######## interrupt_controller ########
Fig. 1: interrupt_controller, routed metal, one color a layer
Only two layers are drawn.
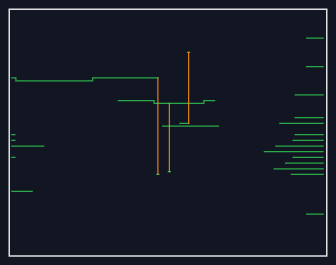

**config.mk**
```make
export PLATFORM = sky130hd
export DESIGN_NAME = interrupt_controller
export DESIGN_NICKNAME = d
export VERILOG_FILES = /design/src/rtl/interrupt_controller.sv
export SDC_FILE = /design/constraint.sdc
export NUM_CORES = 1
export LEC_CHECK = 0
export CAP_MARGIN = 0
export CORE_ASPECT_RATIO = 0.75
export CORE_MARGIN = 4
export CORE_UTILIZATION = 32
export CTS_CLUSTER_DIAMETER = 40
export DETAILED_ROUTE_END_ITERATION = 8
export PLACE_DENSITY = 0.75
export SLEW_MARGIN = 20
export SYNTH_ARGS = -nofsm -noshare
export SYNTH_HDL_FRONTEND = slang
export SYNTH_SLANG_ARGS = --single-unit
export TNS_END_PERCENT = 1
```
**constraint.sdc**
```tcl
create_clock -name Clock -period 1.05 [get_ports Clock]
set_input_delay 0.1575 -clock Clock [delete_from_list [all_inputs] [get_ports Clock]]
set_output_delay 0.1575 -clock Clock [all_outputs]
set_load 0.02 [all_outputs]
```
**src/rtl/interrupt_controller.sv**
```systemverilog
// External interrupt controller for the pipelined Beta core: synchronizes and edge-detects
// two interrupt lines, latches them as pending, and holds one prioritized request until ACK.
module interrupt_controller #(
    parameter int SYNC_STAGES    = 2,
    parameter int HOLDOFF_CYCLES = 2
) (
    input  logic        Clock,
    input  logic        Reset,
    input  logic [1:0]  Irq_In,
    input  logic        IO_EnR,
    input  logic        IO_EnW,
    input  logic [31:0] IO_DataW,
    output logic [31:0] IO_DataR,
    output logic        I_Req,
    output logic        I_Id
);

    localparam int CNT_W = (HOLDOFF_CYCLES > 1) ? $clog2(HOLDOFF_CYCLES) : 1;

    typedef enum logic [1:0] {
        IDLE    = 2'd0,
        ACTIVE  = 2'd1,
        HOLDOFF = 2'd2
    } state_e;

    logic [1:0]       sync_q [SYNC_STAGES];
    logic [1:0]       sync_d [SYNC_STAGES];
    logic [1:0]       hist_q, hist_d;
    logic [1:0]       pend_q, pend_d;
    logic [1:0]       en_q, en_d;
    logic [1:0]       ovf_q, ovf_d;
    state_e           state_q, state_d;
    logic             act_id_q, act_id_d;
    logic             req_q, req_d;
    logic [CNT_W-1:0] cnt_q, cnt_d;
    logic [31:0]      data_r_q, data_r_d;

    logic [1:0] rise, set, ack_mask, elig;
    logic [1:0] cmd;
    logic       ack_hit;
    logic       unused_data_bits;

    assign unused_data_bits = ^{IO_DataW[29:6], IO_DataW[3:2]};
    assign cmd = IO_DataW[31:30];

    always_comb begin
        sync_d[0] = Irq_In;
        for (int i = 1; i < SYNC_STAGES; i++) begin
            sync_d[i] = sync_q[i-1];
        end
        hist_d = sync_q[SYNC_STAGES-1];
        rise   = sync_q[SYNC_STAGES-1] & ~hist_q;
    end

    // A matching ACK releases the active source; a simultaneous new rise on it re-pends it
    // without counting as an overflow.
    always_comb begin
        ack_hit  = IO_EnW && (cmd == 2'b10) && (state_q == ACTIVE) && (IO_DataW[0] == act_id_q);
        ack_mask = ack_hit ? (act_id_q ? 2'b10 : 2'b01) : 2'b00;
        set      = rise & en_q;
        elig     = pend_q & en_q;

        pend_d = (pend_q & ~ack_mask) | set;
        ovf_d  = ovf_q;
        if (IO_EnW && (cmd == 2'b11)) begin
            ovf_d = ovf_q & ~IO_DataW[5:4];
        end
        ovf_d = ovf_d | (set & pend_q & ~ack_mask);

        en_d = en_q;
        if (IO_EnW && (cmd == 2'b01)) begin
            en_d = IO_DataW[1:0];
        end

        data_r_d = data_r_q;
        if (IO_EnR) begin
            data_r_d = {24'd0, act_id_q, (state_q == ACTIVE), ovf_q, en_q, pend_q};
        end
    end

    always_comb begin
        state_d  = state_q;
        act_id_d = act_id_q;
        req_d    = req_q;
        cnt_d    = cnt_q;
        case (state_q)
            IDLE: begin
                if (elig != 2'b00) begin
                    act_id_d = ~elig[0];
                    req_d    = 1'b1;
                    state_d  = ACTIVE;
                end
            end
            ACTIVE: begin
                if (ack_hit) begin
                    cnt_d   = CNT_W'(HOLDOFF_CYCLES - 1);
                    req_d   = 1'b0;
                    state_d = HOLDOFF;
                end
            end
            HOLDOFF: begin
                if (cnt_q == '0) begin
                    state_d = IDLE;
                end else begin
                    cnt_d = cnt_q - 1'b1;
                end
            end
            default: begin
                req_d   = 1'b0;
                state_d = IDLE;
            end
        endcase
    end

    always_ff @(posedge Clock) begin
        if (Reset) begin
            for (int i = 0; i < SYNC_STAGES; i++) begin
                sync_q[i] <= 2'b00;
            end
            hist_q   <= 2'b00;
            pend_q   <= 2'b00;
            en_q     <= 2'b00;
            ovf_q    <= 2'b00;
            state_q  <= IDLE;
            act_id_q <= 1'b0;
            req_q    <= 1'b0;
            cnt_q    <= '0;
            data_r_q <= 32'd0;
        end else begin
            for (int i = 0; i < SYNC_STAGES; i++) begin
                sync_q[i] <= sync_d[i];
            end
            hist_q   <= hist_d;
            pend_q   <= pend_d;
            en_q     <= en_d;
            ovf_q    <= ovf_d;
            state_q  <= state_d;
            act_id_q <= act_id_d;
            req_q    <= req_d;
            cnt_q    <= cnt_d;
            data_r_q <= data_r_d;
        end
    end

    assign IO_DataR = data_r_q;
    assign I_Req    = req_q;
    assign I_Id     = act_id_q;

endmodule

```
######## cp2_wb_commit_unit ########
$ cat src/rtl/cp2_wb_commit_unit.sv
// CP2 write-back/commit stage: registers one decoded operation per handshake and
// holds time-stamped operations until cp2_tds arrives, committing or dropping them.
module cp2_wb_commit_unit #(
   parameter int DATA_W      = 32,
   parameter int TASK_ADDR_W = 6,
   parameter int NUM_ADDR_W  = 4,
   parameter int TDS_TIMEOUT = 8,
   parameter int ERR_CNT_W   = 8
) (
   input  logic                   clk,
   input  logic                   rst,
   input  logic                   in_valid,
   output logic                   in_ready,
   input  logic                   flush,
   input  logic                   decode_ts,
   input  logic                   cp2_tds,
   input  logic [DATA_W-1:0]      cp2_tdata,
   input  logic [TASK_ADDR_W-1:0] decode_task_sel,
   input  logic [1:0]             decode_task_aord_op,
   input  logic                   decode_g_time_write_sel,
   input  logic                   decode_ttr_w_sel,
   input  logic                   decode_task_new_status,
   input  logic                   decode_task_trigger_op,
   input  logic [NUM_ADDR_W-1:0]  decode_ttr_w_number,
   input  logic                   decode_g_time_write_en,
   input  logic                   decode_ttr_wea,
   input  logic                   decode_chcy_ena,
   input  logic                   decode_chph_ena,
   input  logic                   decode_chdeadline_ena,
   input  logic                   decode_task_chs_ena,
   input  logic                   decode_task_trigger_op_ena,
   output logic [TASK_ADDR_W-1:0] task_sel,
   output logic [1:0]             task_aord_op,
   output logic                   g_time_write_sel,
   output logic                   ttr_w_sel,
   output logic                   task_new_status,
   output logic                   task_trigger_op,
   output logic [NUM_ADDR_W-1:0]  ttr_w_number,
   output logic                   g_time_write_en,
   output logic                   ttr_wea,
   output logic                   chcy_ena,
   output logic                   chph_ena,
   output logic                   chdeadline_ena,
   output logic                   task_chs_ena,
   output logic                   task_trigger_op_ena,
   output logic [DATA_W-1:0]      writeBack_data,
   output logic                   wb_valid,
   output logic                   tds_timeout_err,
   output logic [ERR_CNT_W-1:0]   drop_count
);

   localparam int CNT_W = (TDS_TIMEOUT > 1) ? $clog2(TDS_TIMEOUT) : 1;
   localparam logic [CNT_W-1:0] CNT_LAST = CNT_W'(TDS_TIMEOUT - 1);

   typedef struct packed {
      logic [TASK_ADDR_W-1:0] task_sel;
      logic [1:0]             task_aord_op;
      logic                   g_time_write_sel;
      logic                   ttr_w_sel;
      logic                   task_new_status;
      logic                   task_trigger_op;
      logic [NUM_ADDR_W-1:0]  ttr_w_number;
      logic                   g_time_write_en;
      logic                   ttr_wea;
      logic                   chcy_ena;
      logic                   chph_ena;
      logic                   chdeadline_ena;
      logic                   task_chs_ena;
      logic                   task_trigger_op_ena;
   } op_t;

   typedef enum logic {
      IDLE     = 1'b0,
      WAIT_TDS = 1'b1
   } state_t;

   state_t           state_q, state_d;
   logic [CNT_W-1:0] cnt_q, cnt_d;
   op_t              dec_op, cap_q, cap_d;
   op_t              op_p0, out_p1;
   logic             vld_p0, drop_p0;
   logic [DATA_W-1:0] data_p1;
   logic             vld_p1, err_p1;
   logic [ERR_CNT_W-1:0] drop_cnt_q;

   // Gated enables only survive when the operation is time-stamped and tds is present.
   function automatic op_t gate_op(input op_t op, input logic qual);
      op_t r;
      r                 = op;
      r.g_time_write_en = op.g_time_write_en & qual;
      r.ttr_wea         = op.ttr_wea & qual;
      r.chcy_ena        = op.chcy_ena & qual;
      r.chph_ena        = op.chph_ena & qual;
      return r;
   endfunction

   function automatic op_t clear_enables(input op_t op);
      op_t r;
      r                     = gate_op(op, 1'b0);
      r.chdeadline_ena      = 1'b0;
      r.task_chs_ena        = 1'b0;
      r.task_trigger_op_ena = 1'b0;
      return r;
   endfunction

   function automatic logic [ERR_CNT_W-1:0] sat_inc(input logic [ERR_CNT_W-1:0] v);
      return (&v) ? v : v + ERR_CNT_W'(1);
   endfunction

   assign dec_op = '{
      task_sel:            decode_task_sel,
      task_aord_op:        decode_task_aord_op,
      g_time_write_sel:    decode_g_time_write_sel,
      ttr_w_sel:           decode_ttr_w_sel,
      task_new_status:     decode_task_new_status,
      task_trigger_op:     decode_task_trigger_op,
      ttr_w_number:        decode_ttr_w_number,
      g_time_write_en:     decode_g_time_write_en,
      ttr_wea:             decode_ttr_wea,
      chcy_ena:            decode_chcy_ena,
      chph_ena:            decode_chph_ena,
      chdeadline_ena:      decode_chdeadline_ena,
      task_chs_ena:        decode_task_chs_ena,
      task_trigger_op_ena: decode_task_trigger_op_ena
   };

   assign in_ready = (state_q == IDLE) && !flush;

   // Stage p0: select the operation to commit and advance the tds wait.
   always_comb begin
      state_d = state_q;
      cnt_d   = cnt_q;
      cap_d   = cap_q;
      op_p0   = dec_op;
      vld_p0  = 1'b0;
      drop_p0 = 1'b0;
      case (state_q)
         IDLE: begin
            if (in_valid && in_ready) begin
               if (!decode_ts || cp2_tds) begin
                  vld_p0 = 1'b1;
                  op_p0  = gate_op(dec_op, decode_ts & cp2_tds);
               end else begin
                  cap_d   = dec_op;
                  cnt_d   = '0;
                  state_d = WAIT_TDS;
               end
            end
         end
         WAIT_TDS: begin
            // Flush wins over a simultaneous tds.
            if (flush) begin
               cnt_d   = '0;
               state_d = IDLE;
            end else if (cp2_tds) begin
               vld_p0  = 1'b1;
               op_p0   = cap_q;
               cnt_d   = '0;
               state_d = IDLE;
            end else if (cnt_q == CNT_LAST) begin
               drop_p0 = 1'b1;
               cnt_d   = '0;
               state_d = IDLE;
            end else begin
               cnt_d = cnt_q + CNT_W'(1);
            end
         end
         default: begin
            state_d = IDLE;
            cnt_d   = '0;
         end
      endcase
   end

   always_ff @(posedge clk) begin
      if (rst) begin
         state_q <= IDLE;
         cnt_q   <= '0;
         cap_q   <= '0;
      end else begin
         state_q <= state_d;
         cnt_q   <= cnt_d;
         cap_q   <= cap_d;
      end
   end

   // Stage p1: registered write-back outputs; selectors and data hold between commits.
   always_ff @(posedge clk) begin
      if (rst) begin
         out_p1     <= '0;
         data_p1    <= '0;
         vld_p1     <= 1'b0;
         err_p1     <= 1'b0;
         drop_cnt_q <= '0;
      end else begin
         vld_p1 <= vld_p0;
         err_p1 <= drop_p0;
         if (vld_p0) begin
            out_p1  <= op_p0;
            data_p1 <= cp2_tdata;
         end else begin
            out_p1 <= clear_enables(out_p1);
         end
         if (drop_p0) begin
            drop_cnt_q <= sat_inc(drop_cnt_q);
         end
      end
   end

   assign task_sel            = out_p1.task_sel;
   assign task_aord_op        = out_p1.task_aord_op;
   assign g_time_write_sel    = out_p1.g_time_write_sel;
   assign ttr_w_sel           = out_p1.ttr_w_sel;
   assign task_new_status     = out_p1.task_new_status;
   assign task_trigger_op     = out_p1.task_trigger_op;
   assign ttr_w_number        = out_p1.ttr_w_number;
   assign g_time_write_en     = out_p1.g_time_write_en;
   assign ttr_wea             = out_p1.ttr_wea;
   assign chcy_ena            = out_p1.chcy_ena;
   assign chph_ena            = out_p1.chph_ena;
   assign chdeadline_ena      = out_p1.chdeadline_ena;
   assign task_chs_ena        = out_p1.task_chs_ena;
   assign task_trigger_op_ena = out_p1.task_trigger_op_ena;
   assign writeBack_data      = data_p1;
   assign wb_valid            = vld_p1;
   assign tds_timeout_err     = err_p1;
   assign drop_count          = drop_cnt_q;

endmodule

$ cat config.mk
export PLATFORM = sky130hd
export DESIGN_NAME = cp2_wb_commit_unit
export DESIGN_NICKNAME = d
export VERILOG_FILES = /design/src/rtl/cp2_wb_commit_unit.sv
export SDC_FILE = /design/constraint.sdc
export NUM_CORES = 1
export LEC_CHECK = 0
export ABC_AREA = 1
export CORE_MARGIN = 3
export CORE_UTILIZATION = 45
export CTS_CLUSTER_DIAMETER = 50
export DETAILED_ROUTE_END_ITERATION = 16
export PLACE_DENSITY = 0.8
export SYNTH_ARGS = -nofsm -noshare
export SYNTH_HDL_FRONTEND = slang
export SYNTH_SLANG_ARGS = --single-unit
$ cat constraint.sdc
create_clock -name clk -period 1.7 [get_ports clk]
set_input_delay 0.17 -clock clk [delete_from_list [all_inputs] [get_ports clk]]
set_output_delay 0.17 -clock clk [all_outputs]
set_load 0.03 [all_outputs]
######## execute_unit ########
### src/rtl/cpu_pkg.sv
// Shared types for the execute stage: opcodes, condition codes, FSM states
// and CPSR flag positions.
package cpu_pkg;

  typedef enum logic [3:0] {
    OP_AND = 4'h0, OP_EOR = 4'h1, OP_SUB = 4'h2, OP_RSB = 4'h3,
    OP_ADD = 4'h4, OP_ADC = 4'h5, OP_SBC = 4'h6, OP_RSC = 4'h7,
    OP_TST = 4'h8, OP_TEQ = 4'h9, OP_CMP = 4'hA, OP_CMN = 4'hB,
    OP_ORR = 4'hC, OP_MOV = 4'hD, OP_BIC = 4'hE, OP_MVN = 4'hF
  } op_t;

  typedef enum logic [3:0] {
    COND_EQ = 4'h0, COND_NE = 4'h1, COND_CS = 4'h2, COND_CC = 4'h3,
    COND_MI = 4'h4, COND_PL = 4'h5, COND_VS = 4'h6, COND_VC = 4'h7,
    COND_HI = 4'h8, COND_LS = 4'h9, COND_GE = 4'hA, COND_LT = 4'hB,
    COND_GT = 4'hC, COND_LE = 4'hD, COND_AL = 4'hE, COND_NV = 4'hF
  } cond_t;

  typedef enum logic [2:0] {
    IDLE  = 3'd0,
    CHECK = 3'd1,
    ROT   = 3'd2,
    EXEC  = 3'd3,
    DONE  = 3'd4
  } state_t;

  // cpsr is packed {N,Z,C,V}
  localparam int CPSR_N = 3;
  localparam int CPSR_Z = 2;
  localparam int CPSR_C = 1;
  localparam int CPSR_V = 0;

  // Compare/test ops only update flags and never write Rd.
  function automatic logic writes_rd(input op_t op);
    return !(op inside {OP_TST, OP_TEQ, OP_CMP, OP_CMN});
  endfunction

endpackage

### src/rtl/cond_check.sv
// ARM condition-field evaluation against the current {N,Z,C,V} flags.
module cond_check
  import cpu_pkg::*;
(
  input  logic [3:0] cond,
  input  logic [3:0] cpsr,
  output logic       pass
);

  logic n, z, c, v;

  assign n = cpsr[CPSR_N];
  assign z = cpsr[CPSR_Z];
  assign c = cpsr[CPSR_C];
  assign v = cpsr[CPSR_V];

  always_comb begin
    pass = 1'b0;
    case (cond_t'(cond))
      COND_EQ: pass = z;
      COND_NE: pass = !z;
      COND_CS: pass = c;
      COND_CC: pass = !c;
      COND_MI: pass = n;
      COND_PL: pass = !n;
      COND_VS: pass = v;
      COND_VC: pass = !v;
      COND_HI: pass = c && !z;
      COND_LS: pass = !c || z;
      COND_GE: pass = (n == v);
      COND_LT: pass = (n != v);
      COND_GT: pass = !z && (n == v);
      COND_LE: pass = z || (n != v);
      COND_AL: pass = 1'b1;
      COND_NV: pass = 1'b0;
    endcase
  end

endmodule

### src/rtl/execute_unit.sv
// Multi-cycle ARM data-processing execute stage: condition check, iterative
// immediate rotation (2 bits per cycle), ALU with flag generation, Rd write-back.
module execute_unit
  import cpu_pkg::*;
(
  input  logic        clk,
  input  logic        nreset,
  input  logic        start,
  input  logic [3:0]  op,
  input  logic        set_flags,
  input  logic [3:0]  cond,
  input  logic        use_imm,
  input  logic [7:0]  imm8,
  input  logic [3:0]  rotate,
  input  logic [31:0] rn_data,
  input  logic [31:0] rm_data,
  output logic [31:0] result,
  output logic        wr_en,
  output logic        done,
  output logic        busy,
  output logic [3:0]  cpsr
);

  // Handshake: start is a valid strobe taken only while busy=0 (IDLE); the
  // operands are captured on that edge and held until the next IDLE. done
  // pulses for exactly one cycle, with wr_en qualifying the result for Rd.

  state_t      state, state_d;
  op_t         op_q;
  cond_t       cond_q;
  logic        s_q;
  logic        rot_nz_q;
  logic [3:0]  cnt_q;
  logic [31:0] rn_q, op2_q;
  logic [31:0] result_q;
  logic [3:0]  cpsr_q;
  logic        wr_ok_q;
  logic        cond_pass;

  cond_check u_cond_check (
    .cond (cond_q),
    .cpsr (cpsr_q),
    .pass (cond_pass)
  );

  always_comb begin
    state_d = state;
    case (state)
      IDLE:    if (start) state_d = CHECK;
      CHECK: begin
        if (!cond_pass)        state_d = DONE;
        else if (cnt_q != 4'd0) state_d = ROT;
        else                   state_d = EXEC;
      end
      ROT:     if (cnt_q == 4'd1) state_d = EXEC;
      EXEC:    state_d = DONE;
      DONE:    state_d = IDLE;
      default: state_d = IDLE;
    endcase
  end

  // ALU: every arithmetic op is x + y + cin on a 33-bit sum.
  logic [31:0] x, y, logic_res, alu_res;
  logic        cin, is_arith, shc;
  logic [32:0] sum;
  logic [3:0]  flags;
  logic        writes, upd;

  assign shc = rot_nz_q ? op2_q[31] : cpsr_q[CPSR_C];

  always_comb begin
    x         = rn_q;
    y         = op2_q;
    cin       = 1'b0;
    logic_res = 32'd0;
    is_arith  = 1'b0;
    case (op_q)
      OP_AND, OP_TST: logic_res = rn_q & op2_q;
      OP_EOR, OP_TEQ: logic_res = rn_q ^ op2_q;
      OP_ORR:         logic_res = rn_q | op2_q;
      OP_MOV:         logic_res = op2_q;
      OP_BIC:         logic_res = rn_q & ~op2_q;
      OP_MVN:         logic_res = ~op2_q;
      OP_SUB, OP_CMP: begin is_arith = 1'b1; y = ~op2_q; cin = 1'b1; end
      OP_RSB:         begin is_arith = 1'b1; x = op2_q; y = ~rn_q; cin = 1'b1; end
      OP_ADD, OP_CMN: begin is_arith = 1'b1; end
      OP_ADC:         begin is_arith = 1'b1; cin = cpsr_q[CPSR_C]; end
      OP_SBC:         begin is_arith = 1'b1; y = ~op2_q; cin = cpsr_q[CPSR_C]; end
      OP_RSC:         begin is_arith = 1'b1; x = op2_q; y = ~rn_q; cin = cpsr_q[CPSR_C]; end
    endcase
    sum     = {1'b0, x} + {1'b0, y} + {32'd0, cin};
    alu_res = is_arith ? sum[31:0] : logic_res;
    flags[CPSR_N] = alu_res[31];
    flags[CPSR_Z] = (alu_res == 32'd0);
    flags[CPSR_C] = is_arith ? sum[32] : shc;
    flags[CPSR_V] = is_arith ? ((x[31] == y[31]) && (sum[31] != x[31])) : cpsr_q[CPSR_V];
    writes  = writes_rd(op_q);
    upd     = s_q || !writes;
  end

  always_ff @(posedge clk) begin
    if (!nreset) begin
      state    <= IDLE;
      op_q     <= OP_AND;
      cond_q   <= COND_AL;
      s_q      <= 1'b0;
      rot_nz_q <= 1'b0;
      cnt_q    <= 4'd0;
      rn_q     <= 32'd0;
      op2_q    <= 32'd0;
      result_q <= 32'd0;
      cpsr_q   <= 4'd0;
      wr_ok_q  <= 1'b0;
    end else begin
      state <= state_d;
      case (state)
        IDLE: if (start) begin
          op_q     <= op_t'(op);
          cond_q   <= cond_t'(cond);
          s_q      <= set_flags;
          rn_q     <= rn_data;
          op2_q    <= use_imm ? {24'd0, imm8} : rm_data;
          cnt_q    <= use_imm ? rotate : 4'd0;
          rot_nz_q <= use_imm && (rotate != 4'd0);
          wr_ok_q  <= 1'b0;
        end
        ROT: begin
          op2_q <= {op2_q[1:0], op2_q[31:2]};
          cnt_q <= cnt_q - 4'd1;
        end
        EXEC: begin
          if (writes) result_q <= alu_res;
          if (upd)    cpsr_q   <= flags;
          wr_ok_q <= writes;
        end
        default: ;
      endcase
    end
  end

  assign result = result_q;
  assign cpsr   = cpsr_q;
  assign done   = (state == DONE);
  assign wr_en  = (state == DONE) && wr_ok_q;
  assign busy   = (state != IDLE);

endmodule

### config.mk
export PLATFORM = sky130hd
export DESIGN_NAME = execute_unit
export DESIGN_NICKNAME = d
export VERILOG_FILES = /design/src/rtl/cpu_pkg.sv /design/src/rtl/cond_check.sv /design/src/rtl/execute_unit.sv
export SDC_FILE = /design/constraint.sdc
export NUM_CORES = 1
export LEC_CHECK = 0
export CAP_MARGIN = 10
export CELL_PAD_IN_SITES_DETAIL_PLACEMENT = 0
export CELL_PAD_IN_SITES_GLOBAL_PLACEMENT = 1
export CORE_ASPECT_RATIO = 0.9
export CORE_MARGIN = 1.5
export CORE_UTILIZATION = 43
export DETAILED_ROUTE_END_ITERATION = 6
export PLACE_DENSITY_LB_ADDON = 0.1
export SYNTH_ARGS = -nofsm -noshare
export SYNTH_HDL_FRONTEND = slang
export SYNTH_SLANG_ARGS = --single-unit
export TNS_END_PERCENT = 5
### constraint.sdc
create_clock -name clk -period 10.5 [get_ports clk]
set_input_delay 1.575 -clock clk [delete_from_list [all_inputs] [get_ports clk]]
set_output_delay 1.575 -clock clk [all_outputs]
set_load 0.005 [all_outputs]
######## muldiv_unit ########
### src/rtl/muldiv_unit.sv
// -----------------------------------------------------------------------------
// muldiv_unit
//
// Iterative RV32M multiply/divide functional unit. It runs one radix-2 step per
// cycle: shift-add multiply on a 2*size-bit accumulator, and restoring divide.
// Operands arrive through a valid/ready handshake. The result is held in DONE
// until the consumer takes it.
//
// Optional build macro:
//   MULDIV_FAST_SPECIAL_EN - when defined, these cases skip the iteration
//                            sequence and finish one cycle after accept:
//                            divide-by-zero, signed overflow, and a multiply
//                            with a zero operand.
//                            Result values are the same in both builds.
//
// Ports:
//   clk, rst_n   rising-edge clock, asynchronous active-low reset
//   in_valid     A, B and Sel are valid
//   in_ready     unit can accept (IDLE only)
//   A, B         rs1 / rs2 operands
//   Sel          funct3: MUL, MULH, MULHSU, MULHU, DIV, DIVU, REM, REMU
//   flush        synchronous abort; overrides in_valid and out_ready
//   busy         operation in CALC or DONE
//   out_valid    S/N/Z valid (DONE only)
//   out_ready    consumer takes the result
//   S            result
//   N, Z         sign / zero flags of S, gated by out_valid
//   state_dbg    current FSM state (0 IDLE, 1 CALC, 2 DONE)
//
// Handshake: a transfer happens on a rising edge where valid and ready are
// both high. Input side: in_valid & in_ready & ~flush. Output side:
// out_valid & out_ready & ~flush. Operands need to be stable only in the
// accept cycle. S changes only when the unit enters DONE.
// -----------------------------------------------------------------------------
module muldiv_unit #(
   parameter int size = 32
) (
   input  logic            clk,
   input  logic            rst_n,
   input  logic            in_valid,
   output logic            in_ready,
   input  logic [size-1:0] A,
   input  logic [size-1:0] B,
   input  logic [2:0]      Sel,
   input  logic            flush,
   output logic            busy,
   output logic            out_valid,
   input  logic            out_ready,
   output logic [size-1:0] S,
   output logic            N,
   output logic            Z,
   output logic [1:0]      state_dbg
);

   localparam int CW = $clog2(size + 1);

   localparam logic [2:0] F_MUL    = 3'b000;
   localparam logic [2:0] F_MULH   = 3'b001;
   localparam logic [2:0] F_MULHSU = 3'b010;
   localparam logic [2:0] F_MULHU  = 3'b011;
   localparam logic [2:0] F_DIV    = 3'b100;
   localparam logic [2:0] F_DIVU   = 3'b101;
   localparam logic [2:0] F_REM    = 3'b110;
   localparam logic [2:0] F_REMU   = 3'b111;

   typedef enum logic [1:0] {
      ST_IDLE = 2'd0,
      ST_CALC = 2'd1,
      ST_DONE = 2'd2
   } state_t;

   state_t            state_q, state_d;
   logic              accept;
   logic              calc_last;

   // Operation context captured at accept
   logic [2:0]        sel_q;
   logic              neg_q;       // product / quotient must be negated
   logic              a_neg_q;     // remainder takes the dividend's sign
   logic              div_zero_q;  // divisor was zero
   logic [size-1:0]   opnd_q;      // multiplicand (mul) or divisor (div) magnitude
   logic [2*size-1:0] acc_q;       // {hi, lo}: product, or {remainder, quotient}
   logic [CW-1:0]     cnt_q;
   logic [size-1:0]   s_q;

   // Accept-time operand decode
   logic              a_signed, b_signed, a_neg, b_neg;
   logic [size-1:0]   a_mag, b_mag;

   // Iteration datapath
   logic [size:0]     mul_sum, rem_sh, div_diff;
   logic [2*size-1:0] acc_step;

   // Finalisation datapath
   logic [2*size-1:0] prod;
   logic [size-1:0]   quot, rmd, result, s_next;

   assign accept = (state_q == ST_IDLE) && in_valid && !flush;

   // --------------------------------------------------------------------------
   // Operand decode: which operands are signed, and their magnitudes
   // --------------------------------------------------------------------------
   always_comb begin
      a_signed = (Sel == F_MULH) || (Sel == F_MULHSU) || (Sel == F_DIV) || (Sel == F_REM);
      b_signed = (Sel == F_MULH) || (Sel == F_DIV) || (Sel == F_REM);
      a_neg    = a_signed && A[size-1];
      b_neg    = b_signed && B[size-1];
      a_mag    = a_neg ? -A : A;
      b_mag    = b_neg ? -B : B;
   end

   // --------------------------------------------------------------------------
   // One radix-2 step.
   // Multiply: add the multiplicand to hi when lo[0] is set, then shift the
   //           whole accumulator right one bit (the carry becomes the new MSB).
   // Divide:   shift {rem, quot} left, trial-subtract the divisor from rem, and
   //           keep the difference only if it did not go negative.
   // --------------------------------------------------------------------------
   always_comb begin
      mul_sum  = {1'b0, acc_q[2*size-1:size]} + {1'b0, opnd_q};
      rem_sh   = {acc_q[2*size-1:size], acc_q[size-1]};
      div_diff = rem_sh - {1'b0, opnd_q};
      acc_step = acc_q;
      if (sel_q[2]) begin
         if (div_diff[size]) begin
            acc_step = {rem_sh[size-1:0], acc_q[size-2:0], 1'b0};
         end else begin
            acc_step = {div_diff[size-1:0], acc_q[size-2:0], 1'b1};
         end
      end else if (acc_q[0]) begin
         acc_step = {mul_sum, acc_q[size-1:1]};
      end else begin
         acc_step = {1'b0, acc_q[2*size-1:1]};
      end
   end

   // --------------------------------------------------------------------------
   // Sign fix-up and result selection.
   // The signed-overflow case (most-negative / -1) needs no special handling:
   // the magnitude quotient 2^(size-1) negates back to itself, and the
   // remainder is 0. Divide-by-zero leaves rem = |A|, which the dividend
   // sign restores to A. Only the quotient is forced to all ones.
   // --------------------------------------------------------------------------
   always_comb begin
      prod   = neg_q ? -acc_q : acc_q;
      quot   = neg_q ? -acc_q[size-1:0] : acc_q[size-1:0];
      rmd    = a_neg_q ? -acc_q[2*size-1:size] : acc_q[2*size-1:size];
      result = '0;
      case (sel_q)
         F_MUL:    result = prod[size-1:0];
         F_MULH:   result = prod[2*size-1:size];
         F_MULHSU: result = prod[2*size-1:size];
         F_MULHU:  result = prod[2*size-1:size];
         F_DIV:    result = div_zero_q ? '1 : quot;
         F_DIVU:   result = div_zero_q ? '1 : quot;
         F_REM:    result = rmd;
         F_REMU:   result = rmd;
         default:  result = '0;
      endcase
   end

`ifdef MULDIV_FAST_SPECIAL_EN
   localparam logic [size-1:0] MOST_NEG = {1'b1, {(size-1){1'b0}}};

   logic            is_special;
   logic [size-1:0] special_res;
   logic            spec_q;
   logic [size-1:0] spec_res_q;

   // Results whose value is known from the operands alone.
   // Sel[1] selects a remainder op, and Sel[0] selects an unsigned op.
   always_comb begin
      is_special  = 1'b0;
      special_res = '0;
      if (Sel[2]) begin
         if (B == '0) begin
            is_special  = 1'b1;
            special_res = Sel[1] ? A : '1;
         end else if (!Sel[0] && (A == MOST_NEG) && (B == '1)) begin
            is_special  = 1'b1;
            special_res = Sel[1] ? '0 : A;
         end
      end else if ((A == '0) || (B == '0)) begin
         is_special  = 1'b1;
         special_res = '0;
      end
   end

   always_ff @(posedge clk or negedge rst_n) begin
      if (!rst_n) begin
         spec_q     <= 1'b0;
         spec_res_q <= '0;
      end else if (accept) begin
         spec_q     <= is_special;
         spec_res_q <= special_res;
      end
   end

   assign calc_last = (cnt_q == '0) || spec_q;
   assign s_next    = spec_q ? spec_res_q : result;
`else
   assign calc_last = (cnt_q == '0);
   assign s_next    = result;
`endif

   // --------------------------------------------------------------------------
   // FSM: state register
   // --------------------------------------------------------------------------
   always_ff @(posedge clk or negedge rst_n) begin
      if (!rst_n) begin
         state_q <= ST_IDLE;
      end else begin
         state_q <= state_d;
      end
   end

   // --------------------------------------------------------------------------
   // FSM: next state and handshake outputs
   // --------------------------------------------------------------------------
   always_comb begin
      state_d   = state_q;
      in_ready  = 1'b0;
      busy      = 1'b0;
      out_valid = 1'b0;
      case (state_q)
         ST_IDLE: begin
            in_ready = 1'b1;
            if (accept) state_d = ST_CALC;
         end
         ST_CALC: begin
            busy = 1'b1;
            if (calc_last) state_d = ST_DONE;
         end
         ST_DONE: begin
            busy      = 1'b1;
            out_valid = 1'b1;
            if (out_ready) state_d = ST_IDLE;
         end
         default: state_d = ST_IDLE;
      endcase
      if (flush) state_d = ST_IDLE;
   end

   // --------------------------------------------------------------------------
   // Datapath registers
   // --------------------------------------------------------------------------
   always_ff @(posedge clk or negedge rst_n) begin
      if (!rst_n) begin
         sel_q      <= '0;
         neg_q      <= 1'b0;
         a_neg_q    <= 1'b0;
         div_zero_q <= 1'b0;
         opnd_q     <= '0;
         acc_q      <= '0;
         cnt_q      <= '0;
         s_q        <= '0;
      end else if (accept) begin
         sel_q      <= Sel;
         neg_q      <= a_neg ^ b_neg;
         a_neg_q    <= a_neg;
         div_zero_q <= (B == '0);
         opnd_q     <= Sel[2] ? b_mag : a_mag;
         acc_q      <= {{size{1'b0}}, (Sel[2] ? a_mag : b_mag)};
         cnt_q      <= CW'(size);
      end else if ((state_q == ST_CALC) && !flush) begin
         if (calc_last) begin
            s_q <= s_next;
         end else begin
            acc_q <= acc_step;
            cnt_q <= cnt_q - CW'(1);
         end
      end
   end

   assign S         = s_q;
   assign N         = out_valid && s_q[size-1];
   assign Z         = out_valid && (s_q == '0);
   assign state_dbg = state_q;

endmodule

### config.mk
export PLATFORM = sky130hd
export DESIGN_NAME = muldiv_unit
export DESIGN_NICKNAME = d
export VERILOG_FILES = /design/src/rtl/muldiv_unit.sv
export SDC_FILE = /design/constraint.sdc
export NUM_CORES = 1
export LEC_CHECK = 0
export CAP_MARGIN = 5
export CORE_MARGIN = 1
export CORE_UTILIZATION = 45
export DETAILED_ROUTE_END_ITERATION = 8
export PLACE_DENSITY = 0.73
export SKIP_LAST_GASP = 1
export SLEW_MARGIN = 20
export SYNTH_ARGS = -nofsm -noshare
export SYNTH_HDL_FRONTEND = slang
export SYNTH_SLANG_ARGS = --single-unit
### constraint.sdc
create_clock -name clk -period 6.8 [get_ports clk]
set_input_delay 1.36 -clock clk [delete_from_list [all_inputs] [get_ports clk]]
set_output_delay 1.36 -clock clk [all_outputs]
set_load 0.05 [all_outputs]

==> gallery <==
Routed metal, one color a layer.
Only two layers are drawn.
Plate I
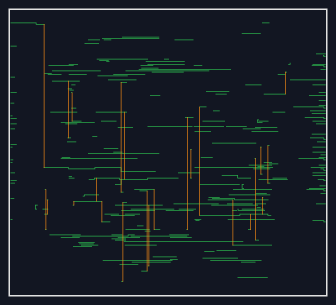
Plate II
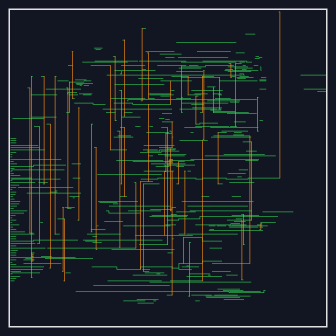
Plate III
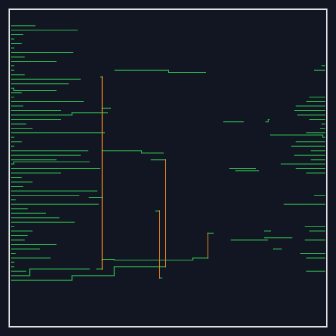
The one with the most wire is Plate II.
- Plate II = muldiv_unit
- Plate I = execute_unit
- Plate III = cp2_wb_commit_unit

Key to Plate I:
[met4] orange | wire length: 664 um
[met3] green | wire length: 2280 um

Fig. 2: interrupt_controller, cells colored by class
The bar under the picture is 20 um long.
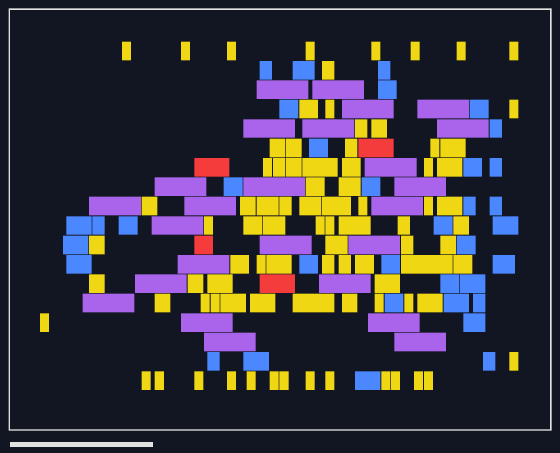
[all other logic] yellow | cells: 86
[other buffers and delay cells] blue | cells: 35
[flip-flops] purple | cells: 25
[clock drivers and dummy loads] red | cells: 4

Fig. 3: interrupt_controller, cell placement
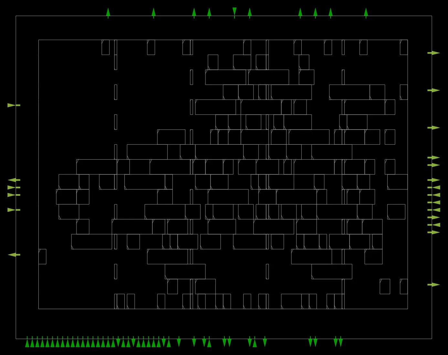
flop share of the area: 36.2%
Non-Filler Instances: 190
core footprint: 0.00329 sq mm
# rows: 18

## Picture notes: Fig. 1
[met4] orange | wire length: 56.4 um
[met3] green | wire length: 201 um

==> deck_impl_summary.md, interrupt_controller <==
Key Metrics from the Run

Outcome
  – Status: complete, but fails checks
  – Failing checks: setup timing

Finish
  – Sequential Area: 504 sq um
  – Clock buffers: 3
  – Post-route cell area: 0.00139 sq mm
  – Clock-cell share of area: 3.50%

GRT
  – Antenna violations before repair: 0
  – Vias in the first global route: 716
  – Largest net degree at the start of global routing: 16

CTS
  – Clock Root Buffer: clkbuf_8
  – Clock Sinks: 25
  – Clock H-tree levels: 1

Die
  – Core Density at Floorplan: 33.4%

Power and ir drop
  – Clock share of power: 32.2%

Drt
  – First drt pass iteration count: 2
  – Drt via density: 4.28

Yosys
  – Yosys stat area: 0.00110 sq mm

Critical path
  – Crit Reg-Reg Startpoint: I_Id$_SDFFE_PP0P_

STA
  – Worst setup margin: -73.2 ps
  – # setup viols final: 5
  – Final Cycle Share: 107%
Fig. 4: execute_unit, PDN straps and rails
The bar under the picture is 50 um long. Pins as bars on the die edge.
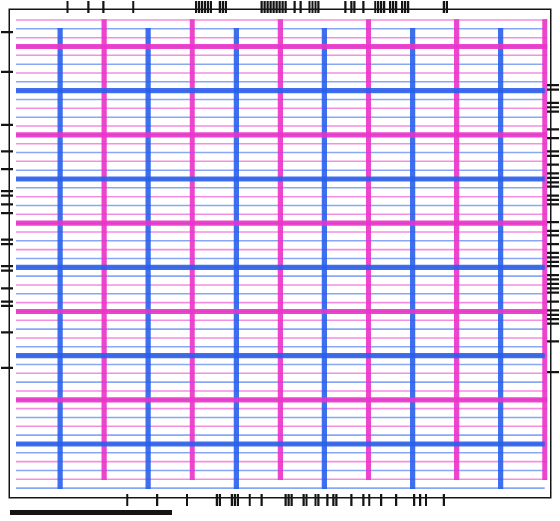
[VSS] blue
[VDD] magenta
met5 straps: 10
rows: 53
met4 straps: 12
met1 rails: 54
signal pins: 128

Fig. 5: execute_unit, cell placement
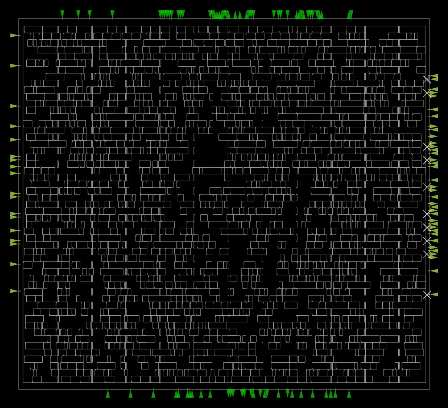
flop count: 118
Fillers: 2377
n_taps: 302

==> deck_impl_summary.md, execute_unit <==
Key Metrics from the Run

Outcome
  – Status: complete, but fails checks
  – Failing checks: DRC

Finish
  – Fraction of area in multi-input gates: 58.5%
  – Post-route cell area: 0.0122 sq mm

Die
  – Core Density at Floorplan: 44.0%
  – Core footprint: 0.0235 sq mm

CTS
  – Clock Path Buffers: 2

Critical path
  – Slowest cell delay on critical path: 800 ps
  – Most frequent CP cell: fa_1

Yosys
  – Area share, top type: 22.9%
  – Yosys cell count: 1472

Run
  – Maxcap violations: 0

Drt
  – Drc violations: 21
  – Met3 routed WL: 2280 um

Worst hold path
  – Hold_sp: result[0]$_SDFFE_PN0P_
  – Hold WC Path Type: reg -> reg
  – Cell depth of the worst hold path: 2

STA
  – Final Cycle Share: 55.3%
  – Worst setup margin: 4690 ps

Power and ir drop
  – PwrDens: 174 mW/mm^2
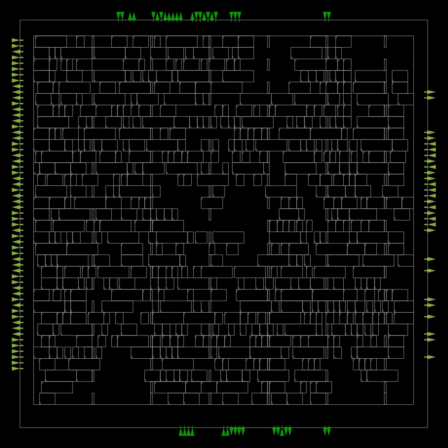
Fig. 6. Cell placement (cp2_wb_commit_unit).
n_taps: 102
flop count: 92
Non-Filler Instances: 713

Fig. 7: cp2_wb_commit_unit, cells colored by class
The bar under the picture is 20 um long.
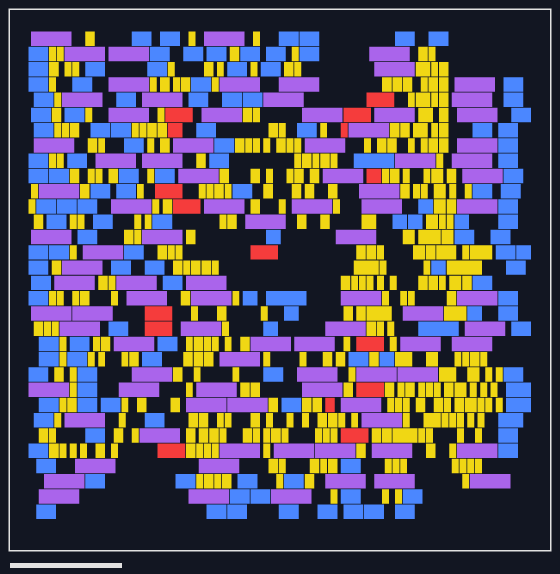
[all other logic] yellow | cells: 363
[clock drivers and dummy loads] red | cells: 16
[other buffers and delay cells] blue | cells: 140
[flip-flops] purple | cells: 92

==> deck_impl_summary.md, cp2_wb_commit_unit <==
Key Metrics from the Run

STA
  – Worst setup margin: 75.0 ps
  – RSZ-0062 raised after global routing: no
  – Setup_tns: 0 ps
  – Worst Hold Slack: 394 ps
  – Max transition margin: 76.4%
  – Hold Vio Cnt, Final: 0
  – Least-Margin Pin Slew: 354 ps

Critical path
  – Worst setup path end: drop_count[0]
  – Worst r2r path cells: 9
  – CP Class: reg -> out
  – Arrival time at the worst endpoint: 1460 ps
  – Critical path's top delay family: buffers and inverters

CTS
  – Worst-skew pair later-pin latency: 360 ps
  – Clock Root Buffer: clkbuf_8
  – Total CTS buffers: 9
  – Clock Sinks: 92
  – CTS tree: built
  – Resized cells post-CTS: 0

Finish
  – Most frequent cells in the layout: clkdlybuf4s50_1, nor2_1, dfxtp_1
  – Fraction of area in multi-input gates: 29.2%
  – Inverters: 35
  – Clock buffers: 13
  – Sequential Area: 0.00184 sq mm
  – Antenna cells: 0
  – Ratio of cells with drive above 1 in the final layout: 7.53%

Die
  – Chip area: 0.00926 sq mm
  – Io pins: 127
  – Die Span Y: 96.2 um

Place
  – Inst Count DP: 697
  – Post-DP HPWL: 6600 um
  – # port buffers: 126

Power and ir drop
  – Sequential share of power: 51.7%
  – Sw power: 1200 uW
  – Leakage power: 0.00221 uW
  – Int Pwr: 3260 uW

Outcome
  – Status: finished clean

Yosys
  – Simple Share, Synth: 22.2%
  – MUX share of area: 0%
  – Synthesized area: 0.00366 sq mm
  – Compound Share, Synth: 17.7%
  – Syn_area_per_cell: 7.58 sq um

GRT
  – GRT Util Overall: 20.4%
  – Global Route met2 Usage: 33.8%

Run
  – Maxcap violations: 0

Drt
  – First drt pass iteration count: 4
Fig. 8: muldiv_unit, cells colored by class
The bar under the picture is 50 um long.
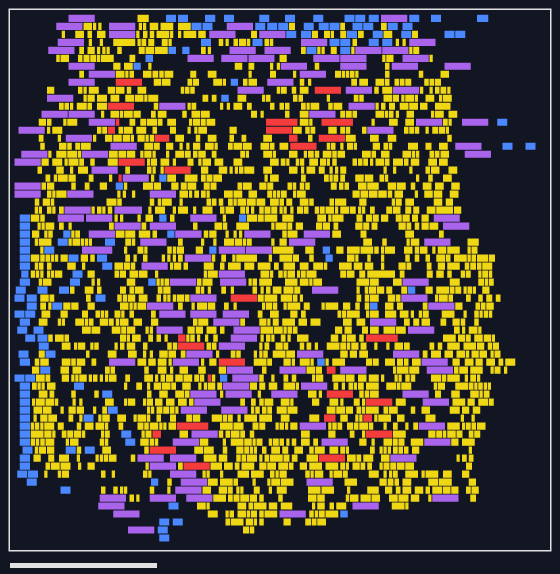
[clock drivers and dummy loads] red | cells: 32
[all other logic] yellow | cells: 1681
[flip-flops] purple | cells: 142
[other buffers and delay cells] blue | cells: 132

Fig. 9: muldiv_unit, clock network drawn from the DEF
The bar under the picture is 50 um long.
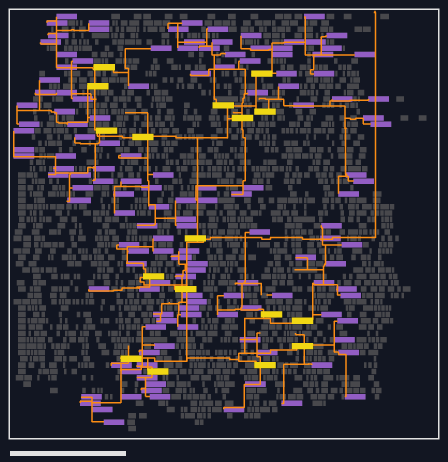
[flip-flops] purple | count: 142
[clock wires] orange | length: 2220 um
[cells driving clock nets] yellow | count: 17
routed clock nets: 18
Clock Power: 1040 uW
worst-skew pair later-pin latency: 450 ps

==> deck_impl_summary.md, muldiv_unit <==
Key Metrics from the Run

Critical path
  – Crit-path cells: or4_1, nor4b_1, nand4_1, or3_1, or2_2, o21ai_0, xnor2_1, a221oi_1, a211oi_1
  – Crit path buf inv count: 0
  – Critical path's top delay family: simple AND/OR/NAND/NOR gates
  – Crit path max fanout: 15
  – Worst path required time: 7130 ps

GRT
  – Most Crowded Layer GR: met2

STA
  – Worst setup margin: 2720 ps
  – RSZ-0062 raised after global routing: no
  – Least-Margin Pin Slew: 1330 ps
  – Max transition margin: 11.2%

Finish
  – Ratio of cells with drive above 1 in the final layout: 5.54%
  – Clock-cell share of area: 3.76%
  – Largest reg by FF count: acc_q
  – Finished Core Util: 51.7%

Yosys
  – Dominant combinational family: AND-OR/OR-AND gates
  – Synth Area in XOR/XNOR: 11.8%
  – Number of enable flip-flop cells: 0

Place
  – GP Congestion: 0.977

CTS
  – Clock-pin slew on the worst setup and hold paths: 70 ps
  – Clock H-tree levels: 4

Power and ir drop
  – Sw frac: 53.7%
  – Power Total: 9420 uW

Outcome
  – Status: finished clean

Worst hold path
  – Hold WC Path Type: reg -> reg
  – Hold_sp: S[12]$_DFFE_PN0P_

Drt
  – ANT nets after route: 0

######## serial_frame_rx ########
Fig. 10: serial_frame_rx, cell placement
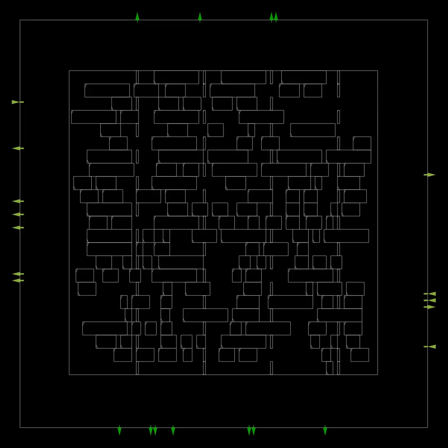

### config.mk
export PLATFORM = sky130hd
export DESIGN_NAME = serial_frame_rx
export DESIGN_NICKNAME = d
export VERILOG_FILES = /design/src/rtl/serial_frame_rx.sv
export SDC_FILE = /design/constraint.sdc
export NUM_CORES = 1
export LEC_CHECK = 0
export CELL_PAD_IN_SITES_DETAIL_PLACEMENT = 1
export CELL_PAD_IN_SITES_GLOBAL_PLACEMENT = 2
export CORE_MARGIN = 10
export CORE_UTILIZATION = 38
export CTS_BUF_LIST = sky130_fd_sc_hd__clkbuf_8
export DETAILED_ROUTE_END_ITERATION = 16
export PLACE_DENSITY_LB_ADDON = 0.1
export SLEW_MARGIN = 15
export SYNTH_ARGS = -nofsm -noshare
export SYNTH_HDL_FRONTEND = slang
export SYNTH_SLANG_ARGS = --single-unit
### constraint.sdc
create_clock -name clock -period 2.9 [get_ports clock]
set_clock_uncertainty 0.1 [all_clocks]
set_input_delay 0.435 -clock clock [delete_from_list [all_inputs] [get_ports clock]]
set_output_delay 0.435 -clock clock [all_outputs]
set_load 0.01 [all_outputs]
### src/rtl/serial_frame_rx.sv
`default_nettype none
// +--------------------------------------------------------------------------+
// | serial_frame_rx : strobed serial frame receiver (start/data/parity/stop) |
// | Revision 1.0                                                             |
// +--------------------------------------------------------------------------+
module serial_frame_rx #(
  parameter int DATA_BITS  = 8,
  parameter int PARITY_EN  = 1,
  parameter int ODD_PARITY = 0
) (
  input  logic       clock,
  input  logic       reset,
  input  logic       din,
  input  logic       bit_en,
  output logic [7:0] byte_out,
  output logic       byte_valid,
  output logic       frame_err,
  output logic       busy,
  output logic [7:0] err_count
);

  localparam logic [2:0] LAST_BIT = 3'(DATA_BITS - 1);
  localparam logic       ODD_BIT  = 1'(ODD_PARITY);

  typedef enum logic [2:0] {
    S_IDLE      = 3'd0,
    S_DATA      = 3'd1,
    S_PARITY    = 3'd2,
    S_STOP      = 3'd3,
    S_WAIT_HIGH = 3'd4
  } state_t;

  state_t     state_q, state_d;
  logic [2:0] cnt_q, cnt_d;
  logic [7:0] shift_q, shift_d;
  logic       par_err_q, par_err_d;
  logic [7:0] byte_out_q, byte_out_d;
  logic       byte_valid_q, byte_valid_d;
  logic       frame_err_q, frame_err_d;
  logic [7:0] err_count_q, err_count_d;

  always_comb begin
    state_d      = state_q;
    cnt_d        = cnt_q;
    shift_d      = shift_q;
    par_err_d    = par_err_q;
    byte_out_d   = byte_out_q;
    byte_valid_d = 1'b0;
    frame_err_d  = 1'b0;
    err_count_d  = err_count_q;

    if (bit_en) begin
      case (state_q)
        S_IDLE: begin
          if (!din) begin
            state_d   = S_DATA;
            cnt_d     = 3'd0;
            par_err_d = 1'b0;
          end
        end
        S_DATA: begin
          // Insert at the top of the DATA_BITS field so the word ends up LSB-aligned.
          shift_d              = shift_q >> 1;
          shift_d[DATA_BITS-1] = din;
          if (cnt_q == LAST_BIT) begin
            state_d = (PARITY_EN != 0) ? S_PARITY : S_STOP;
          end else begin
            cnt_d = cnt_q + 3'd1;
          end
        end
        S_PARITY: begin
          if (din != ((^shift_q[DATA_BITS-1:0]) ^ ODD_BIT)) begin
            par_err_d = 1'b1;
          end
          state_d = S_STOP;
        end
        S_STOP: begin
          if (din && !par_err_q) begin
            byte_out_d   = shift_q;
            byte_valid_d = 1'b1;
            state_d      = S_IDLE;
          end else begin
            frame_err_d = 1'b1;
            state_d     = din ? S_IDLE : S_WAIT_HIGH;
          end
        end
        S_WAIT_HIGH: begin
          if (din) begin
            state_d = S_IDLE;
          end
        end
        default: state_d = S_IDLE;
      endcase
    end

    if (frame_err_d && (err_count_q != 8'hFF)) begin
      err_count_d = err_count_q + 8'd1;
    end
  end

  always_ff @(posedge clock or negedge reset) begin
    if (!reset) begin
      state_q      <= S_IDLE;
      cnt_q        <= 3'd0;
      shift_q      <= 8'd0;
      par_err_q    <= 1'b0;
      byte_out_q   <= 8'd0;
      byte_valid_q <= 1'b0;
      frame_err_q  <= 1'b0;
      err_count_q  <= 8'd0;
    end else begin
      state_q      <= state_d;
      cnt_q        <= cnt_d;
      shift_q      <= shift_d;
      par_err_q    <= par_err_d;
      byte_out_q   <= byte_out_d;
      byte_valid_q <= byte_valid_d;
      frame_err_q  <= frame_err_d;
      err_count_q  <= err_count_d;
    end
  end

  assign byte_out   = byte_out_q;
  assign byte_valid = byte_valid_q;
  assign frame_err  = frame_err_q;
  assign busy       = (state_q != S_IDLE);
  assign err_count  = err_count_q;

endmodule
`default_nettype wire

######## dmem_dump_reader ########
==> config.mk <==
export PLATFORM = sky130hd
export DESIGN_NAME = dmem_dump_reader
export DESIGN_NICKNAME = d
export VERILOG_FILES = /design/src/rtl/dmem_dump_reader.sv
export SDC_FILE = /design/constraint.sdc
export NUM_CORES = 1
export LEC_CHECK = 0
export CAP_MARGIN = 5
export CORE_MARGIN = 5
export CORE_UTILIZATION = 45
export CTS_CLUSTER_SIZE = 30
export DETAILED_ROUTE_END_ITERATION = 7
export PLACE_DENSITY_LB_ADDON = 0.1
export SYNTH_ARGS = -nofsm -noshare
export SYNTH_HDL_FRONTEND = slang
export SYNTH_SLANG_ARGS = --single-unit
==> constraint.sdc <==
create_clock -name clk -period 1.75 [get_ports clk]
set_input_delay 0.35 -clock clk [delete_from_list [all_inputs] [get_ports clk]]
set_output_delay 0.35 -clock clk [all_outputs]
set_load 0.01 [all_outputs]
==> src/rtl/dmem_dump_reader.sv <==
// Debug read engine for the data memory: walks an address range, reads one word at a time
// and holds each word with its address on registered display outputs (timed or stepped).
module dmem_dump_reader #(
    parameter int ADDR_W      = 11,
    parameter int DATA_W      = 16,
    parameter int HOLD_CYCLES = 8
) (
    input  logic              clk,
    input  logic              reset,
    input  logic              start,
    input  logic [ADDR_W-1:0] startAdrx,
    input  logic [ADDR_W-1:0] wordCount,
    input  logic              stepMode,
    input  logic              step,
    output logic              rdEn,
    output logic [ADDR_W-1:0] rdAdrx,
    input  logic [DATA_W-1:0] rdData,
    output logic [DATA_W-1:0] dispData,
    output logic [ADDR_W-1:0] dispAdrx,
    output logic              dispValid,
    output logic              busy,
    output logic              done
);

    localparam int HCW = (HOLD_CYCLES > 1) ? $clog2(HOLD_CYCLES) : 1;
    localparam logic [HCW-1:0]    HOLD_LOAD = HCW'(HOLD_CYCLES - 1);
    localparam logic [HCW-1:0]    HOLD_ONE  = HCW'(1);
    localparam logic [ADDR_W-1:0] ADDR_ONE  = ADDR_W'(1);
    localparam logic [ADDR_W-1:0] ADDR_ZERO = {ADDR_W{1'b0}};

    typedef enum logic [2:0] {
        ST_IDLE    = 3'd0,
        ST_READ    = 3'd1,
        ST_CAPTURE = 3'd2,
        ST_HOLD    = 3'd3,
        ST_DONE    = 3'd4
    } state_t;

    state_t            state_r;
    logic [ADDR_W-1:0] cur_adrx_r;
    logic [ADDR_W-1:0] remaining_r;
    logic [HCW-1:0]    hold_cnt_r;
    logic              rd_en_r;
    logic [ADDR_W-1:0] rd_adrx_r;
    logic [DATA_W-1:0] disp_data_r;
    logic [ADDR_W-1:0] disp_adrx_r;
    logic              disp_valid_r;
    logic              busy_r;
    logic              done_r;
    logic              leave_hold_s;
    logic [ADDR_W-1:0] next_adrx_s;

    // Decide whether the current HOLD cycle is the last one; mode is sampled every cycle.
    always_comb begin
        leave_hold_s = 1'b0;
        next_adrx_s  = cur_adrx_r + ADDR_ONE;
        if (stepMode) begin
            leave_hold_s = step;
        end else begin
            leave_hold_s = (hold_cnt_r == {HCW{1'b0}});
        end
    end

    // Dump FSM; outputs are registered alongside the state they belong to.
    always_ff @(posedge clk or negedge reset) begin
        if (!reset) begin
            state_r      <= ST_IDLE;
            cur_adrx_r   <= ADDR_ZERO;
            remaining_r  <= ADDR_ZERO;
            hold_cnt_r   <= {HCW{1'b0}};
            rd_en_r      <= 1'b0;
            rd_adrx_r    <= ADDR_ZERO;
            disp_data_r  <= {DATA_W{1'b0}};
            disp_adrx_r  <= ADDR_ZERO;
            disp_valid_r <= 1'b0;
            busy_r       <= 1'b0;
            done_r       <= 1'b0;
        end else begin
            rd_en_r   <= 1'b0;
            rd_adrx_r <= ADDR_ZERO;
            done_r    <= 1'b0;
            case (state_r)
                ST_IDLE: begin
                    if (start) begin
                        cur_adrx_r  <= startAdrx;
                        remaining_r <= wordCount;
                        busy_r      <= 1'b1;
                        if (wordCount == ADDR_ZERO) begin
                            state_r <= ST_DONE;
                            done_r  <= 1'b1;
                        end else begin
                            state_r   <= ST_READ;
                            rd_en_r   <= 1'b1;
                            rd_adrx_r <= startAdrx;
                        end
                    end else begin
                        busy_r <= 1'b0;
                    end
                end
                ST_READ: begin
                    state_r <= ST_CAPTURE;
                end
                ST_CAPTURE: begin
                    disp_data_r  <= rdData;
                    disp_adrx_r  <= cur_adrx_r;
                    disp_valid_r <= 1'b1;
                    hold_cnt_r   <= HOLD_LOAD;
                    state_r      <= ST_HOLD;
                end
                ST_HOLD: begin
                    if (leave_hold_s) begin
                        if (remaining_r == ADDR_ONE) begin
                            state_r <= ST_DONE;
                            done_r  <= 1'b1;
                        end else begin
                            remaining_r <= remaining_r - ADDR_ONE;
                            cur_adrx_r  <= next_adrx_s;
                            state_r     <= ST_READ;
                            rd_en_r     <= 1'b1;
                            rd_adrx_r   <= next_adrx_s;
                        end
                    end else if (!stepMode) begin
                        hold_cnt_r <= hold_cnt_r - HOLD_ONE;
                    end else begin
                        hold_cnt_r <= hold_cnt_r;
                    end
                end
                ST_DONE: begin
                    state_r <= ST_IDLE;
                    busy_r  <= 1'b0;
                end
                default: begin
                    state_r <= ST_IDLE;
                    busy_r  <= 1'b0;
                end
            endcase
        end
    end

    assign rdEn      = rd_en_r;
    assign rdAdrx    = rd_adrx_r;
    assign dispData  = disp_data_r;
    assign dispAdrx  = disp_adrx_r;
    assign dispValid = disp_valid_r;
    assign busy      = busy_r;
    assign done      = done_r;

endmodule

######## sample_arbiter_flat ########
<file path="src/rtl/sample_arb_pkg.sv">
// rtl/sample_arb_pkg.sv - shared types and helpers for the sample arbiter
package sample_arb_pkg;

    typedef enum logic [1:0] {
        ST_IDLE  = 2'd0,
        ST_RUN   = 2'd1,
        ST_DRAIN = 2'd2
    } state_e;

    function automatic int id_w(input int n);
        return (n > 2) ? $clog2(n) : 1;
    endfunction

    // Clamps a + b to max; callers keep operands within 32 bits.
    function automatic logic [31:0] sat_add(input logic [31:0] a,
                                            input logic [31:0] b,
                                            input logic [31:0] max);
        logic [32:0] sum;
        sum = {1'b0, a} + {1'b0, b};
        return (sum > {1'b0, max}) ? max : sum[31:0];
    endfunction

endpackage

</file>
<file path="src/rtl/sample_arbiter_if.sv">
// rtl/sample_arbiter_if.sv - host/source/FIFO signal bundle for the sample arbiter
interface sample_arbiter_if
    import sample_arb_pkg::*;
#(
    parameter int N_SRC  = 4,
    parameter int DATA_W = 32,
    parameter int CNT_W  = 16
);
    localparam int ID_W = id_w(N_SRC);

    logic                     i_enable;
    logic [N_SRC-1:0]         i_save;
    logic [N_SRC*DATA_W-1:0]  i_data;
    logic                     i_fifo_full;
    logic                     i_clear_ovf;
    logic                     o_fifo_wr;
    logic [ID_W+DATA_W-1:0]   o_fifo_wdata;
    logic [N_SRC-1:0]         o_busy;
    logic [N_SRC-1:0]         o_ovf;
    logic [CNT_W-1:0]         o_drop_count;
    logic                     o_idle;

    modport master (
        output i_enable, i_save, i_data, i_fifo_full, i_clear_ovf,
        input  o_fifo_wr, o_fifo_wdata, o_busy, o_ovf, o_drop_count, o_idle
    );

    modport slave (
        input  i_enable, i_save, i_data, i_fifo_full, i_clear_ovf,
        output o_fifo_wr, o_fifo_wdata, o_busy, o_ovf, o_drop_count, o_idle
    );

endinterface

</file>
<file path="src/rtl/sample_arbiter_rr_arbiter.sv">
// rtl/sample_arbiter_rr_arbiter.sv - combinational round-robin pick starting at a pointer
module rr_arbiter #(
    parameter int N    = 4,
    parameter int ID_W = 2
) (
    input  logic [N-1:0]    i_req,
    input  logic [ID_W-1:0] i_ptr,
    output logic [N-1:0]    o_gnt,
    output logic [ID_W-1:0] o_idx,
    output logic            o_vld
);

    always_comb begin
        logic [ID_W-1:0] j;
        o_gnt = '0;
        o_idx = '0;
        o_vld = 1'b0;
        j     = '0;
        for (int i = 0; i < N; i++) begin
            j = ID_W'((int'(i_ptr) + i) % N);
            if (!o_vld && i_req[j]) begin
                o_vld    = 1'b1;
                o_gnt[j] = 1'b1;
                o_idx    = j;
            end
        end
    end

endmodule

</file>
<file path="src/rtl/sample_arbiter.sv">
// rtl/sample_arbiter.sv - per-source holding registers merged round-robin onto one FIFO write port
module sample_arbiter
    import sample_arb_pkg::*;
#(
    parameter int N_SRC  = 4,
    parameter int DATA_W = 32,
    parameter int CNT_W  = 16
) (
    input  logic          i_clk,
    input  logic          i_rst,
    sample_arbiter_if.slave bus
);

    localparam int ID_W = id_w(N_SRC);

    state_e                 state_q, state_d;
    logic [DATA_W-1:0]      hold_q [N_SRC];
    logic [DATA_W-1:0]      hold_d [N_SRC];
    logic [N_SRC-1:0]       vld_q, vld_d;
    logic [N_SRC-1:0]       ovf_q, ovf_d;
    logic [ID_W-1:0]        rr_q, rr_d;
    logic [CNT_W-1:0]       cnt_q, cnt_d;
    logic [ID_W+DATA_W-1:0] wdata_q, wdata_d;

    logic [N_SRC-1:0]       gnt_oh;
    logic [ID_W-1:0]        gnt_idx;
    logic                   gnt_any;
    logic                   gnt_en;
    logic [N_SRC-1:0]       granted;
    logic [N_SRC-1:0]       accept;
    logic [N_SRC-1:0]       ovf_new;
    logic [CNT_W-1:0]       cnt_base;

    rr_arbiter #(.N(N_SRC), .ID_W(ID_W)) u_rr (
        .i_req (vld_q),
        .i_ptr (rr_q),
        .o_gnt (gnt_oh),
        .o_idx (gnt_idx),
        .o_vld (gnt_any)
    );

    always_comb begin
        state_d  = state_q;
        hold_d   = hold_q;
        rr_d     = rr_q;
        wdata_d  = wdata_q;
        ovf_new  = '0;

        gnt_en  = (state_q != ST_IDLE) && !bus.i_fifo_full && gnt_any;
        granted = gnt_en ? gnt_oh : '0;
        accept  = (state_q == ST_RUN) ? bus.i_save : '0;

        // A save on an occupied hold survives only if that hold drains at the same edge.
        for (int k = 0; k < N_SRC; k++) begin
            if (accept[k] && vld_q[k] && !granted[k]) begin
                ovf_new[k] = 1'b1;
            end else if (accept[k]) begin
                hold_d[k] = bus.i_data[k*DATA_W +: DATA_W];
            end
        end
        vld_d = (vld_q & ~granted) | (accept & ~ovf_new);

        if (gnt_en) begin
            wdata_d = {gnt_idx, hold_q[gnt_idx]};
            rr_d    = (gnt_idx == ID_W'(N_SRC - 1)) ? '0 : gnt_idx + 1'b1;
        end

        // Clear takes effect before this cycle's overflows are recorded.
        cnt_base = bus.i_clear_ovf ? '0 : cnt_q;
        ovf_d    = (bus.i_clear_ovf ? '0 : ovf_q) | ovf_new;
        cnt_d    = CNT_W'(sat_add(32'(cnt_base), 32'($countones(ovf_new)),
                                  32'({CNT_W{1'b1}})));

        case (state_q)
            ST_IDLE:  if (bus.i_enable)  state_d = ST_RUN;
            ST_RUN:   if (!bus.i_enable) state_d = ST_DRAIN;
            ST_DRAIN: if (!(|vld_q) && !gnt_en) state_d = ST_IDLE;
            default:  state_d = ST_IDLE;
        endcase
    end

    always_ff @(posedge i_clk or posedge i_rst) begin
        if (i_rst) begin
            state_q <= ST_IDLE;
            vld_q   <= '0;
            ovf_q   <= '0;
            rr_q    <= '0;
            cnt_q   <= '0;
            wdata_q <= '0;
            for (int k = 0; k < N_SRC; k++) hold_q[k] <= '0;
        end else begin
            state_q <= state_d;
            vld_q   <= vld_d;
            ovf_q   <= ovf_d;
            rr_q    <= rr_d;
            cnt_q   <= cnt_d;
            wdata_q <= wdata_d;
            for (int k = 0; k < N_SRC; k++) hold_q[k] <= hold_d[k];
        end
    end

    assign bus.o_fifo_wr    = gnt_en;
    assign bus.o_fifo_wdata = wdata_d;
    assign bus.o_busy       = vld_q;
    assign bus.o_ovf        = ovf_q;
    assign bus.o_drop_count = cnt_q;
    assign bus.o_idle       = (state_q == ST_IDLE);

endmodule
</file>
<file path="src/flat_wrapper.sv">
// flat-port wrapper written by rule: the top's interface ports become plain ports
module sample_arbiter_flat import sample_arb_pkg::*;
#(
    parameter int N_SRC  = 4,
    parameter int DATA_W = 32,
    parameter int CNT_W  = 16
)
  (i_clk, i_rst, bus_i_enable, bus_i_save, bus_i_data, bus_i_fifo_full, bus_i_clear_ovf, bus_o_fifo_wr, bus_o_fifo_wdata, bus_o_busy, bus_o_ovf, bus_o_drop_count, bus_o_idle);
  sample_arbiter_if #(.N_SRC(N_SRC), .DATA_W(DATA_W), .CNT_W(CNT_W)) bus_i ();
  input  logic i_clk;
  input  logic i_rst;
  input wire logic [$bits(bus_i.i_enable)-1:0] bus_i_enable;
  input wire logic [$bits(bus_i.i_save)-1:0] bus_i_save;
  input wire logic [$bits(bus_i.i_data)-1:0] bus_i_data;
  input wire logic [$bits(bus_i.i_fifo_full)-1:0] bus_i_fifo_full;
  input wire logic [$bits(bus_i.i_clear_ovf)-1:0] bus_i_clear_ovf;
  output wire logic [$bits(bus_i.o_fifo_wr)-1:0] bus_o_fifo_wr;
  output wire logic [$bits(bus_i.o_fifo_wdata)-1:0] bus_o_fifo_wdata;
  output wire logic [$bits(bus_i.o_busy)-1:0] bus_o_busy;
  output wire logic [$bits(bus_i.o_ovf)-1:0] bus_o_ovf;
  output wire logic [$bits(bus_i.o_drop_count)-1:0] bus_o_drop_count;
  output wire logic [$bits(bus_i.o_idle)-1:0] bus_o_idle;
  assign bus_i.i_enable = bus_i_enable;
  assign bus_i.i_save = bus_i_save;
  assign bus_i.i_data = bus_i_data;
  assign bus_i.i_fifo_full = bus_i_fifo_full;
  assign bus_i.i_clear_ovf = bus_i_clear_ovf;
  assign bus_o_fifo_wr = bus_i.o_fifo_wr;
  assign bus_o_fifo_wdata = bus_i.o_fifo_wdata;
  assign bus_o_busy = bus_i.o_busy;
  assign bus_o_ovf = bus_i.o_ovf;
  assign bus_o_drop_count = bus_i.o_drop_count;
  assign bus_o_idle = bus_i.o_idle;
  sample_arbiter #(.N_SRC(N_SRC), .DATA_W(DATA_W), .CNT_W(CNT_W)) u_core (.i_clk(i_clk), .i_rst(i_rst), .bus(bus_i));
endmodule
</file>
<file path="config.mk">
export PLATFORM = sky130hd
export DESIGN_NAME = sample_arbiter_flat
export DESIGN_NICKNAME = d
export VERILOG_FILES = /design/src/rtl/sample_arb_pkg.sv /design/src/rtl/sample_arbiter_if.sv /design/src/rtl/sample_arbiter_rr_arbiter.sv /design/src/rtl/sample_arbiter.sv /design/src/flat_wrapper.sv
export SDC_FILE = /design/constraint.sdc
export NUM_CORES = 1
export LEC_CHECK = 0
export ABC_AREA = 1
export ABC_CLOCK_PERIOD_IN_PS = 7950
export CORE_MARGIN = 2
export CORE_UTILIZATION = 45
export CTS_BUF_LIST = sky130_fd_sc_hd__clkbuf_4 sky130_fd_sc_hd__clkbuf_8
export DETAILED_ROUTE_END_ITERATION = 16
export MAX_ROUTING_LAYER = met4
export PLACE_DENSITY = 0.76
export SYNTH_ARGS = -nofsm -noshare
export SYNTH_HDL_FRONTEND = slang
export SYNTH_SLANG_ARGS = --single-unit
</file>
<file path="constraint.sdc">
create_clock -name i_clk -period 7.95 [get_ports i_clk]
set_input_delay 0.795 -clock i_clk [delete_from_list [all_inputs] [get_ports i_clk]]
set_output_delay 0.795 -clock i_clk [all_outputs]
set_load 0.02 [all_outputs]
</file>
######## see_inject_ctrl_flat ########
--- src/rtl/see_inject_ctrl_if.sv ---
// rtl/see_inject_ctrl_if.sv - host and cone-pair signal bundle for see_inject_ctrl
interface see_inject_ctrl_if #(
   parameter int NUM_IN    = 5,
   parameter int NUM_SITES = 5,
   parameter int CNT_W     = 16,
   parameter int SITE_W    = (NUM_SITES > 1) ? $clog2(NUM_SITES) : 1
);
   logic                 start;
   logic                 abort;
   logic                 golden_i;
   logic                 faulty_i;
   logic [NUM_IN-1:0]    vec_o;
   logic [NUM_SITES-1:0] fault_en_o;
   logic                 busy;
   logic                 done;
   logic                 err_valid;
   logic [SITE_W-1:0]    err_site;
   logic [NUM_IN-1:0]    err_vec;
   logic [CNT_W-1:0]     err_cnt;
   logic [CNT_W-1:0]     inj_cnt;

   modport master (
      output start, abort, golden_i, faulty_i,
      input  vec_o, fault_en_o, busy, done, err_valid, err_site, err_vec, err_cnt, inj_cnt
   );

   modport slave (
      input  start, abort, golden_i, faulty_i,
      output vec_o, fault_en_o, busy, done, err_valid, err_site, err_vec, err_cnt, inj_cnt
   );
endinterface

--- src/rtl/see_inject_ctrl.sv ---
// rtl/see_inject_ctrl.sv - exhaustive single-site fault injection campaign sequencer
module see_inject_ctrl #(
   parameter int NUM_IN     = 5,
   parameter int NUM_SITES  = 5,
   parameter int SETTLE_CYC = 2,
   parameter int PULSE_CYC  = 1,
   parameter int CNT_W      = 16
) (
   input  logic            CLK,
   input  logic            RSTB,
   see_inject_ctrl_if.slave bus
);
   localparam int SITE_W  = (NUM_SITES > 1) ? $clog2(NUM_SITES) : 1;
   localparam int TMR_MAX = (SETTLE_CYC > PULSE_CYC) ? SETTLE_CYC : PULSE_CYC;
   localparam int TMR_W   = $clog2(TMR_MAX + 1);

   localparam logic [NUM_IN-1:0] VEC_LAST  = '1;
   localparam logic [SITE_W-1:0] SITE_LAST = SITE_W'(NUM_SITES - 1);
   localparam logic [CNT_W-1:0]  CNT_MAX   = '1;
   localparam logic [TMR_W-1:0]  SETTLE_LD = TMR_W'(SETTLE_CYC - 1);
   localparam logic [TMR_W-1:0]  PULSE_LD  = TMR_W'(PULSE_CYC - 1);

   typedef enum logic [2:0] {
      S_IDLE, S_APPLY, S_SETTLE, S_INJECT, S_SAMPLE, S_NEXT, S_DONE
   } state_t;

   state_t               state_q, state_d;
   logic [NUM_IN-1:0]    vec_q, vec_d;
   logic [SITE_W-1:0]    site_q, site_d;
   logic [TMR_W-1:0]     tmr_q, tmr_d;
   logic [NUM_SITES-1:0] fault_en_q, fault_en_d;
   logic                 busy_q, busy_d;
   logic                 done_q, done_d;
   logic                 err_valid_q, err_valid_d;
   logic [SITE_W-1:0]    err_site_q, err_site_d;
   logic [NUM_IN-1:0]    err_vec_q, err_vec_d;
   logic [CNT_W-1:0]     err_cnt_q, err_cnt_d;
   logic [CNT_W-1:0]     inj_cnt_q, inj_cnt_d;
   logic                 in_campaign;

   assign in_campaign = (state_q == S_APPLY)  || (state_q == S_SETTLE) ||
                        (state_q == S_INJECT) || (state_q == S_SAMPLE) ||
                        (state_q == S_NEXT);

   // State register and all registered outputs
   always_ff @(posedge CLK or negedge RSTB) begin
      if (!RSTB) begin
         state_q     <= S_IDLE;
         vec_q       <= '0;
         site_q      <= '0;
         tmr_q       <= '0;
         fault_en_q  <= '0;
         busy_q      <= 1'b0;
         done_q      <= 1'b0;
         err_valid_q <= 1'b0;
         err_site_q  <= '0;
         err_vec_q   <= '0;
         err_cnt_q   <= '0;
         inj_cnt_q   <= '0;
      end else begin
         state_q     <= state_d;
         vec_q       <= vec_d;
         site_q      <= site_d;
         tmr_q       <= tmr_d;
         fault_en_q  <= fault_en_d;
         busy_q      <= busy_d;
         done_q      <= done_d;
         err_valid_q <= err_valid_d;
         err_site_q  <= err_site_d;
         err_vec_q   <= err_vec_d;
         err_cnt_q   <= err_cnt_d;
         inj_cnt_q   <= inj_cnt_d;
      end
   end

   // Next-state sequencing; outputs are decoded from the next state so they stay registered
   always_comb begin
      state_d     = state_q;
      vec_d       = vec_q;
      site_d      = site_q;
      tmr_d       = tmr_q;
      err_valid_d = 1'b0;
      err_site_d  = err_site_q;
      err_vec_d   = err_vec_q;
      err_cnt_d   = err_cnt_q;
      inj_cnt_d   = inj_cnt_q;

      case (state_q)
         S_IDLE: begin
            if (bus.start && !bus.abort) begin
               err_cnt_d = '0;
               inj_cnt_d = '0;
               vec_d     = '0;
               site_d    = '0;
               state_d   = S_APPLY;
            end
         end
         S_APPLY: begin
            tmr_d   = SETTLE_LD;
            state_d = S_SETTLE;
         end
         S_SETTLE: begin
            if (tmr_q == '0) begin
               tmr_d   = PULSE_LD;
               state_d = S_INJECT;
            end else begin
               tmr_d = tmr_q - 1'b1;
            end
         end
         S_INJECT: begin
            if (tmr_q == '0) begin
               state_d = S_SAMPLE;
            end else begin
               tmr_d = tmr_q - 1'b1;
            end
         end
         S_SAMPLE: begin
            if (inj_cnt_q != CNT_MAX) inj_cnt_d = inj_cnt_q + 1'b1;
            if (bus.golden_i != bus.faulty_i) begin
               if (err_cnt_q != CNT_MAX) err_cnt_d = err_cnt_q + 1'b1;
               err_valid_d = 1'b1;
               err_site_d  = site_q;
               err_vec_d   = vec_q;
            end
            state_d = S_NEXT;
         end
         S_NEXT: begin
            if (site_q != SITE_LAST) begin
               site_d  = site_q + 1'b1;
               tmr_d   = SETTLE_LD;
               state_d = S_SETTLE;
            end else begin
               site_d = '0;
               if (vec_q == VEC_LAST) begin
                  state_d = S_DONE;
               end else begin
                  vec_d   = vec_q + 1'b1;
                  state_d = S_APPLY;
               end
            end
         end
         S_DONE: begin
            state_d = S_IDLE;
         end
         default: begin
            state_d = S_IDLE;
         end
      endcase

      // Abort freezes counters and error capture at their partial values
      if (bus.abort && in_campaign) begin
         state_d     = S_IDLE;
         vec_d       = vec_q;
         site_d      = site_q;
         err_valid_d = 1'b0;
         err_site_d  = err_site_q;
         err_vec_d   = err_vec_q;
         err_cnt_d   = err_cnt_q;
         inj_cnt_d   = inj_cnt_q;
      end

      busy_d = (state_d == S_APPLY)  || (state_d == S_SETTLE) ||
               (state_d == S_INJECT) || (state_d == S_SAMPLE) ||
               (state_d == S_NEXT);
      done_d = (state_d == S_DONE);
      fault_en_d = ((state_d == S_INJECT) || (state_d == S_SAMPLE)) ?
                   (NUM_SITES'(1) << site_d) : '0;
   end

   assign bus.vec_o      = vec_q;
   assign bus.fault_en_o = fault_en_q;
   assign bus.busy       = busy_q;
   assign bus.done       = done_q;
   assign bus.err_valid  = err_valid_q;
   assign bus.err_site   = err_site_q;
   assign bus.err_vec    = err_vec_q;
   assign bus.err_cnt    = err_cnt_q;
   assign bus.inj_cnt    = inj_cnt_q;
endmodule

--- src/flat_wrapper.sv ---
// flat-port wrapper written by rule: the top's interface ports become plain ports
module see_inject_ctrl_flat 
#(
   parameter int NUM_IN     = 5,
   parameter int NUM_SITES  = 5,
   parameter int SETTLE_CYC = 2,
   parameter int PULSE_CYC  = 1,
   parameter int CNT_W      = 16
)
  (CLK, RSTB, bus_start, bus_abort, bus_golden_i, bus_faulty_i, bus_vec_o, bus_fault_en_o, bus_busy, bus_done, bus_err_valid, bus_err_site, bus_err_vec, bus_err_cnt, bus_inj_cnt);
  see_inject_ctrl_if #(.NUM_IN(NUM_IN), .NUM_SITES(NUM_SITES), .CNT_W(CNT_W)) bus_i ();
  input  logic CLK;
  input  logic RSTB;
  input wire logic [$bits(bus_i.start)-1:0] bus_start;
  input wire logic [$bits(bus_i.abort)-1:0] bus_abort;
  input wire logic [$bits(bus_i.golden_i)-1:0] bus_golden_i;
  input wire logic [$bits(bus_i.faulty_i)-1:0] bus_faulty_i;
  output wire logic [$bits(bus_i.vec_o)-1:0] bus_vec_o;
  output wire logic [$bits(bus_i.fault_en_o)-1:0] bus_fault_en_o;
  output wire logic [$bits(bus_i.busy)-1:0] bus_busy;
  output wire logic [$bits(bus_i.done)-1:0] bus_done;
  output wire logic [$bits(bus_i.err_valid)-1:0] bus_err_valid;
  output wire logic [$bits(bus_i.err_site)-1:0] bus_err_site;
  output wire logic [$bits(bus_i.err_vec)-1:0] bus_err_vec;
  output wire logic [$bits(bus_i.err_cnt)-1:0] bus_err_cnt;
  output wire logic [$bits(bus_i.inj_cnt)-1:0] bus_inj_cnt;
  assign bus_i.start = bus_start;
  assign bus_i.abort = bus_abort;
  assign bus_i.golden_i = bus_golden_i;
  assign bus_i.faulty_i = bus_faulty_i;
  assign bus_vec_o = bus_i.vec_o;
  assign bus_fault_en_o = bus_i.fault_en_o;
  assign bus_busy = bus_i.busy;
  assign bus_done = bus_i.done;
  assign bus_err_valid = bus_i.err_valid;
  assign bus_err_site = bus_i.err_site;
  assign bus_err_vec = bus_i.err_vec;
  assign bus_err_cnt = bus_i.err_cnt;
  assign bus_inj_cnt = bus_i.inj_cnt;
  see_inject_ctrl #(.NUM_IN(NUM_IN), .NUM_SITES(NUM_SITES), .SETTLE_CYC(SETTLE_CYC), .PULSE_CYC(PULSE_CYC), .CNT_W(CNT_W)) u_core (.CLK(CLK), .RSTB(RSTB), .bus(bus_i));
endmodule
--- config.mk ---
export PLATFORM = sky130hd
export DESIGN_NAME = see_inject_ctrl_flat
export DESIGN_NICKNAME = d
export VERILOG_FILES = /design/src/rtl/see_inject_ctrl_if.sv /design/src/rtl/see_inject_ctrl.sv /design/src/flat_wrapper.sv
export SDC_FILE = /design/constraint.sdc
export NUM_CORES = 1
export LEC_CHECK = 0
export CAP_MARGIN = 20
export CORE_ASPECT_RATIO = 0.6
export CORE_UTILIZATION = 50
export CTS_BUF_LIST = sky130_fd_sc_hd__clkbuf_4
export DETAILED_ROUTE_END_ITERATION = 10
export PLACE_DENSITY = 0.84
export SYNTH_ARGS = -nofsm -noshare
export SYNTH_HDL_FRONTEND = slang
export SYNTH_SLANG_ARGS = --single-unit
--- constraint.sdc ---
create_clock -name CLK -period 2.8 [get_ports CLK]
set_input_delay 0.56 -clock CLK [delete_from_list [all_inputs] [get_ports CLK]]
set_output_delay 0.56 -clock CLK [all_outputs]
set_load 0.03 [all_outputs]
Fig. 11: see_inject_ctrl_flat, PDN straps and rails
The bar under the picture is 20 um long. Pins as bars on the die edge.
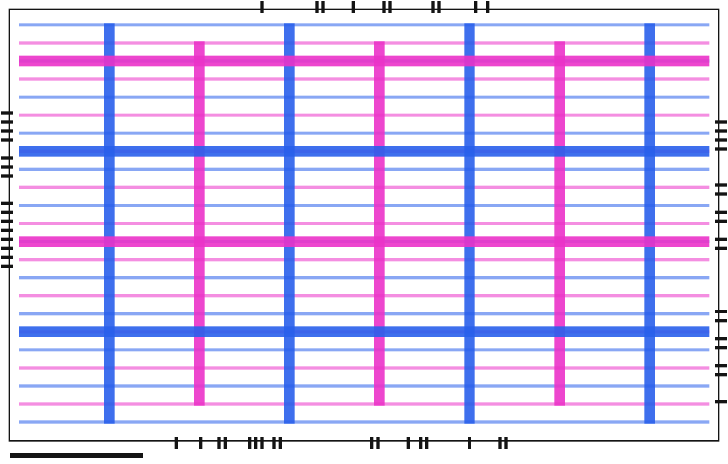
[VDD] magenta
[VSS] blue
signal pins: 59
met4 straps: 7
rows: 22
met5 straps: 4
met1 rails: 23

==> deck_impl_summary.md, see_inject_ctrl_flat <==
Key Metrics from the Run

Critical path
  – Critical path's top delay family: simple AND/OR/NAND/NOR gates
  – Most frequent CP cell: ha_1
  – Slowest stage cell, crit path: a2111oi_2

Yosys
  – Seq cells post-synth: 61
  – Synth unique cells: 65
  – Yosys cell count: 323
  – Adder Area Share: 3.81%

Power and ir drop
  – Sequential share of power: 48.1%
  – Sequential power: 989 uW
  – Int Pwr: 1380 uW

STA
  – Worst setup margin: 240 ps
  – Pins Over Slew Limit: 0
  – Fin crit period: 2560 ps

CTS
  – Hold buffers post-CTS: 0

Finish
  – Dominant logic cell type in the layout: dfrtp_1
  – Finished Core Util: 66.1%
  – Non-Filler Instances: 478
  – Flop share of the area: 37.1%
  – Fillers: 520
  – Antenna cells: 0
  – Ratio of cells with drive above 1 in the final layout: 12.2%

Outcome
  – Status: finished clean

Worst hold path
  – Hold WC Path Type: in -> async

Drt
  – Via count: 2778
  – Metal2 WL: 3140 um
  – Initial drt markers: 194

Die
  – Die Span Y: 64.8 um
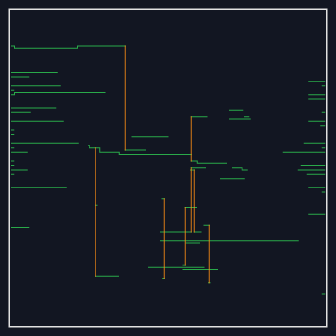
Fig. 12. Routed metal, one color a layer (dmem_dump_reader).
Only two layers are drawn.
[met3] green | wire length: 464 um
[met4] orange | wire length: 184 um

==> deck_impl_summary.md, dmem_dump_reader <==
Key Metrics from the Run

Finish
  – Sequential Area: 0.00175 sq mm
  – Finished Core Util: 75.3%

Yosys
  – Synth unique cells: 52
  – MUX share of area: 8.91%
  – Post-synth top cells: dfrtp_1, o21ai_0, mux2_2
  – Number of enable flip-flop cells: 0
  – Sequential fraction of the synthesis area: 51.4%
  – Area share, top type: 51.4%
  – Top cells, area: dfrtp_1, mux2_2, o21ai_0

Critical path
  – Arrival time at the worst endpoint: 2160 ps
  – RR Endpoint: remaining_r[8]$_DFFE_PN0P_

CTS
  – CTS tree: built
  – # Post-CTS Setup Buffers: 7
  – Clock Sinks: 70

Worst hold path
  – Hold_sp: dispValid$_DFFE_PN0P_

Place
  – Placed inst area: 0.00488 sq mm

Outcome
  – Failing checks: setup timing
  – Status: complete, but fails checks

GRT
  – Vias in the first global route: 3215

STA
  – Worst setup margin: -177 ps
  – # setup viols final: 29

Drt
  – Metal2 WL: 4870 um
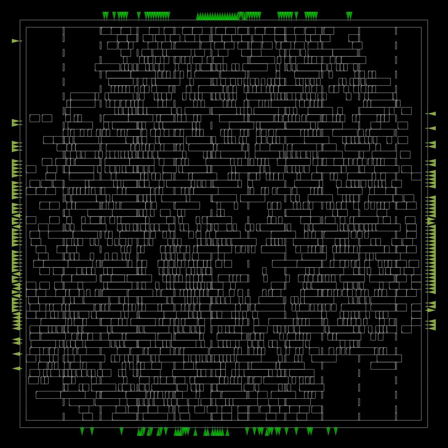
Fig. 13. Cell placement (sample_arbiter_flat).
n_taps: 280
Non-Filler Instances: 1780

==> deck_impl_summary.md, sample_arbiter_flat <==
Key Metrics from the Run

Outcome
  – Status: finished clean

GRT
  – GRT Util Overall: 25.1%
  – Antenna violations before repair: 0
  – Global Route met2 Usage: 36.3%

Critical path
  – Crit-path cells: inv_2, ha_1, inv_1, nand2_1, nand2_1, nand4_4, nand2_2, buf_4, nand2_1, nand3_1, nand3_1, nand2_1, clkdlybuf4s50_1
  – Most frequent CP cell: nand2_1
  – Crit start category: flip-flop
  – Worst setup path end: bus_o_fifo_wdata[31]
  – Setup slack, reg-to-reg: 2280 ps

Place
  – Post-DP HPWL: 19500 um

Yosys
  – Syn_area_per_cell: 7.41 sq um
  – Compound Share, Synth: 0.973%
  – MUX share of area: 0%
  – Synthesized area: 0.00990 sq mm

STA
  – # setup viols final: 0
  – FMAX: 164 MHz
  – Pins Over Slew Limit: 0
  – Fin crit period: 6110 ps

Run
  – Log Warnings: 34

Power and ir drop
  – Power Combinational: 3490 uW
  – Power Total: 5810 uW

Finish
  – Flop share of the area: 38.6%
  – Final nets: 1639
  – Area Growth Syn to Fin: 24.3%
  – Ratio of cells with drive above 1 in the final layout: 4.60%
  – Multi-input gates: 908
  – Inverters: 166

Die
  – Core Density at Floorplan: 45.7%
  – Die Span Y: 152 um

Drt
  – Met3 routed WL: 1920 um

CTS
  – Worst-skew pair later-pin latency: 470 ps
Fig. 14: serial_frame_rx, PDN straps and rails
The bar under the picture is 20 um long. Pins as bars on the die edge.
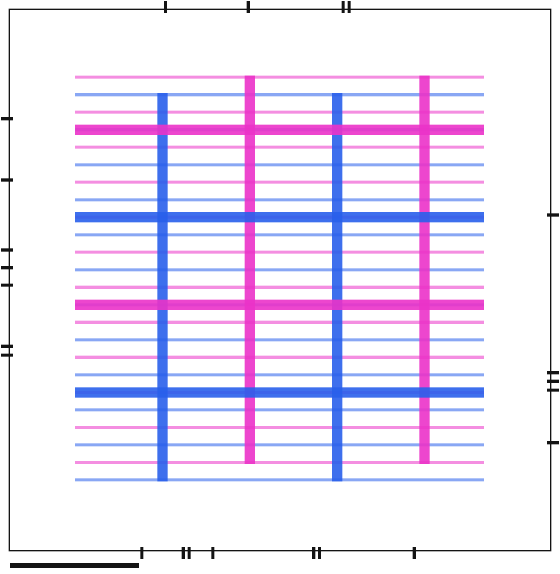
[VSS] blue
[VDD] magenta
signal pins: 23
met4 straps: 4
met5 straps: 4
met1 rails: 24
rows: 23
core footprint: 0.00397 sq mm
Die Span Y: 83.9 um
VDD IR max: 436 uV

Notes on Fig. 10 above:
Finished Core Util: 47.7%
flop share of the area: 43.6%

==> deck_impl_summary.md, serial_frame_rx <==
Key Metrics from the Run

Power and ir drop
  – PwrDens: 908 mW/mm^2
  – Sequential power: 740 uW

Drt
  – Drc violations: 0
  – ANT nets after route: 0
  – Routed length on met1: 1430 um

STA
  – Least-Margin Pin Slew: 425 ps
  – RSZ-0062 raised after global routing: no
  – Pins Over Slew Limit: 0
  – Worst setup margin: 810 ps
  – Worst Hold Slack: 407 ps
  – # setup viols final: 0

Yosys
  – Syn_area_per_cell: 12.9 sq um
  – Compound Share, Synth: 6.46%
  – Sequential fraction of the synthesis area: 53.3%
  – Most common cell in the netlist: dfrtp_1
  – Ys flop type: dfrtp_1
  – Area share, top type: 53.3%

GRT
  – Vias in the first global route: 1085
  – Global Route met2 Usage: 14.5%

Finish
  – Clock-cell share of area: 4.36%
  – Fraction of area in multi-input gates: 35.6%
  – Non-Filler Instances: 198
  – Flop count: 33
  – Fillers: 430

Critical path
  – Crit start category: primary input
  – Slowest cell delay on critical path: 550 ps
  – Critical Path Source: bit_en
  – Crit-path cells: clkdlybuf4s50_1, nand2b_1, nor3b_1, buf_4, mux2_2
  – Critical path's top delay family: buffers and inverters
  – Slowest stage cell, crit path: clkdlybuf4s50_1
  – Worst setup EP type: flip-flop

Die
  – # rows: 23

Place
  – Post-DP HPWL: 2230 um
  – Pre-CTS setup slack: 516 ps

Outcome
  – Status: finished clean

CTS
  – Clock Sinks: 33
  – CTS tree: built

Worst hold path
  – Hold WC Path Type: reg -> reg


==> layout pictures side by side <==
Routed metal, one color a layer.
Only two layers are drawn.
image #1
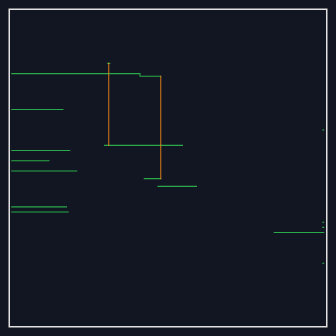
image #2
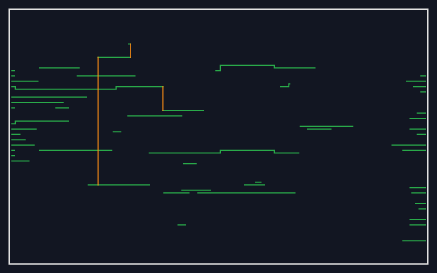
image #3
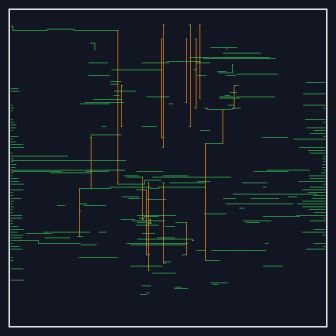
sample_arbiter_flat: image #3
serial_frame_rx: image #1
see_inject_ctrl_flat: image #2
Of these, least wire: image #1


==> layout pictures side by side <==
PDN straps and rails.
shot_01.png
The bar under the picture is 20 um long. Pins as bars on the die edge.
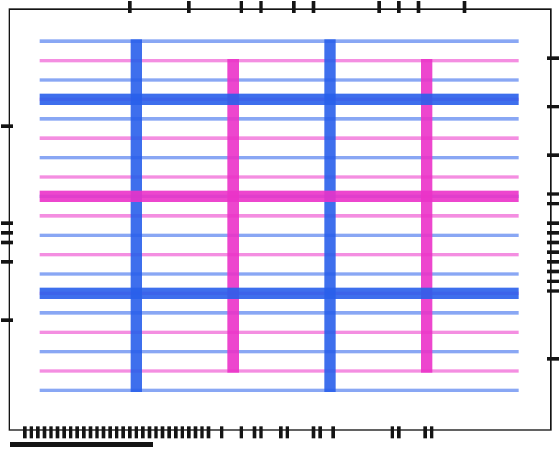
shot_02.png
The bar under the picture is 50 um long. Pins as bars on the die edge.
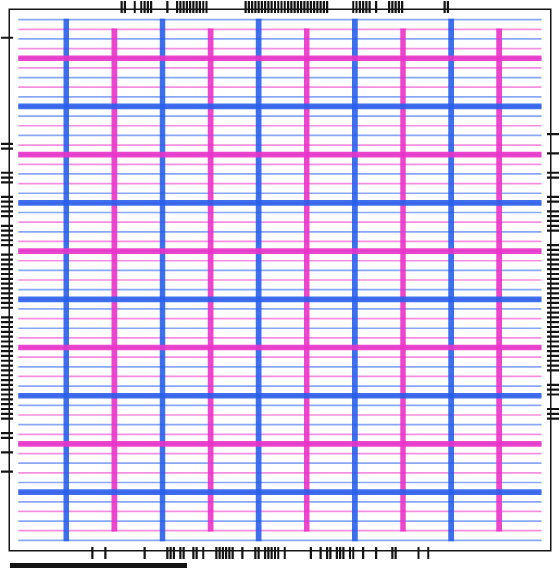
shot_03.png
The bar under the picture is 50 um long. Pins as bars on the die edge.
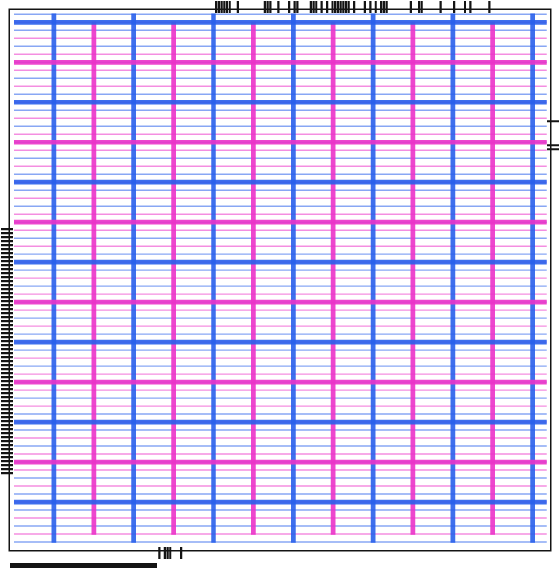
shot_04.png
The bar under the picture is 20 um long. Pins as bars on the die edge.
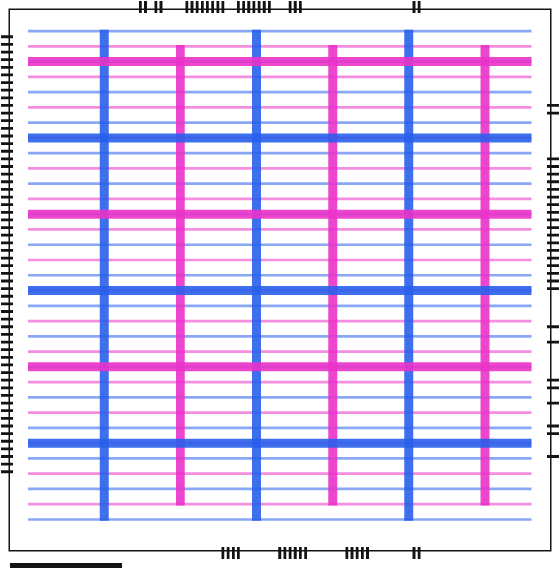
shot_05.png
The bar under the picture is 20 um long. Pins as bars on the die edge.
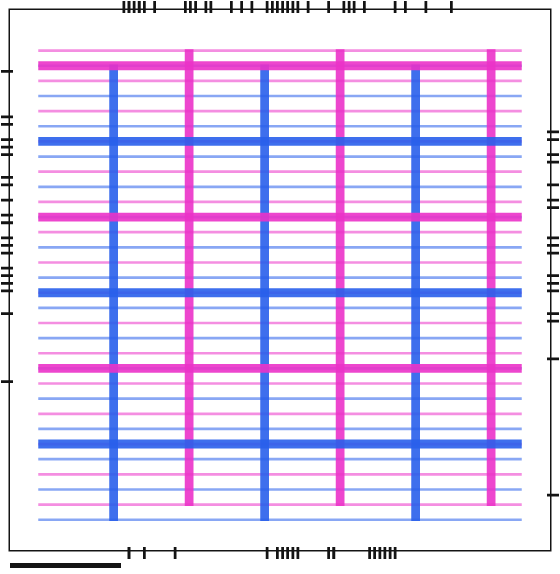
cp2_wb_commit_unit -> shot_04.png
sample_arbiter_flat -> shot_02.png
interrupt_controller -> shot_01.png
dmem_dump_reader -> shot_05.png
muldiv_unit -> shot_03.png

Key to shot_05.png:
[VDD] magenta
[VSS] blue
met5 straps: 6
met4 straps: 6
signal pins: 85

Power figures rest on the tool's default switching activity, not on a simulated workload.
